==================== par2ser_sched
par2ser_sched/m2.png
The bar under the picture is 20 µm long.
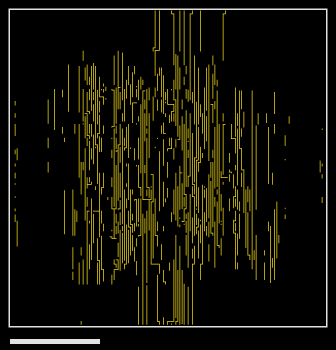

## config.mk

```make
export PLATFORM = sky130hd
export DESIGN_NAME = par2ser_sched
export DESIGN_NICKNAME = d
export VERILOG_FILES = /design/src/rtl/par2ser_sched.sv
export SDC_FILE = /design/constraint.sdc
export NUM_CORES = 1
export LEC_CHECK = 0
export CAP_MARGIN = 10
export CORE_MARGIN = 8
export CORE_UTILIZATION = 49
export CTS_CLUSTER_SIZE = 12
export DETAILED_ROUTE_END_ITERATION = 12
export PLACE_DENSITY = 0.86
export SYNTH_ARGS = -nofsm -noshare
export SYNTH_HDL_FRONTEND = slang
export SYNTH_SLANG_ARGS = --single-unit
export TNS_END_PERCENT = 10
```

## constraint.sdc

```tcl
create_clock -name clk -period 4.3 [get_ports clk]
set_clock_uncertainty 0.2 [all_clocks]
set_input_delay 0.645 -clock clk [delete_from_list [all_inputs] [get_ports clk]]
set_output_delay 0.645 -clock clk [all_outputs]
set_load 0.005 [all_outputs]
```

## src/rtl/par2ser_sched.sv

```systemverilog
// Round-robin arbiter feeding a shared parallel-to-serial shifter: grant one requester,
// shift its word out LSB-first, idle for GAP cycles, then re-arbitrate.
module par2ser_sched #(
   parameter int NREQ = 4,
   parameter int DW   = 8,
   parameter int GAP  = 1
) (
   input  logic                    clk,
   input  logic                    rst,
   input  logic [NREQ-1:0]         req,
   input  logic [NREQ*DW-1:0]      data_in,
   output logic [NREQ-1:0]         grant,
   output logic [$clog2(NREQ)-1:0] src_id,
   output logic                    busy,
   output logic                    ser_valid,
   output logic                    ser_out,
   output logic                    frame_start,
   output logic                    frame_done,
   output logic [1:0]              state_dbg
);
   localparam int IW = $clog2(NREQ);
   localparam int BW = $clog2(DW);
   localparam int GW = (GAP > 0) ? $clog2(GAP + 1) : 1;

   localparam logic [1:0] S_IDLE  = 2'd0;
   localparam logic [1:0] S_SHIFT = 2'd1;
   localparam logic [1:0] S_GAP   = 2'd2;

   localparam logic [BW-1:0] BIT_LAST = BW'(DW - 1);
   localparam logic [GW-1:0] GAP_LAST = (GAP > 0) ? GW'(GAP - 1) : '0;
   localparam logic [IW-1:0] PTR_RST  = IW'(NREQ - 1);

   logic [1:0]    state_q, state_d;
   logic [DW-1:0] shreg_q, shreg_d;
   logic [BW-1:0] bitcnt_q, bitcnt_d;
   logic [GW-1:0] gapcnt_q, gapcnt_d;
   logic [IW-1:0] src_q, src_d;
   logic [IW-1:0] last_q, last_d;

   logic          win_found;
   logic [IW-1:0] win;
   logic [DW-1:0] win_word;

   // Two passes: indices above the pointer first, then wrap around from 0.
   always_comb begin : arbiter
      win_found = 1'b0;
      win       = '0;
      win_word  = '0;
      for (int i = 0; i < NREQ; i++) begin
         if (!win_found && req[i] && (IW'(i) > last_q)) begin
            win_found = 1'b1;
            win       = IW'(i);
            win_word  = data_in[i*DW +: DW];
         end
      end
      for (int i = 0; i < NREQ; i++) begin
         if (!win_found && req[i] && (IW'(i) <= last_q)) begin
            win_found = 1'b1;
            win       = IW'(i);
            win_word  = data_in[i*DW +: DW];
         end
      end
   end

   always_comb begin : next_state
      state_d  = state_q;
      shreg_d  = shreg_q;
      bitcnt_d = bitcnt_q;
      gapcnt_d = gapcnt_q;
      src_d    = src_q;
      last_d   = last_q;
      case (state_q)
         S_IDLE: begin
            if (win_found) begin
               shreg_d  = win_word;
               bitcnt_d = '0;
               src_d    = win;
               last_d   = win;
               state_d  = S_SHIFT;
            end
         end
         S_SHIFT: begin
            shreg_d = {1'b0, shreg_q[DW-1:1]};
            if (bitcnt_q == BIT_LAST) begin
               bitcnt_d = '0;
               state_d  = (GAP > 0) ? S_GAP : S_IDLE;
            end else begin
               bitcnt_d = bitcnt_q + BW'(1);
            end
         end
         S_GAP: begin
            if (gapcnt_q == GAP_LAST) begin
               gapcnt_d = '0;
               state_d  = S_IDLE;
            end else begin
               gapcnt_d = gapcnt_q + GW'(1);
            end
         end
         default: state_d = S_IDLE;
      endcase
   end

   always_ff @(posedge clk or posedge rst) begin
      if (rst) begin
         state_q  <= S_IDLE;
         shreg_q  <= '0;
         bitcnt_q <= '0;
         gapcnt_q <= '0;
         src_q    <= '0;
         last_q   <= PTR_RST;
      end else begin
         state_q  <= state_d;
         shreg_q  <= shreg_d;
         bitcnt_q <= bitcnt_d;
         gapcnt_q <= gapcnt_d;
         src_q    <= src_d;
         last_q   <= last_d;
      end
   end

   // grant is Mealy on req; it is held off while rst is high so every output is 0 in reset.
   always_comb begin : outputs
      grant = '0;
      if ((state_q == S_IDLE) && win_found && !rst) grant[win] = 1'b1;
      ser_valid   = (state_q == S_SHIFT);
      ser_out     = ser_valid & shreg_q[0];
      frame_start = ser_valid && (bitcnt_q == '0);
      frame_done  = ser_valid && (bitcnt_q == BIT_LAST);
      busy        = (state_q != S_IDLE);
      src_id      = src_q;
      state_dbg   = state_q;
   end

endmodule

```

==================== tug_playfield_match
File: src/rtl/tug_pkg.sv
// Shared types and constants for the tug-of-war playfield block.
package tug_pkg;

  typedef enum logic [1:0] {PLAY, WIN_L, WIN_R, OVER} tug_state_t;

  localparam logic SIDE_LEFT  = 1'b0;
  localparam logic SIDE_RIGHT = 1'b1;

endpackage

File: src/rtl/tug_hold_timer.sv
// Point-win hold timer: counts 0..HOLD_CYCLES-1 while enabled, cleared by load.
module tug_hold_timer #(
  parameter int unsigned HOLD_CYCLES = 4
) (
  input  logic clk,
  input  logic reset,
  input  logic load,
  input  logic en,
  output logic done
);

  localparam int unsigned W = $clog2(HOLD_CYCLES + 1);

  logic [W-1:0] cnt;

  always_ff @(posedge clk) begin
    if (reset || load) begin
      cnt <= '0;
    end else if (en && !done) begin
      cnt <= cnt + W'(1);
    end
  end

  assign done = (cnt == W'(HOLD_CYCLES - 1));

endmodule

File: src/rtl/tug_playfield_match.sv
// Tug-of-war playfield: one-hot rope position, point-win hold display and match scoring.
module tug_playfield_match
  import tug_pkg::*;
#(
  parameter int N_LEDS       = 9,
  parameter int SCORE_W      = 3,
  parameter int MATCH_POINTS = 3,
  parameter int HOLD_CYCLES  = 4
) (
  input  logic               clk,
  input  logic               reset,
  input  logic               rin,
  input  logic               lin,
  output logic [N_LEDS-1:0]  led,
  output logic [SCORE_W-1:0] score_l,
  output logic [SCORE_W-1:0] score_r,
  output logic               match_over,
  output logic               match_winner
);

  if ((N_LEDS % 2) == 0 || N_LEDS < 3) begin : g_bad_leds
    $error("tug_playfield_match: N_LEDS must be odd and >= 3");
  end
  if (MATCH_POINTS < 1 || MATCH_POINTS > (1 << SCORE_W) - 1) begin : g_bad_points
    $error("tug_playfield_match: MATCH_POINTS out of range for SCORE_W");
  end
  if (HOLD_CYCLES < 1) begin : g_bad_hold
    $error("tug_playfield_match: HOLD_CYCLES must be >= 1");
  end

  localparam logic [N_LEDS-1:0] CENTRE = N_LEDS'(1) << (N_LEDS / 2);
  localparam logic [N_LEDS-1:0] LED_R  = N_LEDS'(1);
  localparam logic [N_LEDS-1:0] LED_L  = N_LEDS'(1) << (N_LEDS - 1);

  tug_state_t         state, state_n;
  logic [N_LEDS-1:0]  pos, pos_n;
  logic [SCORE_W-1:0] sl_n, sr_n;
  logic               last_side, last_side_n;
  logic               mv_r, mv_l, in_win, hold_done;

  assign mv_r   = rin & ~lin;
  assign mv_l   = lin & ~rin;
  assign in_win = (state == WIN_L) || (state == WIN_R);

  // Clearing on exit leaves the counter at zero for the next point's first hold cycle.
  tug_hold_timer #(.HOLD_CYCLES(HOLD_CYCLES)) u_hold (
    .clk   (clk),
    .reset (reset),
    .load  (in_win && hold_done),
    .en    (in_win),
    .done  (hold_done)
  );

  always_ff @(posedge clk) begin
    if (reset) begin
      state     <= PLAY;
      pos       <= CENTRE;
      score_l   <= '0;
      score_r   <= '0;
      last_side <= SIDE_LEFT;
    end else begin
      state     <= state_n;
      pos       <= pos_n;
      score_l   <= sl_n;
      score_r   <= sr_n;
      last_side <= last_side_n;
    end
  end

  always_comb begin
    state_n     = state;
    pos_n       = pos;
    sl_n        = score_l;
    sr_n        = score_r;
    last_side_n = last_side;
    case (state)
      PLAY: begin
        if (mv_r) begin
          if (pos[0]) begin
            state_n     = WIN_R;
            sr_n        = score_r + SCORE_W'(1);
            last_side_n = SIDE_RIGHT;
          end else begin
            pos_n = pos >> 1;
          end
        end else if (mv_l) begin
          if (pos[N_LEDS-1]) begin
            state_n     = WIN_L;
            sl_n        = score_l + SCORE_W'(1);
            last_side_n = SIDE_LEFT;
          end else begin
            pos_n = pos << 1;
          end
        end
      end
      WIN_L, WIN_R: begin
        if (hold_done) begin
          if (((state == WIN_R) ? score_r : score_l) == SCORE_W'(MATCH_POINTS)) begin
            state_n = OVER;
          end else begin
            state_n = PLAY;
            pos_n   = CENTRE;
          end
        end
      end
      OVER: begin
        state_n = OVER;
      end
      default: begin
        state_n = PLAY;
        pos_n   = CENTRE;
      end
    endcase
  end

  always_comb begin
    led = pos;
    case (state)
      WIN_R:   led = LED_R;
      WIN_L:   led = LED_L;
      OVER:    led = (last_side == SIDE_RIGHT) ? LED_R : LED_L;
      default: led = pos;
    endcase
  end

  assign match_over   = (state == OVER);
  assign match_winner = (state == OVER) && (last_side == SIDE_RIGHT);

endmodule
File: config.mk
export PLATFORM = sky130hd
export DESIGN_NAME = tug_playfield_match
export DESIGN_NICKNAME = d
export VERILOG_FILES = /design/src/rtl/tug_pkg.sv /design/src/rtl/tug_hold_timer.sv /design/src/rtl/tug_playfield_match.sv
export SDC_FILE = /design/constraint.sdc
export NUM_CORES = 1
export LEC_CHECK = 0
export CAP_MARGIN = 40
export CORE_UTILIZATION = 57
export DETAILED_ROUTE_END_ITERATION = 10
export GPL_ROUTABILITY_DRIVEN = 0
export MAX_ROUTING_LAYER = met4
export PLACE_DENSITY = 0.87
export SYNTH_ARGS = -nofsm -noshare
export SYNTH_HDL_FRONTEND = slang
export SYNTH_SLANG_ARGS = --single-unit
File: constraint.sdc
create_clock -name clk -period 3 [get_ports clk]
set_input_delay 0.9 -clock clk [delete_from_list [all_inputs] [get_ports clk]]
set_output_delay 0.9 -clock clk [all_outputs]
set_load 0.02 [all_outputs]
==================== timer_bank
[src/rtl/timer_pkg.sv]
// Shared constants and types for the timer bank: enable-level encodings,
// mode-bit encodings and the per-channel action decode.
package timer_pkg;

  // Enable-level encodings used for the EN_ACT parameter.
  localparam logic EN_ACTIVE_HIGH = 1'b1;
  localparam logic EN_ACTIVE_LOW  = 1'b0;

  // hold_mode encodings.
  localparam logic MODE_HOLD  = 1'b1;
  localparam logic MODE_CLEAR = 1'b0;

  // sat_mode encodings.
  localparam logic MODE_SAT  = 1'b1;
  localparam logic MODE_WRAP = 1'b0;

  // What a channel does on the next edge; clear outranks enable.
  typedef enum logic [1:0] {
    ACT_CLEAR = 2'd0,
    ACT_COUNT = 2'd1,
    ACT_IDLE  = 2'd2
  } chan_act_e;

  function automatic chan_act_e chan_action(input logic clr, input logic en_active);
    if (clr)            return ACT_CLEAR;
    else if (en_active) return ACT_COUNT;
    else                return ACT_IDLE;
  endfunction

endpackage

[src/rtl/timer_chan.sv]
// One counter channel of the timer bank.
// Ports: clk, rst (async, active-high); en_active (already level-decoded),
// clr, hold_mode, sat_mode, term_val in; cnt, term_hit (combinational),
// term_pulse, ovf out.
module timer_chan
  import timer_pkg::*;
#(
  parameter int unsigned CNT_W = 4
) (
  input  logic             clk,
  input  logic             rst,
  input  logic             en_active,
  input  logic             clr,
  input  logic             hold_mode,
  input  logic             sat_mode,
  input  logic [CNT_W-1:0] term_val,
  output logic [CNT_W-1:0] cnt,
  output logic             term_hit,
  output logic             term_pulse,
  output logic             ovf
);

  logic [CNT_W-1:0] cnt_q, cnt_d;
  logic             ovf_q, ovf_d;
  logic             pulse_q, pulse_d;
  logic [CNT_W-1:0] cnt_inc;
  logic             at_max;

  // Next-state decode for count, sticky overflow and terminal pulse.
  always_comb begin
    cnt_d   = cnt_q;
    ovf_d   = ovf_q;
    pulse_d = 1'b0;
    cnt_inc = cnt_q + CNT_W'(1);
    at_max  = (cnt_q == {CNT_W{1'b1}});
    case (chan_action(clr, en_active))
      ACT_CLEAR: begin
        cnt_d = '0;
        ovf_d = 1'b0;
      end
      ACT_COUNT: begin
        if (!at_max) begin
          cnt_d   = cnt_inc;
          pulse_d = (cnt_inc == term_val);
        end else begin
          ovf_d = 1'b1;
          // A saturated hold is not an increment, so it never pulses.
          if (sat_mode == MODE_WRAP) begin
            cnt_d   = '0;
            pulse_d = (term_val == '0);
          end
        end
      end
      default: begin
        if (hold_mode == MODE_CLEAR) cnt_d = '0;
      end
    endcase
  end

  // State registers.
  always_ff @(posedge clk or posedge rst) begin
    if (rst) begin
      cnt_q   <= '0;
      ovf_q   <= 1'b0;
      pulse_q <= 1'b0;
    end else begin
      cnt_q   <= cnt_d;
      ovf_q   <= ovf_d;
      pulse_q <= pulse_d;
    end
  end

  assign cnt        = cnt_q;
  assign ovf        = ovf_q;
  assign term_pulse = pulse_q;
  // Compare of the registered count; reads 1 in reset when term_val is 0.
  assign term_hit   = (cnt_q == term_val);

endmodule

[src/rtl/timer_bank.sv]
// Bank of NUM_CH independent counter channels.
// Ports: clk, rst (async, active-high); cnt_en, cnt_clr, hold_mode,
// sat_mode (one bit per channel); term_val / cnt_out packed CNT_W per
// channel; term_hit (combinational), term_pulse, ovf per channel.
module timer_bank
  import timer_pkg::*;
#(
  parameter int unsigned NUM_CH = 3,
  parameter int unsigned CNT_W  = 4,
  parameter logic        EN_ACT = EN_ACTIVE_HIGH
) (
  input  logic                    clk,
  input  logic                    rst,
  input  logic [NUM_CH-1:0]       cnt_en,
  input  logic [NUM_CH-1:0]       cnt_clr,
  input  logic [NUM_CH-1:0]       hold_mode,
  input  logic [NUM_CH-1:0]       sat_mode,
  input  logic [NUM_CH*CNT_W-1:0] term_val,
  output logic [NUM_CH*CNT_W-1:0] cnt_out,
  output logic [NUM_CH-1:0]       term_hit,
  output logic [NUM_CH-1:0]       term_pulse,
  output logic [NUM_CH-1:0]       ovf
);

  // Channels are fully independent; only clk and rst are shared.
  for (genvar i = 0; i < int'(NUM_CH); i++) begin : g_chan
    timer_chan #(
      .CNT_W(CNT_W)
    ) u_chan (
      .clk       (clk),
      .rst       (rst),
      .en_active (cnt_en[i] == EN_ACT),
      .clr       (cnt_clr[i]),
      .hold_mode (hold_mode[i]),
      .sat_mode  (sat_mode[i]),
      .term_val  (term_val[i*CNT_W +: CNT_W]),
      .cnt       (cnt_out[i*CNT_W +: CNT_W]),
      .term_hit  (term_hit[i]),
      .term_pulse(term_pulse[i]),
      .ovf       (ovf[i])
    );
  end

endmodule
[config.mk]
export PLATFORM = sky130hd
export DESIGN_NAME = timer_bank
export DESIGN_NICKNAME = d
export VERILOG_FILES = /design/src/rtl/timer_pkg.sv /design/src/rtl/timer_chan.sv /design/src/rtl/timer_bank.sv
export SDC_FILE = /design/constraint.sdc
export NUM_CORES = 1
export LEC_CHECK = 0
export ABC_CLOCK_PERIOD_IN_PS = 2000
export CORE_UTILIZATION = 30
export CTS_CLUSTER_SIZE = 10
export DETAILED_ROUTE_END_ITERATION = 12
export PLACE_DENSITY_LB_ADDON = 0.1
export REMOVE_ABC_BUFFERS = 1
export SYNTH_ARGS = -nofsm -noshare
export SYNTH_HDL_FRONTEND = slang
export SYNTH_HIERARCHICAL = 1
export SYNTH_SLANG_ARGS = --single-unit
[constraint.sdc]
create_clock -name clk -period 2 [get_ports clk]
set_clock_uncertainty 0.1 [all_clocks]
set_input_delay 0.4 -clock clk [delete_from_list [all_inputs] [get_ports clk]]
set_output_delay 0.4 -clock clk [all_outputs]
set_load 0.02 [all_outputs]
==================== sprite_scanner_flat
## config.mk

```make
export PLATFORM = sky130hd
export DESIGN_NAME = sprite_scanner_flat
export DESIGN_NICKNAME = d
export VERILOG_FILES = /design/src/rtl/sprite_pkg.sv /design/src/rtl/sprite_scanner_if.sv /design/src/rtl/sprite_hit_test.sv /design/src/rtl/sprite_scanner.sv /design/src/flat_wrapper.sv
export SDC_FILE = /design/constraint.sdc
export NUM_CORES = 1
export LEC_CHECK = 0
export CORE_MARGIN = 3
export CORE_UTILIZATION = 60
export CTS_CLUSTER_SIZE = 12
export DETAILED_ROUTE_END_ITERATION = 8
export HOLD_SLACK_MARGIN = 0.02
export PLACE_DENSITY = 0.88
export SYNTH_ARGS = -nofsm -noshare
export SYNTH_HDL_FRONTEND = slang
export SYNTH_SLANG_ARGS = --single-unit
```

## constraint.sdc

```tcl
create_clock -name clk -period 50.5 [get_ports clk]
set_input_delay 10.1 -clock clk [delete_from_list [all_inputs] [get_ports clk]]
set_output_delay 10.1 -clock clk [all_outputs]
set_load 0.05 [all_outputs]
```

## src/rtl/sprite_pkg.sv

```systemverilog
// sprite_pkg: descriptor field positions, sprite geometry and rom_addr layout.
package sprite_pkg;
  localparam int N_SPRITES   = 8;
  localparam int SPRITE_SIZE = 32;
  localparam int OFF_W       = $clog2(SPRITE_SIZE);
  localparam int COORD_W     = 10;
  localparam int D_VALID = 31;
  localparam int D_FLIP  = 26;
  localparam int D_X     = 16;
  localparam int D_Y     = 6;
  localparam int D_ROW   = 3;
  localparam int D_COL   = 0;
  localparam int R_ROW = 13;
  localparam int R_COL = 10;
  localparam int R_DY  = 5;
  localparam int R_DX  = 0;
  typedef logic [31:0] desc_t;
  function automatic logic [15:0] rom_pack(logic [2:0] row, logic [2:0] col,
                                           logic [OFF_W-1:0] dy, logic [OFF_W-1:0] dx);
    logic [15:0] r;
    r = '0;
    r[R_ROW +: 3]     = row;
    r[R_COL +: 3]     = col;
    r[R_DY +: OFF_W]  = dy;
    r[R_DX +: OFF_W]  = dx;
    return r;
  endfunction
endpackage

```

## src/rtl/sprite_scanner_if.sv

```systemverilog
// sprite_scanner_if: descriptor write port, raster input and pixel result bundle.
interface sprite_scanner_if;
  logic        we;
  logic [2:0]  addr;
  logic [31:0] dina;
  logic        frame_start;
  logic        pixel_tick;
  logic [9:0]  pixel_x;
  logic [9:0]  pixel_y;
  logic        video_on;
  logic        pix_valid;
  logic        sprite_hit;
  logic [2:0]  sprite_idx;
  logic [15:0] rom_addr;
  modport master (
    output we, addr, dina, frame_start, pixel_tick, pixel_x, pixel_y, video_on,
    input  pix_valid, sprite_hit, sprite_idx, rom_addr
  );
  modport slave (
    input  we, addr, dina, frame_start, pixel_tick, pixel_x, pixel_y, video_on,
    output pix_valid, sprite_hit, sprite_idx, rom_addr
  );
endinterface

```

## src/rtl/sprite_hit_test.sv

```systemverilog
// sprite_hit_test: range compare of one descriptor against the raster position plus sheet address.
module sprite_hit_test #(
  parameter int SPRITE_SIZE = sprite_pkg::SPRITE_SIZE
) (
  input  logic [31:0] i_desc,
  input  logic [9:0]  i_px,
  input  logic [9:0]  i_py,
  output logic        o_hit,
  output logic [15:0] o_rom
);
  import sprite_pkg::*;
  logic [10:0] w_x, w_y, w_px, w_py, w_dx, w_dy;
  logic [OFF_W-1:0] w_off_x;
  logic w_unused;
  assign w_x  = {1'b0, i_desc[D_X +: COORD_W]};
  assign w_y  = {1'b0, i_desc[D_Y +: COORD_W]};
  assign w_px = {1'b0, i_px};
  assign w_py = {1'b0, i_py};
  assign w_dx = w_px - w_x;
  assign w_dy = w_py - w_y;
  // 11-bit compares keep a sprite near x=1023 from wrapping onto the left edge
  assign o_hit = i_desc[D_VALID] && w_px >= w_x && w_px < w_x + 11'(SPRITE_SIZE)
                 && w_py >= w_y && w_py < w_y + 11'(SPRITE_SIZE);
  assign w_off_x = i_desc[D_FLIP] ? ~w_dx[OFF_W-1:0] : w_dx[OFF_W-1:0];
  assign o_rom = rom_pack(i_desc[D_ROW +: 3], i_desc[D_COL +: 3], w_dy[OFF_W-1:0], w_off_x);
  assign w_unused = ^{i_desc[30:27], w_dx[10:OFF_W], w_dy[10:OFF_W]};
endmodule

```

## src/rtl/sprite_scanner.sv

```systemverilog
// sprite_scanner: double-buffered sprite table with a two-stage per-pixel hit/priority pipeline.
module sprite_scanner #(
  parameter int N_SPRITES   = sprite_pkg::N_SPRITES,
  parameter int SPRITE_SIZE = sprite_pkg::SPRITE_SIZE
) (
  input logic            clk,
  input logic            reset,
  sprite_scanner_if.slave bus
);
  import sprite_pkg::*;
  logic [31:0] r_shadow [N_SPRITES];
  logic [31:0] r_active [N_SPRITES];
  logic [N_SPRITES-1:0] w_hits, r_hits;
  logic [15:0] w_rom [N_SPRITES];
  logic [15:0] r_rom [N_SPRITES];
  logic r_v1, r_pix_valid, r_hit, w_hit;
  logic [2:0] r_idx, w_idx;
  logic [15:0] r_rom_addr;
  for (genvar k = 0; k < N_SPRITES; k++) begin : g_slot
    sprite_hit_test #(.SPRITE_SIZE(SPRITE_SIZE)) u_hit (
      .i_desc(r_active[k]),
      .i_px  (bus.pixel_x),
      .i_py  (bus.pixel_y),
      .o_hit (w_hits[k]),
      .o_rom (w_rom[k])
    );
  end
  // descending scan so the lowest hitting slot is the last to assign
  always_comb begin
    w_hit = 1'b0;
    w_idx = '0;
    for (int k = N_SPRITES - 1; k >= 0; k--) begin
      w_hit = r_hits[k] ? 1'b1 : w_hit;
      w_idx = r_hits[k] ? 3'(k) : w_idx;
    end
  end
  always_ff @(posedge clk or posedge reset) begin
    if (reset) begin
      for (int k = 0; k < N_SPRITES; k++) begin
        r_shadow[k] <= '0;
        r_active[k] <= '0;
        r_rom[k]    <= '0;
      end
      r_hits      <= '0;
      r_v1        <= 1'b0;
      r_pix_valid <= 1'b0;
      r_hit       <= 1'b0;
      r_idx       <= '0;
      r_rom_addr  <= '0;
    end else begin
      if (bus.frame_start)
        for (int k = 0; k < N_SPRITES; k++) r_active[k] <= r_shadow[k];
      if (bus.we) r_shadow[bus.addr] <= bus.dina;
      r_v1 <= bus.pixel_tick;
      if (bus.pixel_tick) begin
        r_hits <= bus.video_on ? w_hits : '0;
        for (int k = 0; k < N_SPRITES; k++) r_rom[k] <= w_rom[k];
      end
      r_pix_valid <= r_v1;
      if (r_v1) begin
        r_hit      <= w_hit;
        r_idx      <= w_idx;
        r_rom_addr <= w_hit ? r_rom[w_idx] : '0;
      end
    end
  end
  assign bus.pix_valid  = r_pix_valid;
  assign bus.sprite_hit = r_hit;
  assign bus.sprite_idx = r_idx;
  assign bus.rom_addr   = r_rom_addr;
endmodule

```

## src/flat_wrapper.sv

```systemverilog
// flat-port wrapper written by rule: the top's interface ports become plain ports
module sprite_scanner_flat import sprite_pkg::*;
#(
  parameter int N_SPRITES   = sprite_pkg::N_SPRITES,
  parameter int SPRITE_SIZE = sprite_pkg::SPRITE_SIZE
)
  (clk, reset, bus_we, bus_addr, bus_dina, bus_frame_start, bus_pixel_tick, bus_pixel_x, bus_pixel_y, bus_video_on, bus_pix_valid, bus_sprite_hit, bus_sprite_idx, bus_rom_addr);
  sprite_scanner_if bus_i ();
  input logic clk;
  input logic reset;
  input wire logic [$bits(bus_i.we)-1:0] bus_we;
  input wire logic [$bits(bus_i.addr)-1:0] bus_addr;
  input wire logic [$bits(bus_i.dina)-1:0] bus_dina;
  input wire logic [$bits(bus_i.frame_start)-1:0] bus_frame_start;
  input wire logic [$bits(bus_i.pixel_tick)-1:0] bus_pixel_tick;
  input wire logic [$bits(bus_i.pixel_x)-1:0] bus_pixel_x;
  input wire logic [$bits(bus_i.pixel_y)-1:0] bus_pixel_y;
  input wire logic [$bits(bus_i.video_on)-1:0] bus_video_on;
  output wire logic [$bits(bus_i.pix_valid)-1:0] bus_pix_valid;
  output wire logic [$bits(bus_i.sprite_hit)-1:0] bus_sprite_hit;
  output wire logic [$bits(bus_i.sprite_idx)-1:0] bus_sprite_idx;
  output wire logic [$bits(bus_i.rom_addr)-1:0] bus_rom_addr;
  assign bus_i.we = bus_we;
  assign bus_i.addr = bus_addr;
  assign bus_i.dina = bus_dina;
  assign bus_i.frame_start = bus_frame_start;
  assign bus_i.pixel_tick = bus_pixel_tick;
  assign bus_i.pixel_x = bus_pixel_x;
  assign bus_i.pixel_y = bus_pixel_y;
  assign bus_i.video_on = bus_video_on;
  assign bus_pix_valid = bus_i.pix_valid;
  assign bus_sprite_hit = bus_i.sprite_hit;
  assign bus_sprite_idx = bus_i.sprite_idx;
  assign bus_rom_addr = bus_i.rom_addr;
  sprite_scanner #(.N_SPRITES(N_SPRITES), .SPRITE_SIZE(SPRITE_SIZE)) u_core (.clk(clk), .reset(reset), .bus(bus_i));
endmodule
```

==================== divider16_seq
## src/rtl/divider16_seq.sv

```systemverilog
// divider16_seq: multi-cycle unsigned restoring divider.
// One shift-subtract step per clock behind a start/busy/done handshake.
module divider16_seq #(
    parameter int WIDTH = 16
) (
    input  logic             clk,
    input  logic             rst_n,
    input  logic             start,
    input  logic [WIDTH-1:0] dividend,
    input  logic [WIDTH-1:0] divisor,
    output logic             busy,
    output logic             done,
    output logic [WIDTH-1:0] quotient,
    output logic [WIDTH-1:0] remainder,
    output logic             div_zero
);

    localparam int CW = $clog2(WIDTH);
    localparam logic [CW-1:0] LAST = CW'(WIDTH - 1);

    typedef enum logic [1:0] {
        IDLE,
        CALC,
        FIN
    } state_t;

    state_t           state_q;
    logic [CW-1:0]    cnt_q;
    logic [WIDTH-1:0] q_q;
    logic [WIDTH-1:0] d_q;
    // Partial remainder stays below 2^(WIDTH-1) until the final step,
    // whose full-width result goes straight into rem_q.
    logic [WIDTH-2:0] r_q;
    logic             busy_q;
    logic             done_q;
    logic [WIDTH-1:0] quot_q;
    logic [WIDTH-1:0] rem_q;
    logic             dz_q;

    logic [WIDTH-1:0] r_sh;
    logic [WIDTH:0]   t;
    logic [WIDTH-1:0] r_d;
    logic [WIDTH-1:0] q_d;

    always_comb begin
        r_sh = {r_q, q_q[WIDTH-1]};
        t    = {1'b0, r_sh} - {1'b0, d_q};
        r_d  = t[WIDTH] ? r_sh : t[WIDTH-1:0];
        q_d  = {q_q[WIDTH-2:0], ~t[WIDTH]};
    end

    always_ff @(posedge clk or negedge rst_n) begin
        if (!rst_n) begin
            state_q <= IDLE;
            cnt_q   <= '0;
            q_q     <= '0;
            d_q     <= '0;
            r_q     <= '0;
            busy_q  <= 1'b0;
            done_q  <= 1'b0;
            quot_q  <= '0;
            rem_q   <= '0;
            dz_q    <= 1'b0;
        end else begin
            done_q <= 1'b0;
            unique case (state_q)
                IDLE: begin
                    if (start) begin
                        if (divisor == '0) begin
                            quot_q  <= '1;
                            rem_q   <= dividend;
                            dz_q    <= 1'b1;
                            done_q  <= 1'b1;
                            state_q <= FIN;
                        end else begin
                            q_q     <= dividend;
                            d_q     <= divisor;
                            r_q     <= '0;
                            cnt_q   <= '0;
                            quot_q  <= '0;
                            rem_q   <= '0;
                            dz_q    <= 1'b0;
                            busy_q  <= 1'b1;
                            state_q <= CALC;
                        end
                    end
                end
                CALC: begin
                    q_q   <= q_d;
                    r_q   <= r_d[WIDTH-2:0];
                    cnt_q <= cnt_q + 1'b1;
                    if (cnt_q == LAST) begin
                        busy_q  <= 1'b0;
                        done_q  <= 1'b1;
                        quot_q  <= q_d;
                        rem_q   <= r_d;
                        state_q <= FIN;
                    end
                end
                FIN: begin
                    state_q <= IDLE;
                end
                default: begin
                    state_q <= IDLE;
                end
            endcase
        end
    end

    assign busy      = busy_q;
    assign done      = done_q;
    assign quotient  = quot_q;
    assign remainder = rem_q;
    assign div_zero  = dz_q;

endmodule
```

## config.mk

```make
export PLATFORM = sky130hd
export DESIGN_NAME = divider16_seq
export DESIGN_NICKNAME = d
export VERILOG_FILES = /design/src/rtl/divider16_seq.sv
export SDC_FILE = /design/constraint.sdc
export NUM_CORES = 1
export LEC_CHECK = 0
export CAP_MARGIN = 30
export CORE_MARGIN = 1
export CORE_UTILIZATION = 50
export DETAILED_ROUTE_END_ITERATION = 16
export PLACE_DENSITY = 0.86
export REMOVE_ABC_BUFFERS = 1
export SLEW_MARGIN = 15
export SYNTH_ARGS = -nofsm -noshare
export SYNTH_HDL_FRONTEND = slang
export SYNTH_SLANG_ARGS = --single-unit
export TNS_END_PERCENT = 20
```

## constraint.sdc

```tcl
create_clock -name clk -period 3.9 [get_ports clk]
set_clock_uncertainty 0.15 [all_clocks]
set_input_delay 0.39 -clock clk [delete_from_list [all_inputs] [get_ports clk]]
set_output_delay 0.39 -clock clk [all_outputs]
set_load 0.01 [all_outputs]
```


## Gallery

Sequential cells grouped by signal name.
image #1
The bar under the picture is 50 µm long. Other sequential cells in the stronger grey, the rest of the logic in the fainter grey.
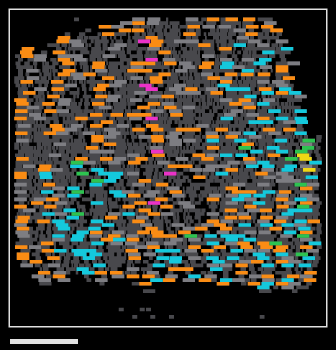
image #2
The bar under the picture is 20 µm long. Other sequential cells in the stronger grey, the rest of the logic in the fainter grey.
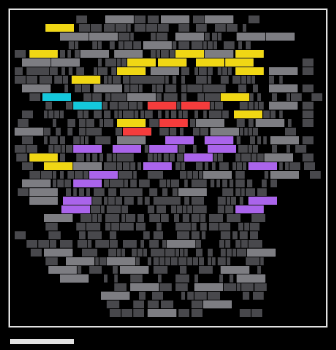
image #3
The bar under the picture is 20 µm long. Other sequential cells in the stronger grey, the rest of the logic in the fainter grey.
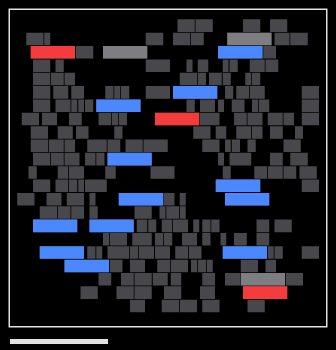
image #4
The bar under the picture is 20 µm long. Other sequential cells in the stronger grey, the rest of the logic in the fainter grey.
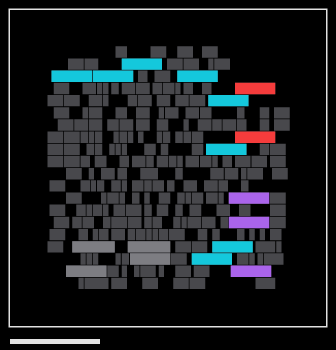
image #5
The bar under the picture is 20 µm long. Other sequential cells in the stronger grey, the rest of the logic in the fainter grey.
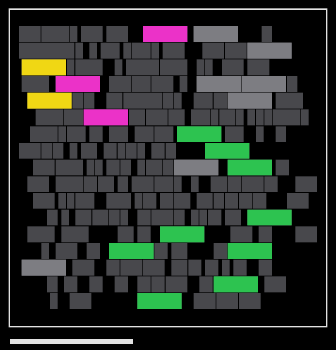
Of these, most cells: image #1
Of these, most sequential cells: image #1
- sprite_scanner_flat = image #1
- timer_bank = image #3
- par2ser_sched = image #4
- tug_playfield_match = image #5
- divider16_seq = image #2

Key to image #4:
legend:
  cyan:
    netlist_name: shreg_q
    placed_flops: 8
  red:
    netlist_name: state_dbg
    placed_flops: 2
  purple:
    netlist_name: bitcnt_q
    placed_flops: 3
not coloured: 4

divider16_seq/m2.png
The bar under the picture is 20 µm long.
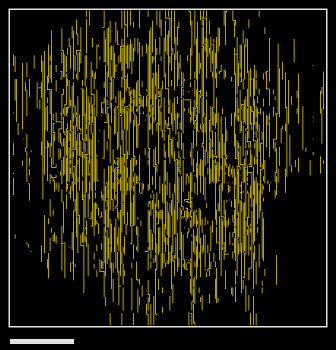
wire length on this layer: 6140 µm
share of all routed wire: 49%

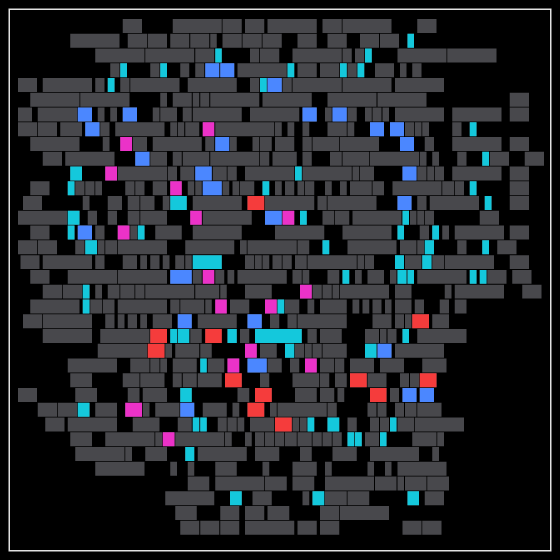
divider16_seq/gates.png
legend:
  cyan:
    family: nor cells
    cells: 63
    most_used: nor2_1
    where: spread over the die
  blue:
    family: non-inverting ao/oa cells
    cells: 27
    most_used: a21o_1
  red:
    family: xor and xnor cells
    cells: 12
    most_used: xor2_1
  magenta:
    family: and/or cells
    cells: 16
    most_used: or3_1
fin cells: 708
combinational share of cell area: 40.6%
Commonest Layout Cell: dfrtp_1

==> GITHUB_STEP_SUMMARY, divider16_seq <==
## Synthesis and layout report

| Metric | Value |
|---|---|
| CTS tree | yes |
| CTS resizes | 0 |
| Setup bufs post-CTS | 0 |
| Non-clock buffering overhead | 13.6% |
| Status | finished, final reports clean |
| Clock network area share | under 10% |
| Ys flops | 88 |
| Max-cap viol count | 0 |
| Max-slew headroom | roughly 44% |
| Worst-Margin Slew | ~840 ps |
| Count leader, synth | dfrtp_1 |
| Antenna Violating Nets Remaining | 0 |
| Tmin final | between 3000 and 4000 ps |
| GR Layer Usage met1 | around a third |
| Post-synth ARST share | 100% |
| Met2 wire len | 6140 µm |
| Grt peak-use layer | met2 |
| Crit-path max FO | 17 |
| PortBufs | 69 |
| Core Rows | 35 |
==> divider16_seq: power breakdown <==
part	switching [mW]	internal, mW
clock network	0.371	0.310
logic	1.62	1.28
registers	0.293	1.34
total	2.28	2.93
==> divider16_seq: per-stage QoR <==
stage	util, %	area [µm²]	worst slack (ps)
floorplan	-	4610	1080
global placement	59.9	5530	556
detailed placement	60.1	5550	517
CTS	62.5	5770	790
global route	62.5	5770	622
finish	62.5	5770	751
==> divider16_seq: registers in the layout, indices dropped and copies added, names as in the netlist <==
| register | cells |
|---|---|
| cnt_q | 4 |
| quotient | 16 |
| remainder | 16 |
| div_zero | 1 |
| d_q | 16 |
| q_q | 16 |
| r_q | 15 |
| done | 1 |
| busy | 1 |
| state_q | 2 |
==> divider16_seq: worst paths after layout <==
kind                       startpoint  cells past startpoint             to
max                           q_q[15]                     10  remainder[10]
min                            q_q[4]                      1         q_q[4]
max reg2reg                   q_q[15]                     10  remainder[10]
min reg2reg                    q_q[4]                      1         q_q[4]
max in group asynchronous       rst_n                      3        r_q[12]
min in group asynchronous       rst_n                      2         q_q[2]
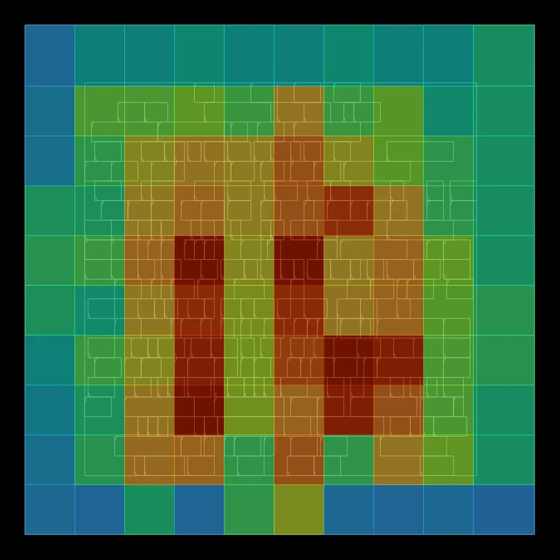
par2ser_sched/congestion_map.png
DR WL/cell: 17.3 µm
GRT Overall Usage: 18.7%
met2 Usage GRT: 30.7%

About par2ser_sched/m2.png:
longest straight run: 39.8 µm
main direction: vertical
share of all routed wire: 48%
WL final: 4560 µm
via count: 1675

==> GITHUB_STEP_SUMMARY, par2ser_sched <==
## Synthesis and layout report

| Metric | Value |
|---|---|
| Post-synth area hogs | dfrtp_1, a221oi_1, nand2_1 |
| FF-to-FF End | shreg_q[6] |
| Post-CTS Hold Fix Bufs | 0 |
| Setup crit start | req[1] |
| Main flop type after synthesis | dfrtp_1 |
| M1 WL | around 1900 µm |
| Inverters excl. clock | 8 |
| Critical path class | in2out |
| R2r setup slk | between 2000 and 2500 ps |
| DP HPWL | ~3600 µm |
| Hold Startpoint | src_id[1] |
| Maximum number of pins on one net before global-route repair | 21 |
| Post-synth area from yosys stat | around 1500 µm² |
| Late-Pin Clk Latency | between 200 and 300 ps |
| Max-cap viol count | 0 |
| Highest clock rate | 260 MHz |
| Highest metal used | met4 |
| Status | finished, final reports clean |
| Worst path depth | 7 |
| Total global routing overflow | 0 |
| Diode count | 0 |
| Worst setup margin | around 460 ps |
| Syn Inst Count | approximately 190 |
| Setup bufs post-CTS | 0 |
| Tap cell count | 33 |
| Register area | between 400 and 500 µm² |
| Die Span Y | between 70 and 80 µm |
par2ser_sched: stage by stage:
stage	util, %	cells	hold slack, ps	power, mW
2_1_floorplan	-	187	267	0.713
3_3_place_gp	66.4	260	263	0.914
3_5_place_dp	66.4	260	269	0.927
4_1_cts	67.3	264	294	1.01
5_1_grt	67.3	264	349	1.10
6_report	67.3	264	289	1.02
par2ser_sched: worst min-delay path: cells and delay by family, from the launching register on:
kind | cells | cell delay, ps
and+or+nand+nor | 2 | 110
DFF | 1 | 350
par2ser_sched: state kept, by name, indices dropped and copies added (netlist names):
register and count:
shreg_q 8, bitcnt_q 3, last_q 2, src_id 2, state_dbg 2
par2ser_sched: worst max path at each step:
stage	to	slack, ps
after detailed placement	grant[0]	460
after global placement	grant[0]	580
after global routing	grant[0]	300
after floorplan	grant[0]	1840
final	grant[0]	460
after CTS	grant[0]	430
par2ser_sched: cell families after synthesis:
logic type,share of synthesized area [%]
adder cells (fa/ha/maj),2.57
flip-flops,29.3
buffers and inverters,6.86
AND/OR/NAND/NOR,30.8
AND-OR/OR-AND,30.4
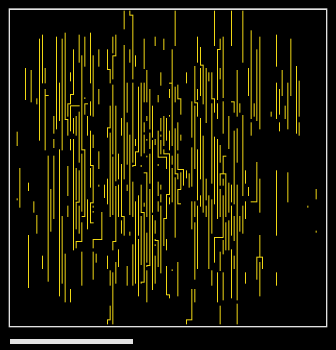
tug_playfield_match/m2.png
The bar under the picture is 20 µm long.
main direction: vertical
wire length on this layer: 1560 µm
nets with wire on the layer: 170
share of all routed wire: 48%

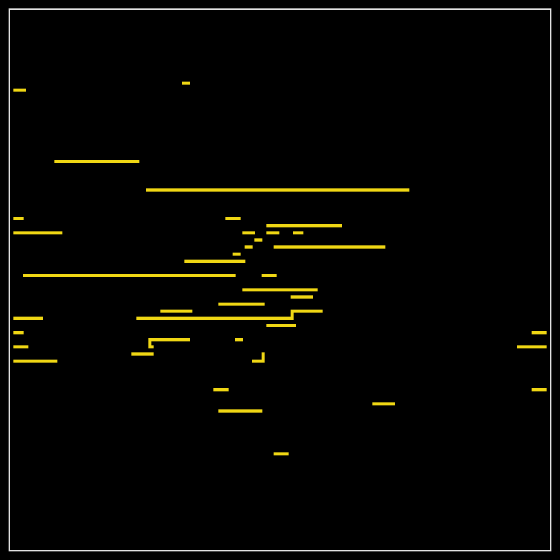
tug_playfield_match/m3.png
longest straight run: 24.8 µm
share of all routed wire: 4.7%
nets with wire on the layer: 30

==> GITHUB_STEP_SUMMARY, tug_playfield_match <==
## Synthesis and layout report

| Metric | Value |
|---|---|
| Power Density | 313 nW/µm² |
| Clock network power | 0.144 mW |
| Setup TNS Final | 0 ps |
| Maximum number of pins on one net before global-route repair | 22 |
| Syn Inst Count | about 170 |
| Setup bufs post-CTS | 0 |
| Bufs on Longest Clock Path | 2 |
| Layout cells sized above 1 | ~7.6% |
| Post-Synth AOI/OAI Area | a little over an eighth |
| PnR Total Power | a little over 0.5 mW |
| GR Util met3 | under 10% |
| Status | finished, final reports clean |
| Core region area | approximately 2300 µm² |
| Area Growth Syn to Fin | 18.6% |
| Die width | roughly 52 µm |
| Late-Pin Clk Latency | between 300 and 400 ps |
| Fa+ha+maj area frac | a little over a tenth |
| Final Setup Violations | 0 |
| Ys cells | between 150 and 200 |
| CTS root buf | clkbuf_4 |
| Worst R2R Start | state[1] |
| Post-synth area hogs | dfxtp_1, ha_1, mux2i_1 |
| Post-synth ARST share | 0% |
| I/O pin cnt | 21 |
| Clock power frac | roughly 28% |
| Number of enable flip-flop cells | 0 |
| Register area share after synthesis | a little under a third |
| Placed Instances | approximately 210 |
-- tug_playfield_match: sequential cells by signal (all words and copies together) (netlist names) --
register and flops:
u_hold.cnt 3, state 2, pos 9, score_l 3
score_r 3, last_side 1
-- tug_playfield_match: timing repair --
item	in CTS	in global routing
resized	1	2
endpoints found under the setup margin	3	2
endpoints found under the hold margin	0	0
cloned	0	0
-- tug_playfield_match: cells in the final DEF, fill, tap and decap left out, drive strengths merged, types with 4 or more instances in the layout --
cell and instances:
ha 12, nor3 4, clkdlybuf4s50 19, nor3b 5, and2 8, nand2b 8
mux2i 11, dfxtp 21, a31oi 4, a21oi 9, nand2 7, nor2 18
inv 12, or3 6
-- tug_playfield_match: layout make-up --
class,instances,area [µm²],area share [%]
clock inverters,1,5.00,0.302
repair buffers,23,225,13.6
clock buffers,3,22.5,1.36
flip-flops and latches,21,420,25.4
inverters,12,45.0,2.72
multi-input cells,125,905,54.6
well taps,28,35.0,2.11
-- tug_playfield_match: per-layer routing --
metal | part of all wire, % | routed length, µm
met4 | 3.6 | 116
met3 | 4.7 | 152
met2 | 48 | 1560
met1 | 44 | 1420
met5 | 0 | 0
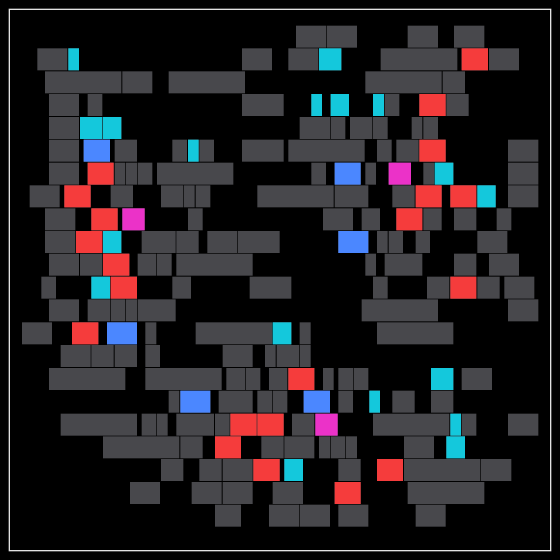
timer_bank/gates.png
legend:
  magenta:
    family: and/or cells
    cells: 3
    most_used: and3_2
  blue:
    family: non-inverting ao/oa cells
    cells: 6
  cyan:
    family: nor cells
    cells: 18
    where: spread over the die
  red:
    family: xor and xnor cells
    cells: 21
    most_used: xor2_1
fin cells: 250
Commonest Layout Cell: clkdlybuf4s50_1
combinational share of cell area: 36.3%

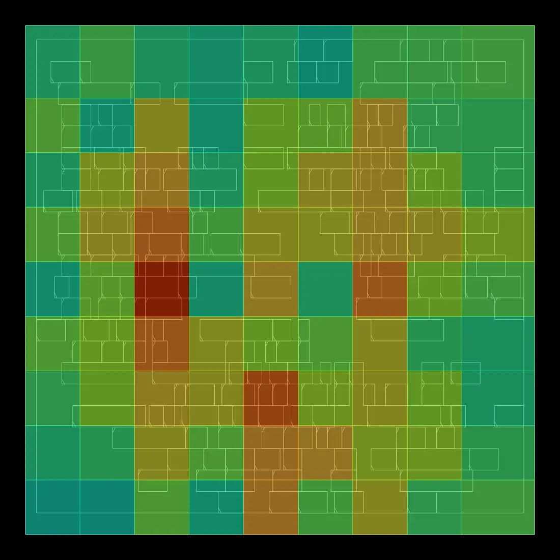
timer_bank/congestion_map.png
Util after Layout: 51.8%
DR WL/cell: 12.0 µm
GR Util met3: 2.14%
grt peak-use layer: met2
met2 Usage GRT: 25.9%

==> GITHUB_STEP_SUMMARY, timer_bank <==
## Synthesis and layout report

| Metric | Value |
|---|---|
| Status | finished, final reports clean |
| Clk sink count | 18 |
| P_leak | roughly 0.83 nW |
| Seq area share | 23.6% |
| XOR-XNOR Cells, Area Fraction | ~16% |
| Fin. Hold Viols | 0 |
| Final period utilization | 99.5% |
| Worst path top cell family by delay | buffers and inverters |
| Unique cell types | 21 |
| Peak VDD IR | around 0.19 mV |
| Crit path cell chain | clkdlybuf4s50_1 > xor2_1 > nor4_1 > buf_2 |
| R2r setup slk | roughly 220 ps |
| FP Core Util | about a third |
| Count leader, synth | dfrtp_1 |
| Tightest Hold Check Type | in2async |
## timer_bank: registers in the layout, summed over array words and instances, names as in the netlist
register / cells
g_chan.u_chan/cnt: 12
g_chan.u_chan/term_pulse: 3
g_chan.u_chan/ovf: 3
## timer_bank: where the power goes
group	internal (mW)	switching [mW]	leakage, nW	total, mW
Clock	0.174	0.117	0.0288	0.291
Combinational	0.127	0.0980	0.555	0.225
Sequential	0.372	0.00570	0.248	0.378
Total	0.674	0.220	0.832	0.894
## timer_bank: cells in the final DEF, fill, tap and decap left out
master,instances
xor2_1,15
nor2b_1,3
buf_4,26
and3_2,3
clkdlybuf4s50_1,42
xnor2_1,6
mux2i_1,3
nand4_1,3
nor3b_1,3
mux2_2,3
dfrtp_1,18
dlygate4sd2_1,1
a31o_2,3
nor2_1,6
ha_1,3
nor4_1,6
clkbuf_8,4
nand2b_1,3
a21oi_1,15
buf_2,3
a32o_1,3
nand2_1,15
inv_1,3
o21ai_0,3
nand3_1,9
## timer_bank: timing repair
item                                    CTS  global route
endpoints found under the setup margin    3             2
setup buffers                             0             0
resized                                  16             0
pin swaps                                 1             2
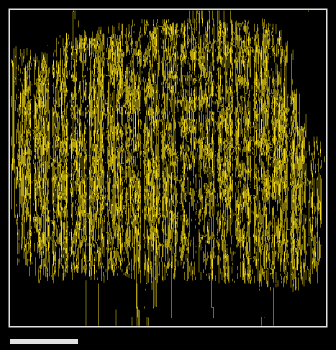
sprite_scanner_flat/m2.png
The bar under the picture is 50 µm long.
wire length on this layer: 38.9 mm
main direction: vertical
longest straight run: 91.9 µm
via count: 22117
met2 Usage GRT: 50.4%

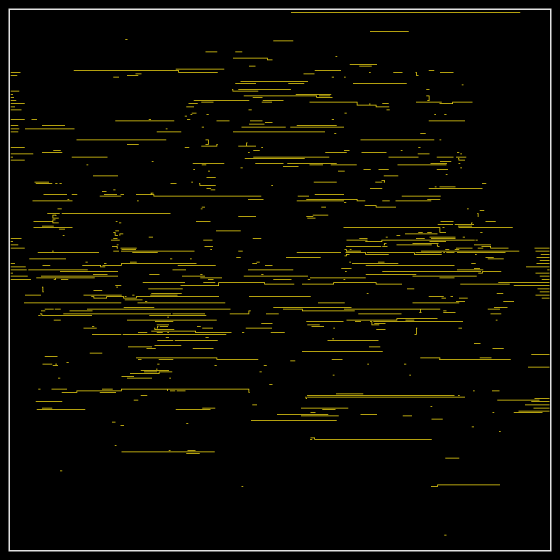
sprite_scanner_flat/m3.png
main direction: horizontal
wire length on this layer: 5050 µm
nets with wire on the layer: 289
share of all routed wire: 6.2%

==> GITHUB_STEP_SUMMARY, sprite_scanner_flat <==
## Synthesis and layout report

| Metric | Value |
|---|---|
| Worst-Margin Slew | 1360 ps |
| Final Max Slew Viols | 0 |
| Top post-synthesis cells by count | dfrtp_1, mux2_2, ha_1 |
| DRT iter0 DRCs | 1788 |
| Fa+ha+maj area frac | a little under an eighth |
| Vias per inst | approximately 6.3 |
| Syn_area_per_cell | approximately 11 µm² |
| CTS resizes | 0 |
| XOR-XNOR Cells, Area Fraction | about 3.6% |
| Main flop type after synthesis | dfrtp_1 |
| Final Setup Violations | 0 |
| Clk sink count | 606 |
| Register area share after synthesis | around half |
| DP HPWL | around 53000 µm |
| Combinational share of cell area | 43.1% |
| Status | finished, final reports clean |
| Crit-path max FO | 8 |
| Core region area | between 50000 and 60000 µm² |
| Sequential cell count | between 600 and 700 |
| Util after Layout | about two thirds |
| Syn Inst Count | between 2000 and 3000 |
| Placer Congestion | around 0.90 |
| Filler cells | between 3000 and 4000 |
| Top cell area share | about half |
| CP max-delay cell | clkdlybuf4s50_1 |
[sprite_scanner_flat: worst max-delay path, delay by kind of cell]
kind | cells | cell delay (ps)
compound gates | 5 | 1200
buf+inv | 3 | 1030
fa+ha+maj | 2 | 670
simple gates | 2 | 390
[sprite_scanner_flat: power groups by stage]
stage                     Clock [mW]  Sequential, mW  Combinational (mW)
after global routing           0.472           0.704               0.487
after floorplan                    0           0.681               0.309
after global placement             0           0.684               0.404
after detailed placement           0           0.695               0.432
after CTS                      0.450           0.689               0.440
final                          0.446           0.692               0.444
[sprite_scanner_flat: per-layer routing]
metal / global-route usage (%) / up-vias / share of wire, %
li1: - / 9735 / -
met1: 37.6 / 11222 / 40
met2: 50.4 / 855 / 48
met3: 4.69 / 305 / 6.2
met4: 17.0 / 0 / 6.1
met5: 0 / - / 0
[sprite_scanner_flat: stage by stage]
step | worst slack (ps) | hold slack (ps) | cells
after floorplan | 23440 | 352 | 2732
after global placement | 37200 | 454 | 3392
after detailed placement | 37110 | 462 | 3392
after CTS | 37720 | 469 | 3489
after global routing | 37530 | 498 | 3489
final | 37620 | 476 | 3490

==================== bottleneck_bridge
--- config.mk ---
export PLATFORM = sky130hd
export DESIGN_NAME = bottleneck_bridge
export DESIGN_NICKNAME = d
export VERILOG_FILES = /design/src/rtl/bottleneck_bridge.sv
export SDC_FILE = /design/constraint.sdc
export NUM_CORES = 1
export LEC_CHECK = 0
export ABC_AREA = 1
export CORE_MARGIN = 2
export CORE_UTILIZATION = 30
export DETAILED_ROUTE_END_ITERATION = 8
export PLACE_DENSITY = 0.6
export REMOVE_ABC_BUFFERS = 1
export SETUP_SLACK_MARGIN = 0.4
export SYNTH_ARGS = -nofsm -noshare
export SYNTH_HDL_FRONTEND = slang
export SYNTH_SLANG_ARGS = --single-unit
--- constraint.sdc ---
create_clock -name ClkI -period 8.55 [get_ports ClkI]
set_input_delay 1.71 -clock ClkI [delete_from_list [all_inputs] [get_ports ClkI]]
set_output_delay 1.71 -clock ClkI [all_outputs]
set_load 0.005 [all_outputs]
--- src/rtl/bottleneck_bridge.sv ---
// ---------------------------------------------------------------------------
// bottleneck_bridge
//
// Splits one master access (8/16/32/64 bit, right-justified data) into a
// sequence of narrower slave beats of SW = 8<<SSIZ bits. Beats are issued
// highest address offset first. Read data is gathered into a hold register
// and returned, sign- or zero-extended, in the same cycle as the final slave
// acknowledge.
//
// Handshake: a request is MCycI & MStbI with ResetI low. While the request is
// held and aligned, SStbO stays high for the current beat until SAckI or
// SErrI arrives. SErrI wins over SAckI and ends the transfer with MErrBusO.
// MAckO pulses combinationally with the final SAckI. Dropping the request
// abandons the transfer.
//
// Ports
//   ClkI, ResetI          clock, synchronous active-high reset
//   MCycI, MStbI          master request qualifiers
//   MWeI, MSignedI        write enable, signed read extension
//   MSizI                 access size: 0=8, 1=16, 2=32, 3=64 bit
//   MAdrI, MDatI          byte address, right-justified write data
//   MDatO, MAckO          read data (0 unless MAckO), transfer done
//   MErrAlignO            address not aligned to MSizI
//   MErrBusO              slave reported an error
//   SStbO, SWeO, SSignedO, SSizO, SAdrO, SDatO   slave beat request
//   SDatI, SAckI, SErrI   slave response
// ---------------------------------------------------------------------------
module bottleneck_bridge #(
    parameter int AW   = 64,
    parameter int SSIZ = 1
) (
    input  logic                    ClkI,
    input  logic                    ResetI,
    input  logic                    MCycI,
    input  logic                    MStbI,
    input  logic                    MWeI,
    input  logic                    MSignedI,
    input  logic [1:0]              MSizI,
    input  logic [AW-1:0]           MAdrI,
    input  logic [63:0]             MDatI,
    output logic [63:0]             MDatO,
    output logic                    MAckO,
    output logic                    MErrAlignO,
    output logic                    MErrBusO,
    output logic                    SStbO,
    output logic                    SWeO,
    output logic                    SSignedO,
    output logic [1:0]              SSizO,
    output logic [AW-1:0]           SAdrO,
    output logic [(8<<SSIZ)-1:0]    SDatO,
    input  logic [(8<<SSIZ)-1:0]    SDatI,
    input  logic                    SAckI,
    input  logic                    SErrI
);

    localparam int          SW        = 8 << SSIZ;
    localparam logic [1:0]  SSIZ_L    = 2'(SSIZ);
    localparam logic [63:0] LANE_MASK = {64{1'b1}} >> (64 - SW);

    logic        w_req;
    logic        w_misalign;
    logic        w_act;
    logic        w_final;
    logic [2:0]  w_alnmask;
    logic [1:0]  w_esz;
    logic [1:0]  w_lg;
    logic [2:0]  w_nm1;
    logic [2:0]  w_k;
    logic [8:0]  w_boff;
    logic [63:0] w_asm;
    logic [63:0] w_rd;

    logic [2:0]  r_cnt;
    logic [63:0] r_hold;

    assign w_req = MCycI & MStbI & ~ResetI;

    always_comb begin
        w_alnmask = 3'd0;
        case (MSizI)
            2'd0:    w_alnmask = 3'd0;
            2'd1:    w_alnmask = 3'd1;
            2'd2:    w_alnmask = 3'd3;
            default: w_alnmask = 3'd7;
        endcase
    end

    assign w_misalign = |(MAdrI[2:0] & w_alnmask);
    assign w_act      = w_req & ~w_misalign;

    // Effective element size: the wider of the access and the slave port.
    assign w_esz = (MSizI > SSIZ_L) ? MSizI : SSIZ_L;
    assign w_lg  = w_esz - SSIZ_L;

    always_comb begin
        w_nm1 = 3'd0;
        case (w_lg)
            2'd0:    w_nm1 = 3'd0;
            2'd1:    w_nm1 = 3'd1;
            2'd2:    w_nm1 = 3'd3;
            default: w_nm1 = 3'd7;
        endcase
    end

    // A size change mid-transfer can leave the counter above N-1; treat that
    // as the final beat so the transfer still terminates and clears.
    assign w_k     = (r_cnt > w_nm1) ? 3'd0 : (w_nm1 - r_cnt);
    assign w_final = (w_k == 3'd0);
    assign w_boff  = 9'(w_k) << (SSIZ + 3);

    assign SStbO    = w_act;
    assign SWeO     = w_act & MWeI;
    assign SSignedO = w_act & MSignedI;
    assign SSizO    = w_act ? ((MSizI < SSIZ_L) ? MSizI : SSIZ_L) : 2'd0;
    assign SAdrO    = w_act ? (MAdrI + (AW'(w_k) << SSIZ)) : '0;
    assign SDatO    = w_act ? SW'(MDatI >> w_boff) : '0;

    assign MErrAlignO = w_req & w_misalign;
    assign MErrBusO   = w_act & SErrI;
    assign MAckO      = w_act & ~SErrI & SAckI & w_final;

    // Upper lanes come from the hold register, lane 0 straight from the slave.
    assign w_asm = (r_hold & ~LANE_MASK) | 64'(SDatI);

    always_comb begin
        w_rd = '0;
        if (MAckO) begin
            case (w_esz)
                2'd0:    w_rd = {{56{MSignedI & w_asm[7]}},  w_asm[7:0]};
                2'd1:    w_rd = {{48{MSignedI & w_asm[15]}}, w_asm[15:0]};
                2'd2:    w_rd = {{32{MSignedI & w_asm[31]}}, w_asm[31:0]};
                default: w_rd = w_asm;
            endcase
        end
    end

    assign MDatO = w_rd;

    always_ff @(posedge ClkI) begin
        if (ResetI) begin
            r_cnt  <= 3'd0;
            r_hold <= '0;
        end else if (!w_act || SErrI) begin
            r_cnt <= 3'd0;
        end else if (SAckI) begin
            if (w_final) begin
                r_cnt <= 3'd0;
            end else begin
                r_cnt  <= r_cnt + 3'd1;
                r_hold <= (r_hold & ~(LANE_MASK << w_boff)) | (64'(SDatI) << w_boff);
            end
        end
    end

endmodule

==================== serializador_param
**config.mk**
```make
export PLATFORM = sky130hd
export DESIGN_NAME = serializador_param
export DESIGN_NICKNAME = d
export VERILOG_FILES = /design/src/rtl/serializador_param.sv
export SDC_FILE = /design/constraint.sdc
export NUM_CORES = 1
export LEC_CHECK = 0
export ABC_CLOCK_PERIOD_IN_PS = 3400
export CAP_MARGIN = 20
export CORE_UTILIZATION = 35
export CTS_CLUSTER_SIZE = 8
export DETAILED_ROUTE_END_ITERATION = 7
export GPL_TIMING_DRIVEN = 0
export PLACE_DENSITY = 0.54
export RECOVER_POWER = 25
export SYNTH_ARGS = -nofsm -noshare
export SYNTH_HDL_FRONTEND = slang
export SYNTH_SLANG_ARGS = --single-unit
```
**constraint.sdc**
```tcl
create_clock -name CLK -period 3.4 [get_ports CLK]
set_input_delay 0.34 -clock CLK [delete_from_list [all_inputs] [get_ports CLK]]
set_output_delay 0.34 -clock CLK [all_outputs]
set_load 0.05 [all_outputs]
```
**src/rtl/serializador_param.sv**
```systemverilog
// serializador_param
//   Word-to-lane serializer for the PHY transmit path. Accepts IN_W-bit words
//   on a valid/ready handshake and emits IN_MODE+1 pieces of OUT_W bits, from
//   lane IN_MODE down to lane 0. A one-word pending buffer lets the next word
//   load into the active register with no bubble at word boundaries.
//
// Ports
//   CLK        sole clock, posedge
//   RST        synchronous active-high reset, highest priority
//   ENB        block enable; 0 discards active and pending words
//   IN_VALID   word offered on IN_DATA/IN_MODE
//   IN_READY   block can take a word this cycle (pending slot empty)
//   IN_DATA    word to serialize
//   IN_MODE    piece count minus one, captured with the word
//   OUT_VALID  OUT_DATA holds a piece
//   OUT_READY  downstream takes the piece
//   OUT_DATA   current piece (0 when invalid or disabled)
//   OUT_LAST   current piece is the last of its word
module serializador_param #(
  parameter  int IN_W  = 32,
  parameter  int OUT_W = 8,
  parameter  int LANES = 4,
  localparam int MW    = (LANES > 1) ? $clog2(LANES) : 1
) (
  input  logic             CLK,
  input  logic             RST,
  input  logic             ENB,
  input  logic             IN_VALID,
  output logic             IN_READY,
  input  logic [IN_W-1:0]  IN_DATA,
  input  logic [MW-1:0]    IN_MODE,
  output logic             OUT_VALID,
  input  logic             OUT_READY,
  output logic [OUT_W-1:0] OUT_DATA,
  output logic             OUT_LAST
);

  logic            a_valid_q, a_valid_d;
  logic [IN_W-1:0] a_word_q,  a_word_d;
  logic [MW-1:0]   a_idx_q,   a_idx_d;
  logic            p_valid_q, p_valid_d;
  logic [IN_W-1:0] p_word_q,  p_word_d;
  logic [MW-1:0]   p_mode_q,  p_mode_d;

  logic accept;
  logic fire;
  logic done;
  logic a_free;

  // IN_READY looks only at registered pending state, so downstream
  // backpressure reaches the input one cycle late rather than combinationally.
  assign IN_READY  = ENB & ~RST & ~p_valid_q;
  assign OUT_VALID = a_valid_q;
  assign OUT_LAST  = a_valid_q & (a_idx_q == '0);
  assign OUT_DATA  = (a_valid_q && ENB) ? a_word_q[a_idx_q*OUT_W +: OUT_W] : '0;

  assign accept = IN_VALID & IN_READY;
  assign fire   = OUT_VALID & OUT_READY;
  assign done   = fire & OUT_LAST;
  assign a_free = ~a_valid_q | done;

  always_comb begin
    a_valid_d = a_valid_q;
    a_word_d  = a_word_q;
    a_idx_d   = a_idx_q;
    p_valid_d = p_valid_q;
    p_word_d  = p_word_q;
    p_mode_d  = p_mode_q;

    if (a_free) begin
      if (p_valid_q) begin
        a_valid_d = 1'b1;
        a_word_d  = p_word_q;
        a_idx_d   = p_mode_q;
        p_valid_d = 1'b0;
      end else if (accept) begin
        a_valid_d = 1'b1;
        a_word_d  = IN_DATA;
        a_idx_d   = IN_MODE;
      end else begin
        a_valid_d = 1'b0;
      end
    end else if (fire) begin
      a_idx_d = a_idx_q - 1'b1;
    end

    // accept implies p_valid_q=0, so a word that did not go straight into a
    // busy active register always finds the pending slot free.
    if (accept && !a_free) begin
      p_valid_d = 1'b1;
      p_word_d  = IN_DATA;
      p_mode_d  = IN_MODE;
    end
  end

  always_ff @(posedge CLK) begin
    if (RST || !ENB) begin
      a_valid_q <= 1'b0;
      a_idx_q   <= '0;
      p_valid_q <= 1'b0;
    end else begin
      a_valid_q <= a_valid_d;
      a_idx_q   <= a_idx_d;
      p_valid_q <= p_valid_d;
    end
  end

  // Word/mode payload needs no reset: it is only observed behind a valid bit.
  always_ff @(posedge CLK) begin
    a_word_q <= a_word_d;
    p_word_q <= p_word_d;
    p_mode_q <= p_mode_d;
  end

endmodule

```

## Gallery

Track usage over the die.
panel A
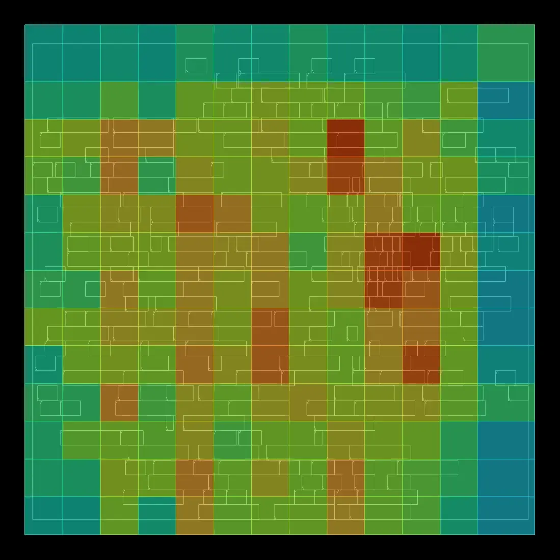
panel B
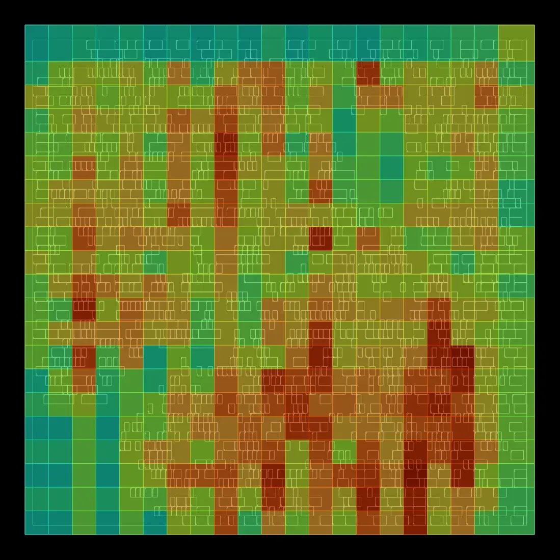
- bottleneck_bridge = panel B
- serializador_param = panel A
The one with the highest track usage is panel B.

bottleneck_bridge/m2.png
The bar under the picture is 50 µm long.
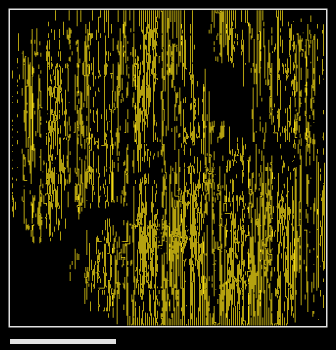
nets with wire on the layer: 1277
main direction: vertical

==> GITHUB_STEP_SUMMARY, bottleneck_bridge <==
## Synthesis and layout report

| Metric | Value |
|---|---|
| Vias in the first global route | about 7700 |
| Clock transition at the registers of the reported paths | 70 ps |
| R2r setup slk | 5720 ps |
| Switch share | about a third |
| Largest regs | r_hold (48), r_cnt (3) |
| Setup crit end | SAdrO[37] |
| Seq area share | between 10% and 20% |
| Die Span Y | approximately 150 µm |
| DP HPWL | approximately 24000 µm |
| 1st-pass router iterations | 5 |
| Highest metal used | met4 |
| Util after Layout | a little under half |
| Core Rows | about 52 |
| Hold Startpoint | r_hold[17] |
| Critical Path Most Common Cell | nand2_1 |
| Unique cell types | 38 |
| Max-cap viol count | 0 |
| Fin. Hold Viols | 0 |
| Placed Area | roughly 9500 µm² |
| Antenna Violating Nets Remaining | 0 |
| Top cells excl fill/tap | nand2_1, clkdlybuf4s50_1, nor2_1 |
| Comb pwr share | roughly a third |
| Status | finished, final reports clean |
==> bottleneck_bridge: cell usage after synthesis (2+ instances only) <==
library cell	n	share of area (%)
inv_1	183	11
buf_6	2	0.36
xnor2_1	11	1.5
nand3_4	2	0.56
nand3_1	40	3.2
nand3b_1	2	0.24
clkinv_1	3	0.18
nand3_2	3	0.48
o21bai_1	3	0.36
o21ai_2	2	0.28
xor2_1	17	2.4
a21oi_1	76	6.1
buf_1	6	0.36
nand2_2	3	0.30
nor2_4	5	0.90
buf_2	16	1.3
nor2_2	2	0.20
nor2_1	280	17
and2_1	7	0.70
a31oi_1	2	0.20
inv_2	12	0.72
nand2_1	372	22
o21ai_0	32	2.6
dfxtp_1	51	16
nand4_1	57	5.7
fa_1	2	0.64
nor3_1	10	0.80
clkbuf_1	21	1.3
ha_1	7	1.4
==> bottleneck_bridge: repair_timing <==
| item | CTS | global route |
|---|---|---|
| endpoints found under the hold margin | 0 | 0 |
| hold buffers | 0 | 0 |
| resized | 0 | 1 |
| buffers inserted | 0 | 1 |
| endpoints found under the setup margin | 0 | 12 |
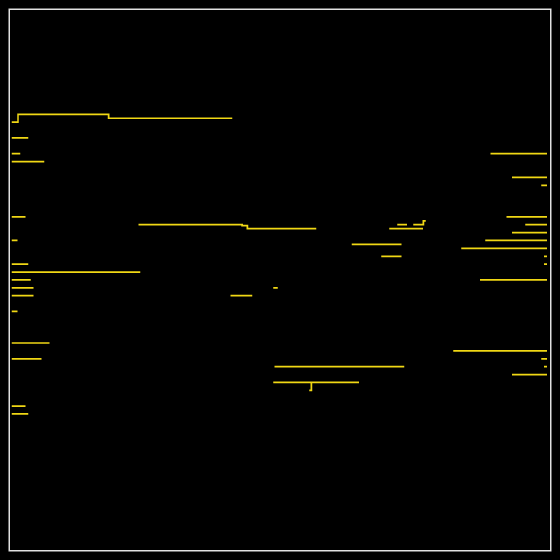
serializador_param/m3.png
longest straight run: 22.1 µm
share of all routed wire: 5.0%

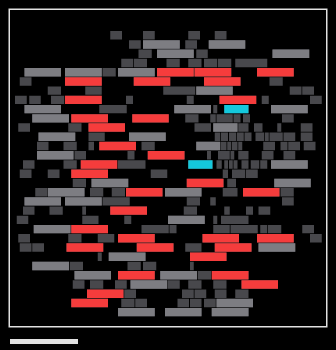
serializador_param/ff_map.png
The bar under the picture is 20 µm long. Other sequential cells in the stronger grey, the rest of the logic in the fainter grey.
legend:
  red:
    netlist_name: a_word_q
    placed_flops: 32
  cyan:
    netlist_name: a_idx_q
    placed_flops: 2
not coloured: 36
Sequential Power: 0.960 mW
Seq area share: 56.0%
register area: 2060 µm²
Util after Layout: 46.7%

==> GITHUB_STEP_SUMMARY, serializador_param <==
## Synthesis and layout report

| Metric | Value |
|---|---|
| Status | finished, final reports clean |
| Main flop type after synthesis | edfxtp_1 |
| Filler cells | just under 700 |
| Mapped cell area | between 2000 and 3000 µm² |
| Top cells excl fill/tap | edfxtp_1, dlygate4sd3_1, mux2_2 |
| Antenna Violating Nets Remaining | 0 |
| Maximum number of pins on one net before global-route repair | 35 |
| Setup bufs post-CTS | 0 |
| FF-to-FF End | p_word_q[26] |
| Die Span Y | between 90 and 100 µm |
| Crit path DAT | around 2800 ps |
| FP Core Util | 36.8% |
| Ys flops | ~70 |
| Final period utilization | a little over four fifths |
| PnR Total Power | 1.60 mW |
| Peak VDD IR | between 0.1 and 0.15 mV |
| Post-synth area from yosys stat | approximately 2900 µm² |
| Clk sink count | 70 |
| Routed wl met3 | ~290 µm |
| Non-clk bufs | 57 |
| Core region area | approximately 7900 µm² |
| Critical Path Start Type | flop |
[serializador_param: worst max-delay path, cell delays in order (launching register included)]
cell and delay [ps]:
dfxtp_1 420, buf_6 200, inv_1 60, ha_1 230
a21boi_0 600, and3_2 940
[serializador_param: flip-flops by register name (all words and copies together) (netlist names)]
signal and cells:
p_valid_q 1, a_idx_q 2, a_word_q 32, OUT_VALID 1, p_mode_q 2, p_word_q 32
[serializador_param: cell families after synthesis]
group / synth area share [%]
adders and majority gates: 0.430
DFF: 70.9
AOI/OAI and AO/OA: 2.15
muxes: 19.9
and+or+nand+nor: 4.65
buffers and inverters: 1.89
[serializador_param: worst min path at each step]
stage | startpoint | end | cells past startpoint
finish | p_word_q[3] | a_word_q[3] | 1
global route | p_word_q[13] | a_word_q[13] | 1
CTS | p_word_q[18] | a_word_q[18] | 1
detailed placement | p_word_q[19] | a_word_q[19] | 1
global placement | p_word_q[2] | a_word_q[2] | 1
floorplan | IN_MODE[0] | p_mode_q[0] | 0
[serializador_param: power by group]
group / internal, mW / switching [mW] / total [mW] / leakage [nW]
logic: 0.0585 / 0.0417 / 0.100 / 0.497
registers: 0.957 / 0.00338 / 0.960 / 0.632
clock network: 0.256 / 0.282 / 0.538 / 0.0753

==================== vga_timing_gen
vga_timing_gen/gates.png
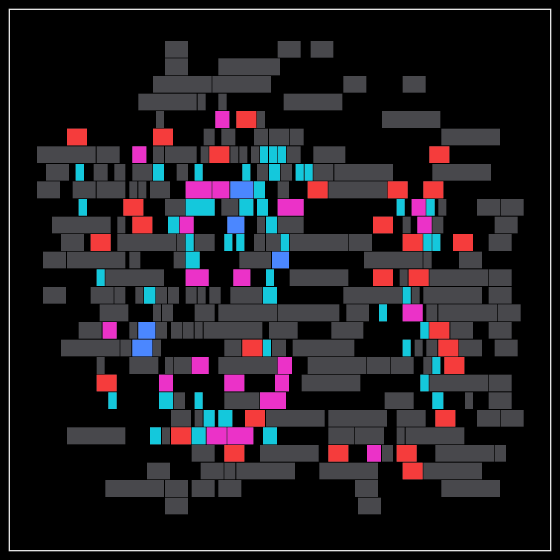

File: config.mk
export PLATFORM = sky130hd
export DESIGN_NAME = vga_timing_gen
export DESIGN_NICKNAME = d
export VERILOG_FILES = /design/src/rtl/vga_timing_gen.sv
export SDC_FILE = /design/constraint.sdc
export NUM_CORES = 1
export LEC_CHECK = 0
export CORE_MARGIN = 4
export CORE_UTILIZATION = 40
export CTS_CLUSTER_DIAMETER = 40
export DETAILED_ROUTE_END_ITERATION = 12
export PLACE_DENSITY = 0.72
export SLEW_MARGIN = 20
export SYNTH_ARGS = -nofsm -noshare
export SYNTH_HDL_FRONTEND = slang
export SYNTH_SLANG_ARGS = --single-unit
File: constraint.sdc
create_clock -name clk -period 7.83 [get_ports clk]
set_clock_uncertainty 0.15 [all_clocks]
set_input_delay 1.9575 -clock clk [delete_from_list [all_inputs] [get_ports clk]]
set_output_delay 1.9575 -clock clk [all_outputs]
set_load 0.01 [all_outputs]
File: src/rtl/vga_timing_gen.sv
`default_nettype none
// ============================================================================
// Module   : vga_timing_gen
// Purpose  : VGA pixel timing: sync levels, visible flag, coordinates, strobes.
// Revision : 1.0
// ============================================================================
module vga_timing_gen #(
  parameter int H_DISPLAY         = 640,
  parameter int H_FRONT           = 16,
  parameter int H_SYNC            = 96,
  parameter int H_BACK            = 48,
  parameter int V_DISPLAY         = 480,
  parameter int V_FRONT           = 10,
  parameter int V_SYNC            = 2,
  parameter int V_BACK            = 33,
  parameter int HSYNC_ACTIVE_HIGH = 0,
  parameter int VSYNC_ACTIVE_HIGH = 0
) (
  input  logic        clk,
  input  logic        rst_n,
  input  logic        ce,
  output logic [9:0]  hpos,
  output logic [9:0]  vpos,
  output logic        display_on,
  output logic        hsync,
  output logic        vsync,
  output logic        line_start,
  output logic        frame_start,
  output logic        vblank_start,
  output logic [15:0] frame_count
);

  localparam int C_H_TOTAL = H_DISPLAY + H_FRONT + H_SYNC + H_BACK;
  localparam int C_V_TOTAL = V_DISPLAY + V_FRONT + V_SYNC + V_BACK;

  if (C_H_TOTAL > 1024) begin : g_h_total_check
    $error("vga_timing_gen: H_TOTAL exceeds 1024");
  end
  if (C_V_TOTAL > 1024) begin : g_v_total_check
    $error("vga_timing_gen: V_TOTAL exceeds 1024");
  end

  localparam logic [9:0]  C_H_LAST   = 10'(C_H_TOTAL - 1);
  localparam logic [9:0]  C_V_LAST   = 10'(C_V_TOTAL - 1);
  // Window bounds are 11 bits wide so an edge landing exactly on 1024 still compares correctly.
  localparam logic [10:0] C_H_DISP   = 11'(H_DISPLAY);
  localparam logic [10:0] C_V_DISP   = 11'(V_DISPLAY);
  localparam logic [10:0] C_HS_START = 11'(H_DISPLAY + H_FRONT);
  localparam logic [10:0] C_HS_END   = 11'(H_DISPLAY + H_FRONT + H_SYNC);
  localparam logic [10:0] C_VS_START = 11'(V_DISPLAY + V_FRONT);
  localparam logic [10:0] C_VS_END   = 11'(V_DISPLAY + V_FRONT + V_SYNC);
  localparam logic        C_HS_ON    = 1'(HSYNC_ACTIVE_HIGH != 0);
  localparam logic        C_VS_ON    = 1'(VSYNC_ACTIVE_HIGH != 0);

  logic [9:0]  h_q, h_d;
  logic [9:0]  v_q, v_d;
  logic [15:0] frame_count_q, frame_count_d;
  logic        display_on_q, display_on_d;
  logic        hsync_q, hsync_d;
  logic        vsync_q, vsync_d;
  logic        line_start_q, line_start_d;
  logic        frame_start_q, frame_start_d;
  logic        vblank_start_q, vblank_start_d;

  logic [10:0] h_ext;
  logic [10:0] v_ext;

  always_comb begin
    h_d           = h_q;
    v_d           = v_q;
    frame_count_d = frame_count_q;

    if (ce) begin
      if (h_q == C_H_LAST) begin
        h_d = '0;
        if (v_q == C_V_LAST) begin
          v_d           = '0;
          frame_count_d = frame_count_q + 16'd1;
        end else begin
          v_d = v_q + 10'd1;
        end
      end else begin
        h_d = h_q + 10'd1;
      end
    end

    // Levels and strobes derive from the next coordinates so they line up with hpos/vpos.
    h_ext = {1'b0, h_d};
    v_ext = {1'b0, v_d};

    display_on_d   = (h_ext < C_H_DISP) && (v_ext < C_V_DISP);
    hsync_d        = ((h_ext >= C_HS_START) && (h_ext < C_HS_END)) ? C_HS_ON : ~C_HS_ON;
    vsync_d        = ((v_ext >= C_VS_START) && (v_ext < C_VS_END)) ? C_VS_ON : ~C_VS_ON;
    line_start_d   = ce && (h_d == 10'd0);
    frame_start_d  = line_start_d && (v_d == 10'd0);
    vblank_start_d = line_start_d && (v_ext == C_V_DISP);
  end

  always_ff @(posedge clk or negedge rst_n) begin
    if (!rst_n) begin
      h_q            <= '0;
      v_q            <= '0;
      frame_count_q  <= '0;
      display_on_q   <= 1'b1;
      hsync_q        <= ~C_HS_ON;
      vsync_q        <= ~C_VS_ON;
      line_start_q   <= 1'b0;
      frame_start_q  <= 1'b0;
      vblank_start_q <= 1'b0;
    end else begin
      h_q            <= h_d;
      v_q            <= v_d;
      frame_count_q  <= frame_count_d;
      display_on_q   <= display_on_d;
      hsync_q        <= hsync_d;
      vsync_q        <= vsync_d;
      line_start_q   <= line_start_d;
      frame_start_q  <= frame_start_d;
      vblank_start_q <= vblank_start_d;
    end
  end

  assign hpos         = h_q;
  assign vpos         = v_q;
  assign frame_count  = frame_count_q;
  assign display_on   = display_on_q;
  assign hsync        = hsync_q;
  assign vsync        = vsync_q;
  assign line_start   = line_start_q;
  assign frame_start  = frame_start_q;
  assign vblank_start = vblank_start_q;

endmodule
`default_nettype wire

==================== pipe_hazard_ctrl
`src/rtl/pipe_hazard_ctrl.sv`:
```
// Hazard control for an in-order pipeline: tracks EX..WB producers, raises stall/flush, selects forwarding.
// Build macro PIPE_HAZARD_FWD_EN enables forwarding and limits stalls to load-use hazards.
module pipe_hazard_ctrl #(
    parameter int STAGES     = 5,
    parameter int REG_ADDR_W = 5,
    parameter int CNT_W      = 16,
    parameter int SEL_W      = 3
) (
    input  logic                  clock,
    input  logic                  rst,
    input  logic                  id_valid,
    input  logic [REG_ADDR_W-1:0] id_rs,
    input  logic [REG_ADDR_W-1:0] id_rt,
    input  logic                  id_rs_used,
    input  logic                  id_rt_used,
    input  logic [REG_ADDR_W-1:0] id_rd,
    input  logic                  id_reg_write,
    input  logic                  id_mem_read,
    input  logic                  ex_branch_taken,
    output logic                  hold_pc,
    output logic                  hold_if_id,
    output logic                  bubble_id_ex,
    output logic                  flush_if_id,
    output logic [SEL_W-1:0]      fwd_a,
    output logic [SEL_W-1:0]      fwd_b,
    output logic [STAGES-3:0]     stage_valid,
    output logic [CNT_W-1:0]      stall_count,
    output logic [CNT_W-1:0]      flush_count
);

    localparam int N = STAGES - 2;

    typedef struct packed {
        logic                  valid;
        logic [REG_ADDR_W-1:0] rd;
        logic                  regWrite;
        logic                  memRead;
    } entry_t;

    entry_t [N-1:0] entries;
    entry_t         newEntry;
    logic           hitA;
    logic           hitB;
    logic           stallRaw;
    logic           stall;
    logic           branch;
    logic           issue;

    // Register 0 is hardwired, so it never counts as a produced value.
    function automatic logic producerMatch(input entry_t e, input logic [REG_ADDR_W-1:0] src);
        return e.valid && e.regWrite && (e.rd == src) && (src != '0);
    endfunction

`ifdef PIPE_HAZARD_FWD_EN
    logic [REG_ADDR_W-1:0] exRs;
    logic [REG_ADDR_W-1:0] exRt;
    logic                  seenA;
    logic                  seenB;

    // Only the youngest producer matters; a load stalls until it reaches stage STAGES-2.
    always_comb begin
        hitA  = 1'b0;
        hitB  = 1'b0;
        seenA = 1'b0;
        seenB = 1'b0;
        for (int i = 0; i < N; i++) begin
            if (!seenA && producerMatch(entries[i], id_rs)) begin
                seenA = 1'b1;
                hitA  = entries[i].memRead && (i <= STAGES - 5);
            end
            if (!seenB && producerMatch(entries[i], id_rt)) begin
                seenB = 1'b1;
                hitB  = entries[i].memRead && (i <= STAGES - 5);
            end
        end
    end

    // Descending scan so the smallest matching index wins.
    always_comb begin
        fwd_a = '0;
        fwd_b = '0;
        for (int i = N - 1; i >= 1; i--) begin
            if (producerMatch(entries[i], exRs)) fwd_a = SEL_W'(i);
            if (producerMatch(entries[i], exRt)) fwd_b = SEL_W'(i);
        end
    end
`else
    logic unusedEntries;
    assign unusedEntries = ^entries;

    // Without forwarding, any producer short of WB blocks the read.
    always_comb begin
        hitA = 1'b0;
        hitB = 1'b0;
        for (int i = 0; i < N - 1; i++) begin
            if (producerMatch(entries[i], id_rs)) hitA = 1'b1;
            if (producerMatch(entries[i], id_rt)) hitB = 1'b1;
        end
    end

    assign fwd_a = '0;
    assign fwd_b = '0;
`endif

    // Gating with rst keeps every control output low while reset is held.
    always_comb begin
        stallRaw     = id_valid && ((id_rs_used && hitA) || (id_rt_used && hitB));
        branch       = ex_branch_taken && rst;
        stall        = stallRaw && rst && !ex_branch_taken;
        hold_pc      = stall;
        hold_if_id   = stall;
        bubble_id_ex = stall || branch;
        flush_if_id  = branch;
        issue        = id_valid && !stall && !branch;
        newEntry     = '0;
        if (issue) begin
            newEntry.valid    = 1'b1;
            newEntry.rd       = id_rd;
            newEntry.regWrite = id_reg_write;
            newEntry.memRead  = id_mem_read;
        end
    end

    always_comb begin
        stage_valid = '0;
        for (int i = 0; i < N; i++) stage_valid[i] = entries[i].valid;
    end

    always_ff @(posedge clock or negedge rst) begin
        if (!rst) begin
            entries     <= '0;
            stall_count <= '0;
            flush_count <= '0;
`ifdef PIPE_HAZARD_FWD_EN
            exRs        <= '0;
            exRt        <= '0;
`endif
        end else begin
            entries[0] <= newEntry;
            for (int i = 1; i < N; i++) entries[i] <= entries[i-1];
`ifdef PIPE_HAZARD_FWD_EN
            exRs <= (issue && id_rs_used) ? id_rs : '0;
            exRt <= (issue && id_rt_used) ? id_rt : '0;
`endif
            if (hold_pc && (stall_count != '1)) stall_count <= stall_count + 1'b1;
            if (flush_if_id && (flush_count != '1)) flush_count <= flush_count + 1'b1;
        end
    end

endmodule

```
`config.mk`:
```
export PLATFORM = sky130hd
export DESIGN_NAME = pipe_hazard_ctrl
export DESIGN_NICKNAME = d
export VERILOG_FILES = /design/src/rtl/pipe_hazard_ctrl.sv
export SDC_FILE = /design/constraint.sdc
export NUM_CORES = 1
export LEC_CHECK = 0
export CAP_MARGIN = 30
export CORE_AREA = 2 2 76 78
export DETAILED_ROUTE_END_ITERATION = 8
export DIE_AREA = 0 0 78 80
export GPL_TIMING_DRIVEN = 0
export PLACE_DENSITY = 0.75
export SLEW_MARGIN = 10
export SYNTH_ARGS = -nofsm -noshare
export SYNTH_HDL_FRONTEND = slang
export SYNTH_SLANG_ARGS = --single-unit
```
`constraint.sdc`:
```
create_clock -name clock -period 2.2 [get_ports clock]
set_input_delay 0.44 -clock clock [delete_from_list [all_inputs] [get_ports clock]]
set_output_delay 0.44 -clock clock [all_outputs]
set_load 0.005 [all_outputs]
```
==================== shift_reg_univ
===== src/rtl/shift_reg_univ.sv =====
// shift_reg_univ: parametrised N-bit universal shift register.
//
// Each rising edge applies one operation, chosen by mode, to the register q.
// The operations are hold, parallel load, logical shift left/right with a
// serial fill bit, rotate left/right, arithmetic shift right, and clear.
// This is the storage and serialisation building block for serial links,
// LFSR front-ends and shift-and-add multipliers.
//
// Parameters:
//   NBITS        register width in bits (1 or more)
//   RESET_VALUE  value loaded into q by rst
//
// Ports:
//   clk       rising-edge clock
//   rst       synchronous reset, active-high; highest priority
//   en        update enable; 0 holds q whatever mode is
//   mode      operation select (see mode_t below)
//   d         parallel load data
//   sin       serial fill bit, used only by SHL and SHR
//   q         register contents
//   sout_msb  q[NBITS-1], the bit a left shift discards
//   sout_lsb  q[0], the bit a right shift discards
module shift_reg_univ #(
    parameter int               NBITS       = 8,
    parameter logic [NBITS-1:0] RESET_VALUE = '0
) (
    input  logic             clk,
    input  logic             rst,
    input  logic             en,
    input  logic [2:0]       mode,
    input  logic [NBITS-1:0] d,
    input  logic             sin,
    output logic [NBITS-1:0] q,
    output logic             sout_msb,
    output logic             sout_lsb
);

    typedef enum logic [2:0] {
        MODE_HOLD = 3'b000,
        MODE_LOAD = 3'b001,
        MODE_SHL  = 3'b010,
        MODE_SHR  = 3'b011,
        MODE_ROL  = 3'b100,
        MODE_ROR  = 3'b101,
        MODE_ASR  = 3'b110,
        MODE_CLR  = 3'b111
    } mode_t;

    logic [NBITS-1:0] shl_val;
    logic [NBITS-1:0] shr_val;
    logic [NBITS-1:0] rol_val;
    logic [NBITS-1:0] ror_val;
    logic [NBITS-1:0] asr_val;
    logic [NBITS-1:0] next_q;

    // The shifted candidates are built in a generate so a one-bit register
    // never elaborates the q[NBITS-2:0] style slices, which would have a
    // negative width. With one bit, a logical shift just loads sin, and a
    // rotate or arithmetic shift leaves the bit where it is.
    generate
        if (NBITS == 1) begin : g_narrow
            assign shl_val = sin;
            assign shr_val = sin;
            assign rol_val = q;
            assign ror_val = q;
            assign asr_val = q;
        end else begin : g_wide
            assign shl_val = {q[NBITS-2:0], sin};
            assign shr_val = {sin, q[NBITS-1:1]};
            assign rol_val = {q[NBITS-2:0], q[NBITS-1]};
            assign ror_val = {q[0], q[NBITS-1:1]};
            assign asr_val = {q[NBITS-1], q[NBITS-1:1]};
        end
    endgenerate

    // Choose the next register value from the mode code. All eight codes are
    // listed explicitly. The default only catches X or Z codes, and it drives X
    // so that a bad mode shows up in q during simulation instead of being
    // quietly treated as a hold.
    always_comb begin
        next_q = q;
        case (mode)
            MODE_HOLD: next_q = q;
            MODE_LOAD: next_q = d;
            MODE_SHL:  next_q = shl_val;
            MODE_SHR:  next_q = shr_val;
            MODE_ROL:  next_q = rol_val;
            MODE_ROR:  next_q = ror_val;
            MODE_ASR:  next_q = asr_val;
            MODE_CLR:  next_q = '0;
            default:   next_q = 'x;
        endcase
    end

    // State register. rst wins over everything. en=0 holds q. Otherwise the
    // mode-selected value is taken. CLR goes to zero, not to RESET_VALUE,
    // so clear and reset stay distinguishable.
    always_ff @(posedge clk) begin
        if (rst) begin
            q <= RESET_VALUE;
        end else if (en) begin
            q <= next_q;
        end
    end

    // The serial outputs are plain taps on q. They have no path from d, sin
    // or mode.
    assign sout_msb = q[NBITS-1];
    assign sout_lsb = q[0];

endmodule

===== config.mk =====
export PLATFORM = sky130hd
export DESIGN_NAME = shift_reg_univ
export DESIGN_NICKNAME = d
export VERILOG_FILES = /design/src/rtl/shift_reg_univ.sv
export SDC_FILE = /design/constraint.sdc
export NUM_CORES = 1
export LEC_CHECK = 0
export CORE_MARGIN = 2
export CORE_UTILIZATION = 35
export DETAILED_ROUTE_END_ITERATION = 10
export PLACE_DENSITY = 0.75
export SLEW_MARGIN = 20
export SYNTH_ARGS = -nofsm -noshare
export SYNTH_HDL_FRONTEND = slang
export SYNTH_SLANG_ARGS = --single-unit

===== constraint.sdc =====
create_clock -name clk -period 2.6 [get_ports clk]
set_input_delay 0.78 -clock clk [delete_from_list [all_inputs] [get_ports clk]]
set_output_delay 0.78 -clock clk [all_outputs]
set_load 0.03 [all_outputs]

pipe_hazard_ctrl/m3.png
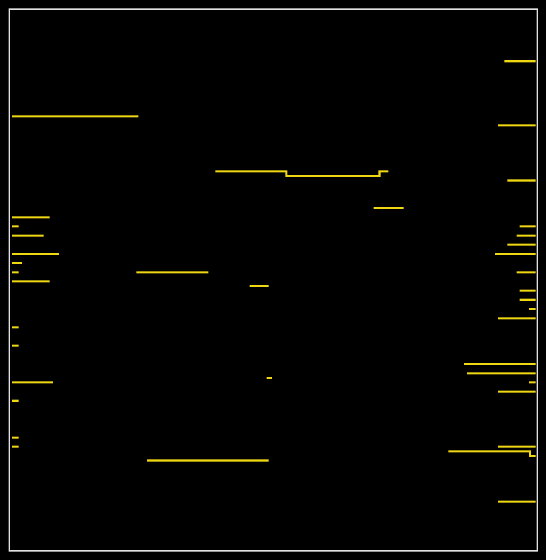
nets with wire on the layer: 35
main direction: horizontal
wire length on this layer: 204 µm
via count: 1802
GR Util met3: 3.96%
WL final: 5090 µm

==> GITHUB_STEP_SUMMARY, pipe_hazard_ctrl <==
## Synthesis and layout report

| Metric | Value |
|---|---|
| Status | complete, but fails checks |
| Area Growth Syn to Fin | 39.1% |
| Crit-path max FO | 3 |
| Final Setup Violations | 3 |
| Largest stage delay on the critical path | about 550 ps |
| FP Core Util | a little over two fifths |
| Register area | roughly 1200 µm² |
| Int Pwr | 1.49 mW |
| Unique cell types | 33 |
| Failing checks | setup timing |
| Logic cell area | 1160 µm² |
| M1 WL | roughly 2200 µm |
| Worst setup margin | -238 ps |
| DR WL/cell | ~14 µm |
| Final period utilization | 111% |
| 1st-pass router iterations | 4 |
| Deepest level of the CTS H-tree | 2 |
| Util after Layout | slightly above 60% |
| Stage-log warning count | 29 |
## pipe_hazard_ctrl: flip-flops by register name, summed over array words and instances, names as in the netlist
register     count
stage_valid      3
entries         12
flush_count     16
stall_count     16
## pipe_hazard_ctrl: layout make-up
type                       count  area share (%)
timing repair buffer          66            19.9
tap                           72            2.74
sequential                    47            35.7
multi-input combinational    159            35.3
clock buffer                   5            2.09
inverter                       2           0.228
clock inverter                 3            1.41
buffer                        11            2.62
## pipe_hazard_ctrl: kinds of logic (layout without fill, tap and decap cells)
logic type	after synthesis	after routing	synth area share, %
adder cells (fa/ha/maj)	2	2	1.06
multiplexers	2	2	0.952
XOR/XNOR	49	49	18.1
AND-OR/OR-AND	8	8	3.60
other	1	6	0.158
buffers and inverters	13	87	3.97
AND/OR/NAND/NOR	92	92	22.4
flip-flops	47	47	49.7
## pipe_hazard_ctrl: repair_timing
| item | in CTS | in global routing |
|---|---|---|
| endpoints found under the setup margin | 7 | 4 |
| resized | 34 | 4 |
| buffers inserted | 3 | 2 |
| pin swaps | 9 | 4 |
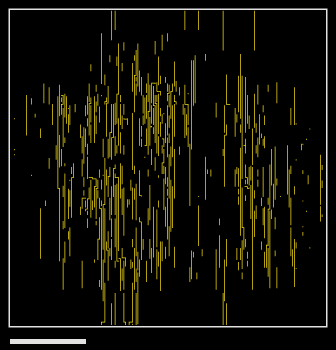
vga_timing_gen/m2.png
The bar under the picture is 20 µm long.
longest straight run: 32.3 µm
share of all routed wire: 47%
nets with wire on the layer: 241
via count: 1838
WL final: 4900 µm
met2 Usage GRT: 22.6%

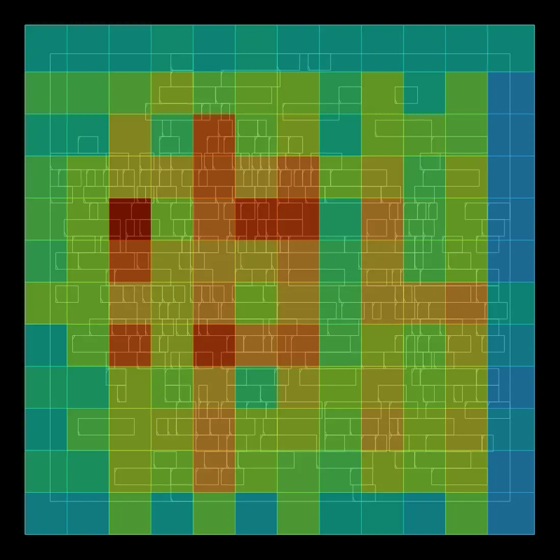
vga_timing_gen/congestion_map.png
GR Layer Usage met1: 19.0%
Util after Layout: 51.2%
DR WL/cell: 14.0 µm
GRT Overall Usage: 14.4%

About vga_timing_gen/gates.png:
legend:
  magenta:
    family: and/or cells
    cells: 21
    most_used: and3_1
  red:
    family: xor and xnor cells
    cells: 28
    most_used: xor2_1
  cyan:
    family: nor cells
    cells: 46
    most_used: nor2_1
  blue:
    family: non-inverting ao/oa cells
    cells: 5
    most_used: a21o_1
    where: centre
Commonest Layout Cell: clkdlybuf4s50_1
fin cells: 350
combinational share of cell area: 39.2%

==> GITHUB_STEP_SUMMARY, vga_timing_gen <==
## Synthesis and layout report

| Metric | Value |
|---|---|
| DRC | 0 |
| Highest clock rate | between 200 and 250 MHz |
| Core Rows | 27 |
| Register area | between 1000 and 1500 µm² |
| Int Pwr | about 0.37 mW |
| DRT iter0 DRCs | slightly above 40 |
| CTS resizes | 0 |
| Routed wl met3 | slightly above 300 µm |
| Late-Pin Clk Latency | around 300 ps |
| R2r setup slk | between 4000 and 5000 ps |
| Crit-path max FO | 16 |
| 1st-pass router iterations | 4 |
| First-pass GRT wire length | 8410 µm |
| Post-synth area from yosys stat | about 2300 µm² |
| Peak VDD IR | 0.183 mV |
| Placed Instances | between 300 and 400 |
| Status | finished, final reports clean |
| Tightest Hold Check Type | reg2reg |
| Nets@finish | roughly 280 |
| Met2 wire len | roughly 2300 µm |
| Comb pwr share | between 20% and 30% |
| CTS root buf | clkbuf_8 |
| Critical path buffers and inverters | 1 |
| Post-synth area hogs | dfrtp_1, xor2_1, nor2_1 |
| Power Density | between 150 and 200 nW/µm² |
| Final hold slack | around 330 ps |
| GR Util met3 | 4.54% |
| Syn_area_per_cell | roughly 10 µm² |
| Bufs on Longest Clock Path | 2 |
| Setup TNS Final | 0 ps |
==> vga_timing_gen: sequential cells by signal (all words and copies together) (netlist names) <==
| signal | cells |
|---|---|
| frame_start | 1 |
| line_start | 1 |
| vblank_start | 1 |
| display_on | 1 |
| hpos | 10 |
| hsync | 1 |
| vsync | 1 |
| vpos | 10 |
| frame_count | 16 |
==> vga_timing_gen: power by group through the flow <==
stage	combinational, mW	sequential (mW)	clock [mW]
6_report	0.141	0.279	0.146
3_3_place_gp	0.140	0.282	0
4_1_cts	0.143	0.278	0.150
2_1_floorplan	0.109	0.268	0
5_1_grt	0.160	0.283	0.157
3_5_place_dp	0.141	0.282	0
==> vga_timing_gen: cells by family after synthesis <==
group,after synthesis,synth area share (%)
DFF,42,46.1
AOI/OAI and AO/OA,26,7.83
buffers and inverters,20,5.20
and+or+nand+nor,110,25.8
adders and majority gates,4,2.19
xor gates and xnor gates,28,10.7
muxes,4,2.08
==> vga_timing_gen: worst max path at each step <==
stage	end	cells after the start
after CTS	display_on	7
after global placement	display_on	7
after detailed placement	display_on	7
after floorplan	display_on	8
final	display_on	7
after global routing	display_on	7
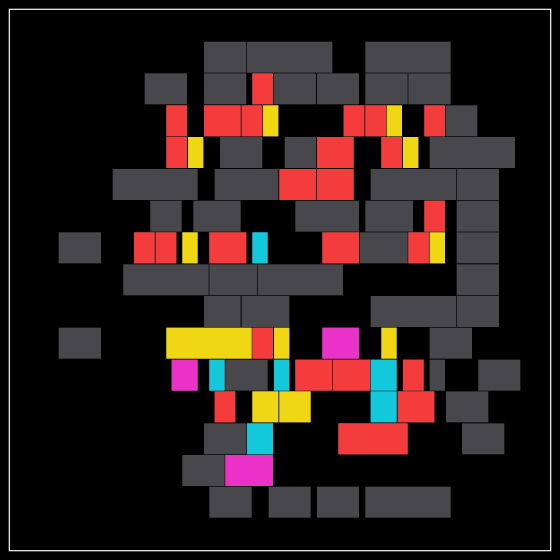
shift_reg_univ/gates.png
legend:
  red:
    family: aoi and oai cells
    cells: 25
    most_used: o21ai_0
  yellow:
    family: nand cells
    cells: 11
    most_used: nand2_1
  cyan:
    family: nor cells
    cells: 6
  magenta:
    family: and/or cells
    cells: 3
fin cells: 116
Commonest Layout Cell: clkdlybuf4s50_1
combinational share of cell area: 45.3%

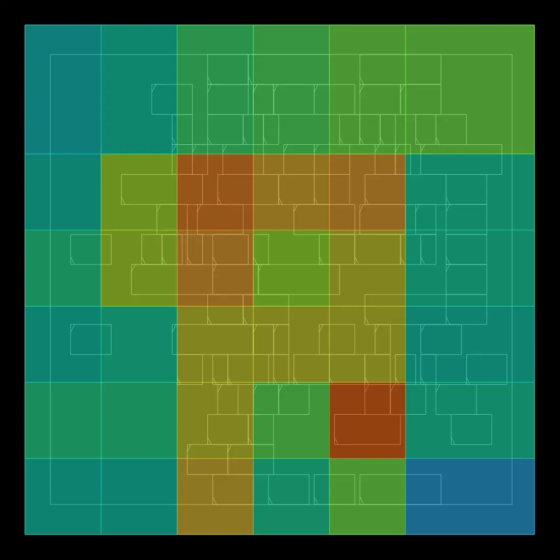
shift_reg_univ/congestion_map.png
Util after Layout: 51.1%
GRT Overall Usage: 15.5%
met2 Usage GRT: 22.8%
GR Layer Usage met1: 20.5%

==> GITHUB_STEP_SUMMARY, shift_reg_univ <==
## Synthesis and layout report

| Metric | Value |
|---|---|
| Status | finished, final reports clean |
| Worst path top cell family by delay | buffers and inverters |
| Tap cell count | 25 |
| Logic cell area | between 300 and 400 µm² |
| Critical path class | reg2out |
| DP HPWL | 1100 µm |
| Maximum number of pins on one net before global-route repair | 18 |
| CTS resizes | 0 |
| Diode count | 0 |
| Critical path buffers and inverters | 1 |
| Max-cap viol count | 0 |
| PnR Total Power | 0.356 mW |
| Clock transition at the registers of the reported paths | ~60 ps |
| DR WL/cell | 13.2 µm |
| 1st-pass router iterations | 4 |
| WL final | about 1500 µm |
| Final hold slack | a little under 500 ps |
| GR Util met3 | 7.06% |
| Initial antenna violation count | 0 |
| Final Setup Violations | 0 |
## shift_reg_univ: worst max-delay path by stage
stage / from / endpoint / slack (ps)
6_report: q[7] / q[7] / 420
5_1_grt: q[0] / q[0] / 380
4_1_cts: q[7] / sout_msb / 430
3_5_place_dp: mode[1] / q[0] / 180
3_3_place_gp: mode[1] / q[0] / 240
2_1_floorplan: mode[0] / q[3] / 860
## shift_reg_univ: kinds of logic (layout without fill, tap and decap cells)
logic type                after synthesis  in the layout  share of synthesized area, %
buffers and inverters                   7             29                          10.8
xor gates and xnor gates                1              1                          1.41
muxes                                   6              6                          12.0
and+or+nand+nor                        20             20                          19.3
AOI/OAI and AO/OA                      27             27                          30.7
DFF                                     8              8                          25.7
## shift_reg_univ: power by group through the flow
stage                     sequential (mW)  clock [mW]  combinational (mW)
after floorplan                     0.152           0              0.0599
after global placement              0.141           0               0.114
after detailed placement            0.141           0               0.116
after CTS                           0.138       0.102               0.117
after global routing                0.139       0.110               0.125
final                               0.139       0.101               0.116

==================== hazard_ctrl_pipe_flat
hazard_ctrl_pipe_flat/ff_map.png
The bar under the picture is 20 µm long. Other sequential cells in the stronger grey, the rest of the logic in the fainter grey.
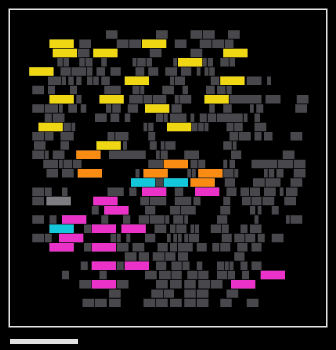

### src/rtl/hazard_ctrl_pipe_if.sv
// D-stage hazard interface: decoder-side requests and the hazard unit's
// stall, forwarding, per-slot visibility and stall counter.
interface hazard_ctrl_pipe_if #(
    parameter int STAGES = 3,
    parameter int RW     = 5,
    parameter int TW     = 2,
    parameter int FW     = 2,
    parameter int CW     = 16
);
    logic                 d_valid;
    logic [RW-1:0]        d_rs;
    logic [RW-1:0]        d_rt;
    logic                 d_read_rs;
    logic                 d_read_rt;
    logic [TW-1:0]        d_tuse_rs;
    logic [TW-1:0]        d_tuse_rt;
    logic [RW-1:0]        d_a3;
    logic [TW-1:0]        d_tnew;
    logic                 d_is_mdft;
    logic                 d_md_start;
    logic                 mdu_busy;
    logic                 flush;
    logic                 stall;
    logic [FW-1:0]        fwd_sel_rs;
    logic [FW-1:0]        fwd_sel_rt;
    logic [STAGES*RW-1:0] stage_a3;
    logic [STAGES*TW-1:0] stage_tnew;
    logic [CW-1:0]        stall_cnt;

    modport master (
        output d_valid, d_rs, d_rt, d_read_rs, d_read_rt, d_tuse_rs, d_tuse_rt,
               d_a3, d_tnew, d_is_mdft, d_md_start, mdu_busy, flush,
        input  stall, fwd_sel_rs, fwd_sel_rt, stage_a3, stage_tnew, stall_cnt
    );

    modport slave (
        input  d_valid, d_rs, d_rt, d_read_rs, d_read_rt, d_tuse_rs, d_tuse_rt,
               d_a3, d_tnew, d_is_mdft, d_md_start, mdu_busy, flush,
        output stall, fwd_sel_rs, fwd_sel_rt, stage_a3, stage_tnew, stall_cnt
    );
endinterface

### src/rtl/hazard_ctrl_pipe.sv
// Control-side hazard unit after the decoder. Tracks destination register and
// remaining Tnew of every instruction in the post-decode slots (slot 0 = E),
// and derives the D-stage stall, D-stage forward selects, the MDU structural
// stall and a saturating stall-cycle counter.
module hazard_ctrl_pipe #(
    parameter int STAGES = 3,
    parameter int RW     = 5,
    parameter int TW     = 2,
    parameter int FW     = 2,
    parameter int CW     = 16
) (
    input logic         clk,
    input logic         reset,
    hazard_ctrl_pipe_if.slave bus
);

    localparam logic [CW-1:0] CNT_MAX = '1;

    // Tnew counts down once per stage and parks at zero (result available).
    function automatic logic [TW-1:0] tnew_dec(input logic [TW-1:0] t);
        return (t == '0) ? '0 : t - TW'(1);
    endfunction

    // Counter increment that holds at all-ones instead of wrapping.
    function automatic logic [CW-1:0] cnt_sat_inc(input logic [CW-1:0] c);
        return (c == CNT_MAX) ? c : c + CW'(1);
    endfunction

    logic [STAGES-1:0]         valid_q, valid_d;
    logic [STAGES-1:0][RW-1:0] a3_q, a3_d;
    logic [STAGES-1:0][TW-1:0] tnew_q, tnew_d;
    logic                      md_q, md_d;
    logic [CW-1:0]             cnt_q, cnt_d;

    logic          hit_rs, hit_rt;
    logic [TW-1:0] tnew_rs, tnew_rt;
    logic [FW-1:0] fwd_rs, fwd_rt;
    logic          stall_rs, stall_rt, stall_md, stall;

    // Youngest-match search: walk oldest to youngest so the lowest slot wins.
    always_comb begin
        hit_rs  = 1'b0;
        hit_rt  = 1'b0;
        tnew_rs = '0;
        tnew_rt = '0;
        fwd_rs  = '0;
        fwd_rt  = '0;
        for (int k = STAGES - 1; k >= 0; k--) begin
            if (valid_q[k] && a3_q[k] != '0 && a3_q[k] == bus.d_rs && bus.d_read_rs) begin
                hit_rs  = 1'b1;
                tnew_rs = tnew_q[k];
                fwd_rs  = FW'(k + 1);
            end
            if (valid_q[k] && a3_q[k] != '0 && a3_q[k] == bus.d_rt && bus.d_read_rt) begin
                hit_rt  = 1'b1;
                tnew_rt = tnew_q[k];
                fwd_rt  = FW'(k + 1);
            end
        end
    end

    // Stall sources: data not ready in time for Tuse, or MDU still occupied.
    always_comb begin
        stall_rs = bus.d_valid && hit_rs && (tnew_rs > bus.d_tuse_rs);
        stall_rt = bus.d_valid && hit_rt && (tnew_rt > bus.d_tuse_rt);
        stall_md = bus.d_valid && bus.d_is_mdft && (bus.mdu_busy || (valid_q[0] && md_q));
        stall    = stall_rs || stall_rt || stall_md;
    end

    // Slot advance, slot-0 load (bubble on stall), flush and counter update.
    always_comb begin
        valid_d = '0;
        a3_d    = '0;
        tnew_d  = '0;
        md_d    = 1'b0;
        for (int k = 1; k < STAGES; k++) begin
            valid_d[k] = valid_q[k-1];
            a3_d[k]    = a3_q[k-1];
            tnew_d[k]  = tnew_dec(tnew_q[k-1]);
        end
        if (bus.d_valid && !stall) begin
            valid_d[0] = 1'b1;
            a3_d[0]    = bus.d_a3;
            tnew_d[0]  = tnew_dec(bus.d_tnew);
            md_d       = bus.d_md_start;
        end
        if (bus.flush) begin
            valid_d = '0;
            a3_d    = '0;
            tnew_d  = '0;
            md_d    = 1'b0;
        end
        cnt_d = (stall && !bus.flush) ? cnt_sat_inc(cnt_q) : cnt_q;
    end

    // Slot and counter registers with synchronous reset.
    always_ff @(posedge clk) begin
        if (reset) begin
            valid_q <= '0;
            a3_q    <= '0;
            tnew_q  <= '0;
            md_q    <= 1'b0;
            cnt_q   <= '0;
        end else begin
            valid_q <= valid_d;
            a3_q    <= a3_d;
            tnew_q  <= tnew_d;
            md_q    <= md_d;
            cnt_q   <= cnt_d;
        end
    end

    assign bus.stall      = stall;
    assign bus.fwd_sel_rs = hit_rs && (tnew_rs == '0) ? fwd_rs : '0;
    assign bus.fwd_sel_rt = hit_rt && (tnew_rt == '0) ? fwd_rt : '0;
    assign bus.stage_a3   = a3_q;
    assign bus.stage_tnew = tnew_q;
    assign bus.stall_cnt  = cnt_q;

endmodule

### src/flat_wrapper.sv
// flat-port wrapper written by rule: the top's interface ports become plain ports
module hazard_ctrl_pipe_flat 
#(
    parameter int STAGES = 3,
    parameter int RW     = 5,
    parameter int TW     = 2,
    parameter int FW     = 2,
    parameter int CW     = 16
)
  (clk, reset, bus_d_valid, bus_d_rs, bus_d_rt, bus_d_read_rs, bus_d_read_rt, bus_d_tuse_rs, bus_d_tuse_rt, bus_d_a3, bus_d_tnew, bus_d_is_mdft, bus_d_md_start, bus_mdu_busy, bus_flush, bus_stall, bus_fwd_sel_rs, bus_fwd_sel_rt, bus_stage_a3, bus_stage_tnew, bus_stall_cnt);
  hazard_ctrl_pipe_if #(.STAGES(STAGES), .RW(RW), .TW(TW), .FW(FW), .CW(CW)) bus_i ();
  input logic clk;
  input logic reset;
  input wire logic [$bits(bus_i.d_valid)-1:0] bus_d_valid;
  input wire logic [$bits(bus_i.d_rs)-1:0] bus_d_rs;
  input wire logic [$bits(bus_i.d_rt)-1:0] bus_d_rt;
  input wire logic [$bits(bus_i.d_read_rs)-1:0] bus_d_read_rs;
  input wire logic [$bits(bus_i.d_read_rt)-1:0] bus_d_read_rt;
  input wire logic [$bits(bus_i.d_tuse_rs)-1:0] bus_d_tuse_rs;
  input wire logic [$bits(bus_i.d_tuse_rt)-1:0] bus_d_tuse_rt;
  input wire logic [$bits(bus_i.d_a3)-1:0] bus_d_a3;
  input wire logic [$bits(bus_i.d_tnew)-1:0] bus_d_tnew;
  input wire logic [$bits(bus_i.d_is_mdft)-1:0] bus_d_is_mdft;
  input wire logic [$bits(bus_i.d_md_start)-1:0] bus_d_md_start;
  input wire logic [$bits(bus_i.mdu_busy)-1:0] bus_mdu_busy;
  input wire logic [$bits(bus_i.flush)-1:0] bus_flush;
  output wire logic [$bits(bus_i.stall)-1:0] bus_stall;
  output wire logic [$bits(bus_i.fwd_sel_rs)-1:0] bus_fwd_sel_rs;
  output wire logic [$bits(bus_i.fwd_sel_rt)-1:0] bus_fwd_sel_rt;
  output wire logic [$bits(bus_i.stage_a3)-1:0] bus_stage_a3;
  output wire logic [$bits(bus_i.stage_tnew)-1:0] bus_stage_tnew;
  output wire logic [$bits(bus_i.stall_cnt)-1:0] bus_stall_cnt;
  assign bus_i.d_valid = bus_d_valid;
  assign bus_i.d_rs = bus_d_rs;
  assign bus_i.d_rt = bus_d_rt;
  assign bus_i.d_read_rs = bus_d_read_rs;
  assign bus_i.d_read_rt = bus_d_read_rt;
  assign bus_i.d_tuse_rs = bus_d_tuse_rs;
  assign bus_i.d_tuse_rt = bus_d_tuse_rt;
  assign bus_i.d_a3 = bus_d_a3;
  assign bus_i.d_tnew = bus_d_tnew;
  assign bus_i.d_is_mdft = bus_d_is_mdft;
  assign bus_i.d_md_start = bus_d_md_start;
  assign bus_i.mdu_busy = bus_mdu_busy;
  assign bus_i.flush = bus_flush;
  assign bus_stall = bus_i.stall;
  assign bus_fwd_sel_rs = bus_i.fwd_sel_rs;
  assign bus_fwd_sel_rt = bus_i.fwd_sel_rt;
  assign bus_stage_a3 = bus_i.stage_a3;
  assign bus_stage_tnew = bus_i.stage_tnew;
  assign bus_stall_cnt = bus_i.stall_cnt;
  hazard_ctrl_pipe #(.STAGES(STAGES), .RW(RW), .TW(TW), .FW(FW), .CW(CW)) u_core (.clk(clk), .reset(reset), .bus(bus_i));
endmodule
### config.mk
export PLATFORM = sky130hd
export DESIGN_NAME = hazard_ctrl_pipe_flat
export DESIGN_NICKNAME = d
export VERILOG_FILES = /design/src/rtl/hazard_ctrl_pipe_if.sv /design/src/rtl/hazard_ctrl_pipe.sv /design/src/flat_wrapper.sv
export SDC_FILE = /design/constraint.sdc
export NUM_CORES = 1
export LEC_CHECK = 0
export ABC_CLOCK_PERIOD_IN_PS = 4500
export CELL_PAD_IN_SITES_DETAIL_PLACEMENT = 0
export CELL_PAD_IN_SITES_GLOBAL_PLACEMENT = 1
export CORE_MARGIN = 5
export CORE_UTILIZATION = 34
export CTS_CLUSTER_DIAMETER = 40
export CTS_CLUSTER_SIZE = 24
export DETAILED_ROUTE_END_ITERATION = 10
export PLACE_DENSITY = 0.75
export SYNTH_ARGS = -nofsm -noshare
export SYNTH_HDL_FRONTEND = slang
export SYNTH_SLANG_ARGS = --single-unit
export TNS_END_PERCENT = 1
### constraint.sdc
create_clock -name clk -period 4.5 [get_ports clk]
set_input_delay 0.45 -clock clk [delete_from_list [all_inputs] [get_ports clk]]
set_output_delay 0.45 -clock clk [all_outputs]
set_load 0.01 [all_outputs]
==================== bypass_ctrl
## src/rtl/bypass_pkg.sv

```systemverilog
// rtl/bypass_pkg.sv - shared constants and entry layout for the operand-bypass controller
package bypass_pkg;

    localparam int SLOT_E     = 0;
    localparam int SLOT_M     = 1;
    localparam int SLOT_W     = 2;
    localparam int SEL_GRF    = 0;

    localparam int DEF_STAGES = 3;
    localparam int DEF_AW     = 5;
    localparam int DEF_LW     = $clog2(DEF_STAGES + 1);

    typedef struct packed {
        logic              valid;
        logic [DEF_AW-1:0] waddr;
        logic [DEF_LW-1:0] rem;
    } entry_t;

    localparam int ENTRY_W = $bits(entry_t);

    function automatic int lw_for(input int stages);
        return $clog2(stages + 1);
    endfunction

endpackage

```

## src/rtl/bypass_slot.sv

```systemverilog
// rtl/bypass_slot.sv - one pending-write entry with shift-in, rem countdown and per-port compare
module bypass_slot
    import bypass_pkg::*;
#(
    parameter int NREAD = 2,
    parameter int AW    = 5,
    parameter int LW    = 2,
    parameter bit DEC   = 1'b1
) (
    input  logic             clk,
    input  logic             resetn,
    input  logic             i_valid,
    input  logic [AW-1:0]    i_waddr,
    input  logic [LW-1:0]    i_rem,
    input  logic [NREAD*AW-1:0] i_rd_addr,
    output logic             o_valid,
    output logic [AW-1:0]    o_waddr,
    output logic [LW-1:0]    o_rem,
    output logic [NREAD-1:0] o_hit,
    output logic [NREAD-1:0] o_ready
);

    logic          r_valid;
    logic [AW-1:0] r_waddr;
    logic [LW-1:0] r_rem;
    logic [LW-1:0] w_rem_in;

    // The E slot takes issue_lat as-is; later slots count down one per shift.
    assign w_rem_in = (DEC && (i_rem != '0)) ? i_rem - 1'b1 : i_rem;

    always_ff @(posedge clk) begin
        if (!resetn) begin
            r_valid <= 1'b0;
            r_waddr <= '0;
            r_rem   <= '0;
        end else begin
            r_valid <= i_valid;
            r_waddr <= i_waddr;
            r_rem   <= w_rem_in;
        end
    end

    assign o_valid = r_valid;
    assign o_waddr = r_waddr;
    assign o_rem   = r_rem;

    for (genvar p = 0; p < NREAD; p++) begin : g_port
        assign o_hit[p]   = r_valid && (r_waddr == i_rd_addr[p*AW +: AW]) &&
                            (i_rd_addr[p*AW +: AW] != '0);
        assign o_ready[p] = (r_rem == '0);
    end

endmodule

```

## src/rtl/bypass_ctrl.sv

```systemverilog
// rtl/bypass_ctrl.sv - tracks pending writes across STAGES slots, drives forwarding selects and stall
module bypass_ctrl
    import bypass_pkg::*;
#(
    parameter int NREAD  = 2,
    parameter int STAGES = 3,
    parameter int AW     = 5,
    parameter int DW     = 32,
    parameter int LW     = 2
) (
    input  logic                 clk,
    input  logic                 reset,
    input  logic                 issue_valid,
    input  logic [AW-1:0]        issue_waddr,
    input  logic [LW-1:0]        issue_lat,
    input  logic                 flush,
    input  logic [NREAD*AW-1:0]  rd_addr,
    input  logic [NREAD*DW-1:0]  reg_data,
    input  logic [STAGES*DW-1:0] stage_data,
    output logic [NREAD*LW-1:0]  fwd_sel,
    output logic [NREAD*DW-1:0]  fwd_data,
    output logic                 stall,
    output logic [15:0]          stall_cnt
);

    logic [STAGES-1:0]       w_valid;
    logic [STAGES*AW-1:0]    w_waddr;
    logic [STAGES*LW-1:0]    w_rem;
    logic [STAGES*NREAD-1:0] w_hit;
    logic [STAGES*NREAD-1:0] w_ready;
    logic [NREAD-1:0]        w_req;
    logic                    w_load;
    logic                    w_unused;
    logic [15:0]             r_stall_cnt;

    assign w_load = issue_valid && !stall && !flush && (issue_waddr != '0);

    for (genvar i = 0; i < STAGES; i++) begin : g_slot
        if (i == 0) begin : g_e
            bypass_slot #(.NREAD(NREAD), .AW(AW), .LW(LW), .DEC(1'b0)) u_slot (
                .clk       (clk),
                .resetn    (reset),
                .i_valid   (w_load),
                .i_waddr   (issue_waddr),
                .i_rem     (issue_lat),
                .i_rd_addr (rd_addr),
                .o_valid   (w_valid[i]),
                .o_waddr   (w_waddr[i*AW +: AW]),
                .o_rem     (w_rem[i*LW +: LW]),
                .o_hit     (w_hit[i*NREAD +: NREAD]),
                .o_ready   (w_ready[i*NREAD +: NREAD])
            );
        end else begin : g_n
            bypass_slot #(.NREAD(NREAD), .AW(AW), .LW(LW), .DEC(1'b1)) u_slot (
                .clk       (clk),
                .resetn    (reset),
                .i_valid   (w_valid[i-1]),
                .i_waddr   (w_waddr[(i-1)*AW +: AW]),
                .i_rem     (w_rem[(i-1)*LW +: LW]),
                .i_rd_addr (rd_addr),
                .o_valid   (w_valid[i]),
                .o_waddr   (w_waddr[i*AW +: AW]),
                .o_rem     (w_rem[i*LW +: LW]),
                .o_hit     (w_hit[i*NREAD +: NREAD]),
                .o_ready   (w_ready[i*NREAD +: NREAD])
            );
        end
    end

    // The W entry retires into the register file; its shift-out has no consumer.
    assign w_unused = ^{w_valid[STAGES-1], w_waddr[(STAGES-1)*AW +: AW], w_rem[(STAGES-1)*LW +: LW]};

    // Walk oldest to youngest so the youngest matching slot has the final say.
    always_comb begin
        fwd_sel  = '0;
        fwd_data = reg_data;
        w_req    = '0;
        for (int p = 0; p < NREAD; p++) begin
            for (int i = STAGES - 1; i >= 0; i--) begin
                if (w_hit[i*NREAD + p]) begin
                    if (w_ready[i*NREAD + p]) begin
                        fwd_sel[p*LW +: LW]  = LW'(i + 1);
                        fwd_data[p*DW +: DW] = stage_data[i*DW +: DW];
                        w_req[p]             = 1'b0;
                    end else begin
                        fwd_sel[p*LW +: LW]  = LW'(SEL_GRF);
                        fwd_data[p*DW +: DW] = reg_data[p*DW +: DW];
                        w_req[p]             = 1'b1;
                    end
                end
            end
        end
    end

    assign stall = |w_req;

    always_ff @(posedge clk) begin
        if (!reset) begin
            r_stall_cnt <= '0;
        end else if (stall && (r_stall_cnt != 16'hFFFF)) begin
            r_stall_cnt <= r_stall_cnt + 16'd1;
        end
    end

    assign stall_cnt = r_stall_cnt;

endmodule

```

## config.mk

```make
export PLATFORM = sky130hd
export DESIGN_NAME = bypass_ctrl
export DESIGN_NICKNAME = d
export VERILOG_FILES = /design/src/rtl/bypass_pkg.sv /design/src/rtl/bypass_slot.sv /design/src/rtl/bypass_ctrl.sv
export SDC_FILE = /design/constraint.sdc
export NUM_CORES = 1
export LEC_CHECK = 0
export CELL_PAD_IN_SITES_DETAIL_PLACEMENT = 1
export CELL_PAD_IN_SITES_GLOBAL_PLACEMENT = 1
export CORE_MARGIN = 2
export CORE_UTILIZATION = 23
export CTS_CLUSTER_SIZE = 10
export DETAILED_ROUTE_END_ITERATION = 10
export GPL_ROUTABILITY_DRIVEN = 0
export PLACE_DENSITY = 0.89
export SKIP_CTS_REPAIR_TIMING = 1
export SLEW_MARGIN = 30
export SYNTH_ARGS = -nofsm -noshare
export SYNTH_HDL_FRONTEND = slang
export SYNTH_SLANG_ARGS = --single-unit
```

## constraint.sdc

```tcl
create_clock -name clk -period 3.4 [get_ports clk]
set_input_delay 0.85 -clock clk [delete_from_list [all_inputs] [get_ports clk]]
set_output_delay 0.85 -clock clk [all_outputs]
set_load 0.03 [all_outputs]
```

hazard_ctrl_pipe_flat/m2.png
The bar under the picture is 20 µm long.
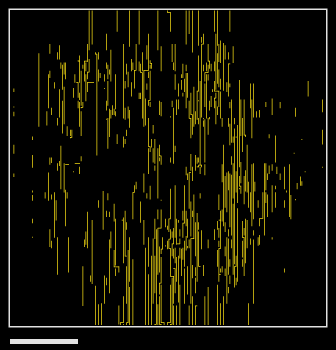
share of all routed wire: 46%
main direction: vertical
met2 Usage GRT: 23.2%
via count: 2119

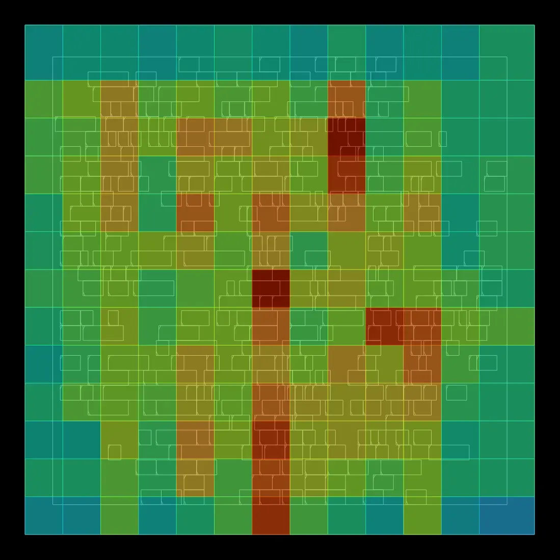
hazard_ctrl_pipe_flat/congestion_map.png
GR Layer Usage met1: 19.1%
DR WL/cell: 15.0 µm
GR Util met3: 3.41%
Util after Layout: 48.3%

About hazard_ctrl_pipe_flat/ff_map.png:
legend:
  magenta:
    netlist_name: u_core.bus.stage_a3
    placed_flops: 15
  yellow:
    netlist_name: u_core.bus.stall_cnt
    placed_flops: 16
  cyan:
    netlist_name: u_core.valid_q
    placed_flops: 3
  orange:
    netlist_name: u_core.bus.stage_tnew
    placed_flops: 6
    where: centre
not coloured: 1
Seq area share: 25.2%
register area: 821 µm²
Sequential Power: 0.371 mW

==> GITHUB_STEP_SUMMARY, hazard_ctrl_pipe_flat <==
## Synthesis and layout report

| Metric | Value |
|---|---|
| Worst-Margin Slew | about 700 ps |
| Stage-log warning count | 26 |
| Diode count | 0 |
| Status | finished, final reports clean |
| CP max-delay cell | clkdlybuf4s50_1 |
| Layout cells sized above 1 | about 8.9% |
| Crit path cell chain | clkdlybuf4s50_1 > xor2_1 > nor4_1 > nand4_1 > nor2_1 > a221oi_1 > a21oi_1 > ha_1 > nor2b_1 > o21ai_0 > a31oi_4 > nor3_2 > nor2b_1 > clkdlybuf4s50_1 |
| Largest stage delay on the critical path | roughly 500 ps |
| Ys flops | 41 |
| Inverters excl. clock | 14 |
| Vias in the first global route | between 2000 and 2500 |
| Switching pwr | around 0.17 mW |
| Int Pwr | just under 0.6 mW |
| Logic cell area | 1430 µm² |
| Peak VDD IR | 0.129 mV |
| Final Setup Violations | 0 |
| Final Skew | between 4 and 5 ps |
| Highest clock rate | between 200 and 250 MHz |
| P_leak | around 1.2 nW |
| CLK BUF | 5 |
| Deepest level of the CTS H-tree | 2 |
| WL final | approximately 6300 µm |
| Sequential cell count | ~41 |
| Die Span Y | a little over 90 µm |
| Mapped cell area | approximately 2300 µm² |
| Post-synth area from yosys stat | 2330 µm² |
| Nets@finish | 374 |
| CTS resizes | 0 |
| Non-clock buffering overhead | 22.7% |
[hazard_ctrl_pipe_flat: metrics by stage]
stage	power [mW]	utilization, %
3_5_place_dp	0.460	46.5
2_1_floorplan	0.413	-
4_1_cts	0.765	48.2
3_3_place_gp	0.459	46.5
5_1_grt	0.784	48.3
6_report	0.749	48.3
[hazard_ctrl_pipe_flat: layer usage]
layer  wire length (µm)  track usage (%)  share of wire [%]
met1               2950             19.1                 47
met2               2870             23.2                 46
met3                328             3.41                5.2
met4                104             5.13                1.7
met5                  0                0                  0
[hazard_ctrl_pipe_flat: path summary, 6_finish.rpt]
check	start	to	slack (ps)	cells past startpoint
setup / recovery	bus_d_rs[4]	bus_stall	240	14
hold reg to reg	u_core.bus.stage_tnew[0]	u_core.bus.stage_tnew[2]	490	1
hold / removal	u_core.bus.stage_tnew[0]	u_core.bus.stage_tnew[2]	490	1
setup reg to reg	u_core.bus.stage_a3[9]	u_core.bus.stall_cnt[9]	950	15
[hazard_ctrl_pipe_flat: logic make-up (layout without fill, tap and decap cells)]
group / Yosys count / count (layout)
mux: 6 / 6
simple gates: 117 / 117
compound gates: 38 / 38
xor+xnor: 30 / 30
buf+inv: 21 / 97
flops: 41 / 41
fa+ha+maj: 8 / 8
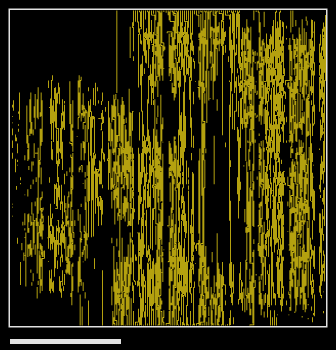
bypass_ctrl/m2.png
The bar under the picture is 50 µm long.
main direction: vertical
wire length on this layer: 14800 µm
longest straight run: 56.4 µm
nets with wire on the layer: 1069
share of all routed wire: 52%

==> GITHUB_STEP_SUMMARY, bypass_ctrl <==
## Synthesis and layout report

| Metric | Value |
|---|---|
| Status | complete, but fails checks |
| Failing checks | setup timing |
| Setup crit end | fwd_data[58] |
| Met2 wire len | between 10000 and 15000 µm |
| Worst R2R Start | g_slot[1].g_n.u_slot.o_waddr[4] |
| Ys flops | 40 |
| XOR-XNOR Cells, Area Fraction | 6.19% |
| Logic cell area | 4730 µm² |
| Fin. Hold Viols | 0 |
| Via count | about 6600 |
| 1st-pass router iterations | 4 |
| Deepest level of the CTS H-tree | 2 |
| Final Setup Violations | just under 70 |
| Clock buffer count from CTS | 5 |
| First-pass GRT wire length | 35000 µm |
| Diode count | 0 |
| FP Core Util | a little under a quarter |
| Area Growth Syn to Fin | 127% |
| Worst setup margin | -488 ps |
| Syn nets | approximately 780 |
| GR Util met3 | approximately 3.6% |
| Tightest Hold Check Type | reg2reg |
| Comb pwr | 0.837 mW |
| Die width | approximately 140 µm |
| FF-to-FF End | stall_cnt[9] |
==> bypass_ctrl: placed cells by master (no fill, tap or decap), types with 8 or more instances in the layout <==
master | synthesis | layout
a21oi_2 | 1 | 16
o22ai_2 | 0 | 10
mux2_2 | 26 | 26
nand2_2 | 0 | 14
xnor2_2 | 0 | 10
nand2_1 | 101 | 75
a22oi_2 | 0 | 16
o22ai_1 | 26 | 14
dfxtp_1 | 40 | 40
buf_12 | 0 | 11
buf_6 | 2 | 91
nand2b_1 | 31 | 27
or3_1 | 11 | 8
mux2i_1 | 17 | 17
nor2_1 | 22 | 19
nand2_4 | 0 | 12
clkdlybuf4s50_1 | 0 | 186
a221o_2 | 0 | 18
and2_1 | 20 | 20
o221ai_4 | 0 | 22
a21oi_1 | 29 | 13
xnor2_1 | 27 | 17
nand3_1 | 17 | 13
nand4_1 | 9 | 9
clkbuf_16 | 0 | 12
buf_4 | 2 | 70
o21ai_4 | 0 | 20
o21ai_2 | 2 | 13
==> bypass_ctrl: critical path, delay by kind of cell <==
family	cells	cell delay, ps
and+or+nand+nor	4	1010
AOI/OAI and AO/OA	3	810
buffers and inverters	3	360


==> screenshots <==
Metal 2.
Plate I
The bar under the picture is 20 µm long.
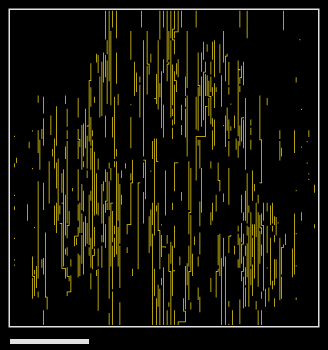
Plate II
The bar under the picture is 10 µm long.
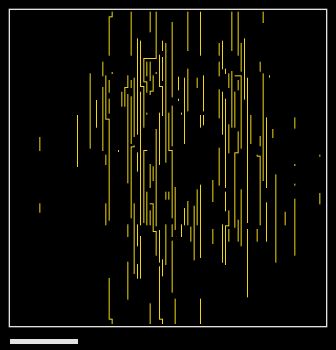
Plate III
The bar under the picture is 20 µm long.
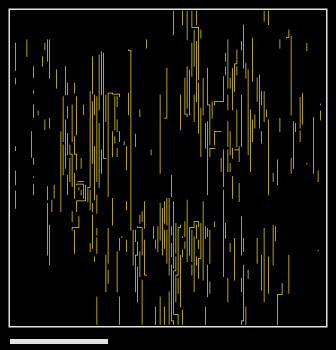
Plate IV
The bar under the picture is 20 µm long.
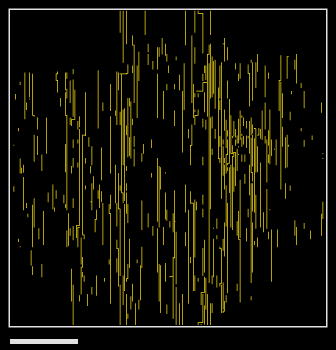
Of these, smallest die: Plate II
Of these, largest die: Plate IV
pipe_hazard_ctrl: Plate I
timer_bank: Plate III
shift_reg_univ: Plate II
serializador_param: Plate IV


## Gallery

Gate families picked out.
(a)
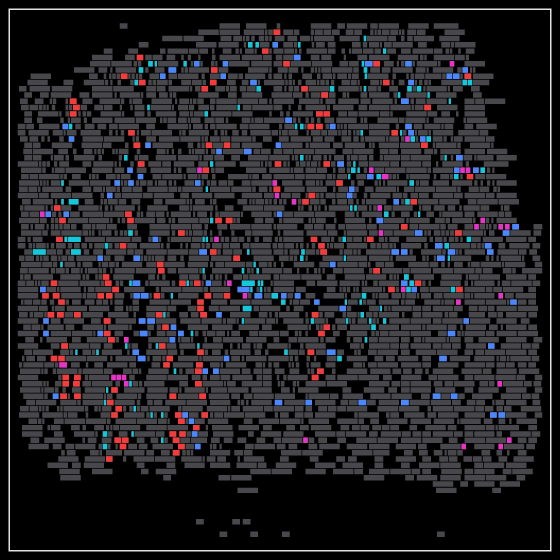
(b)
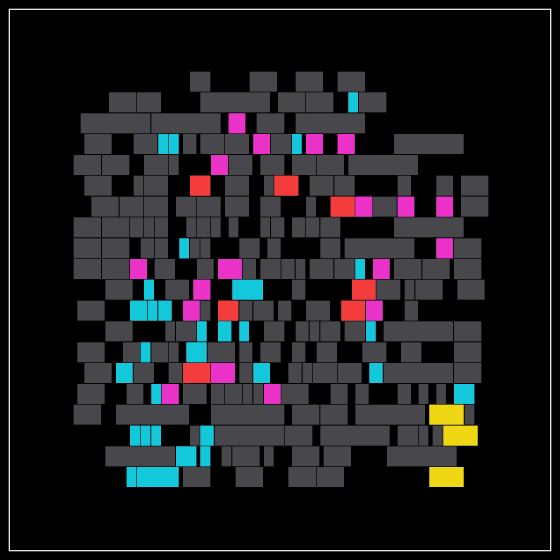
(c)
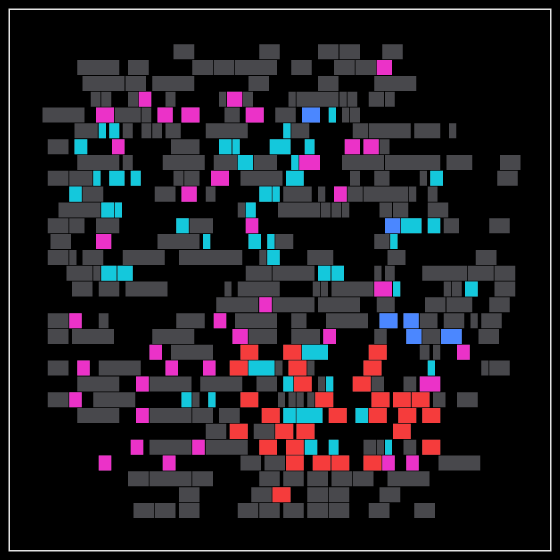
(d)
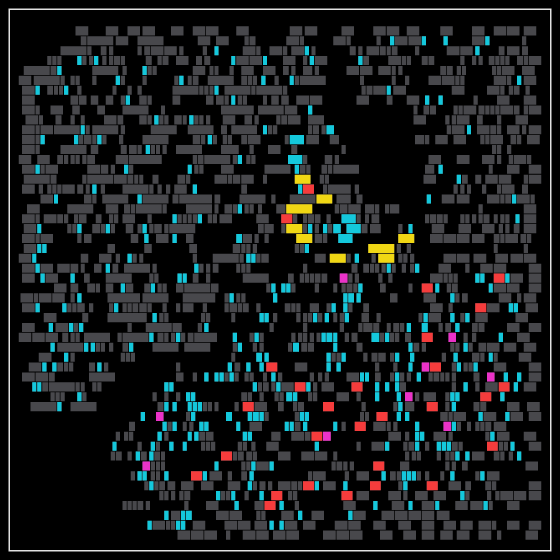
(e)
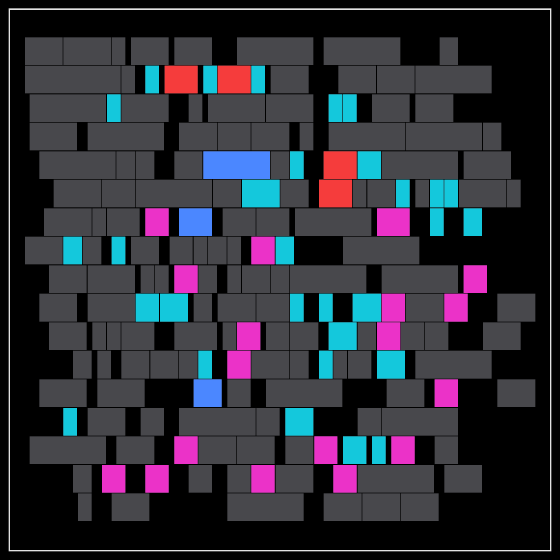
(f)
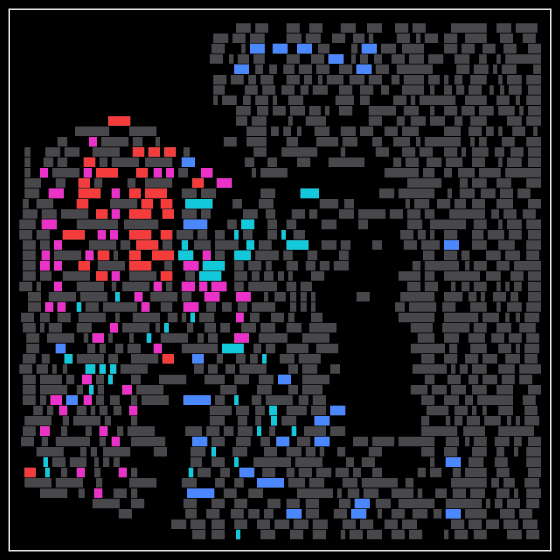
(e) -> tug_playfield_match
(d) -> bottleneck_bridge
(b) -> par2ser_sched
(f) -> bypass_ctrl
(c) -> hazard_ctrl_pipe_flat
(a) -> sprite_scanner_flat
Of these, fewest cells: (e)
Of these, most cells: (a)

Key to (a):
legend:
  blue:
    family: non-inverting ao/oa cells
    cells: 106
    most_used: a21o_1
  red:
    family: xor and xnor cells
    cells: 127
    most_used: xnor2_1
  magenta:
    family: and/or cells
    cells: 34
    most_used: and2_1
  cyan:
    family: nor cells
    cells: 123
    most_used: nor2_1

No activity file was given, so power comes from the tool's default toggle rates.
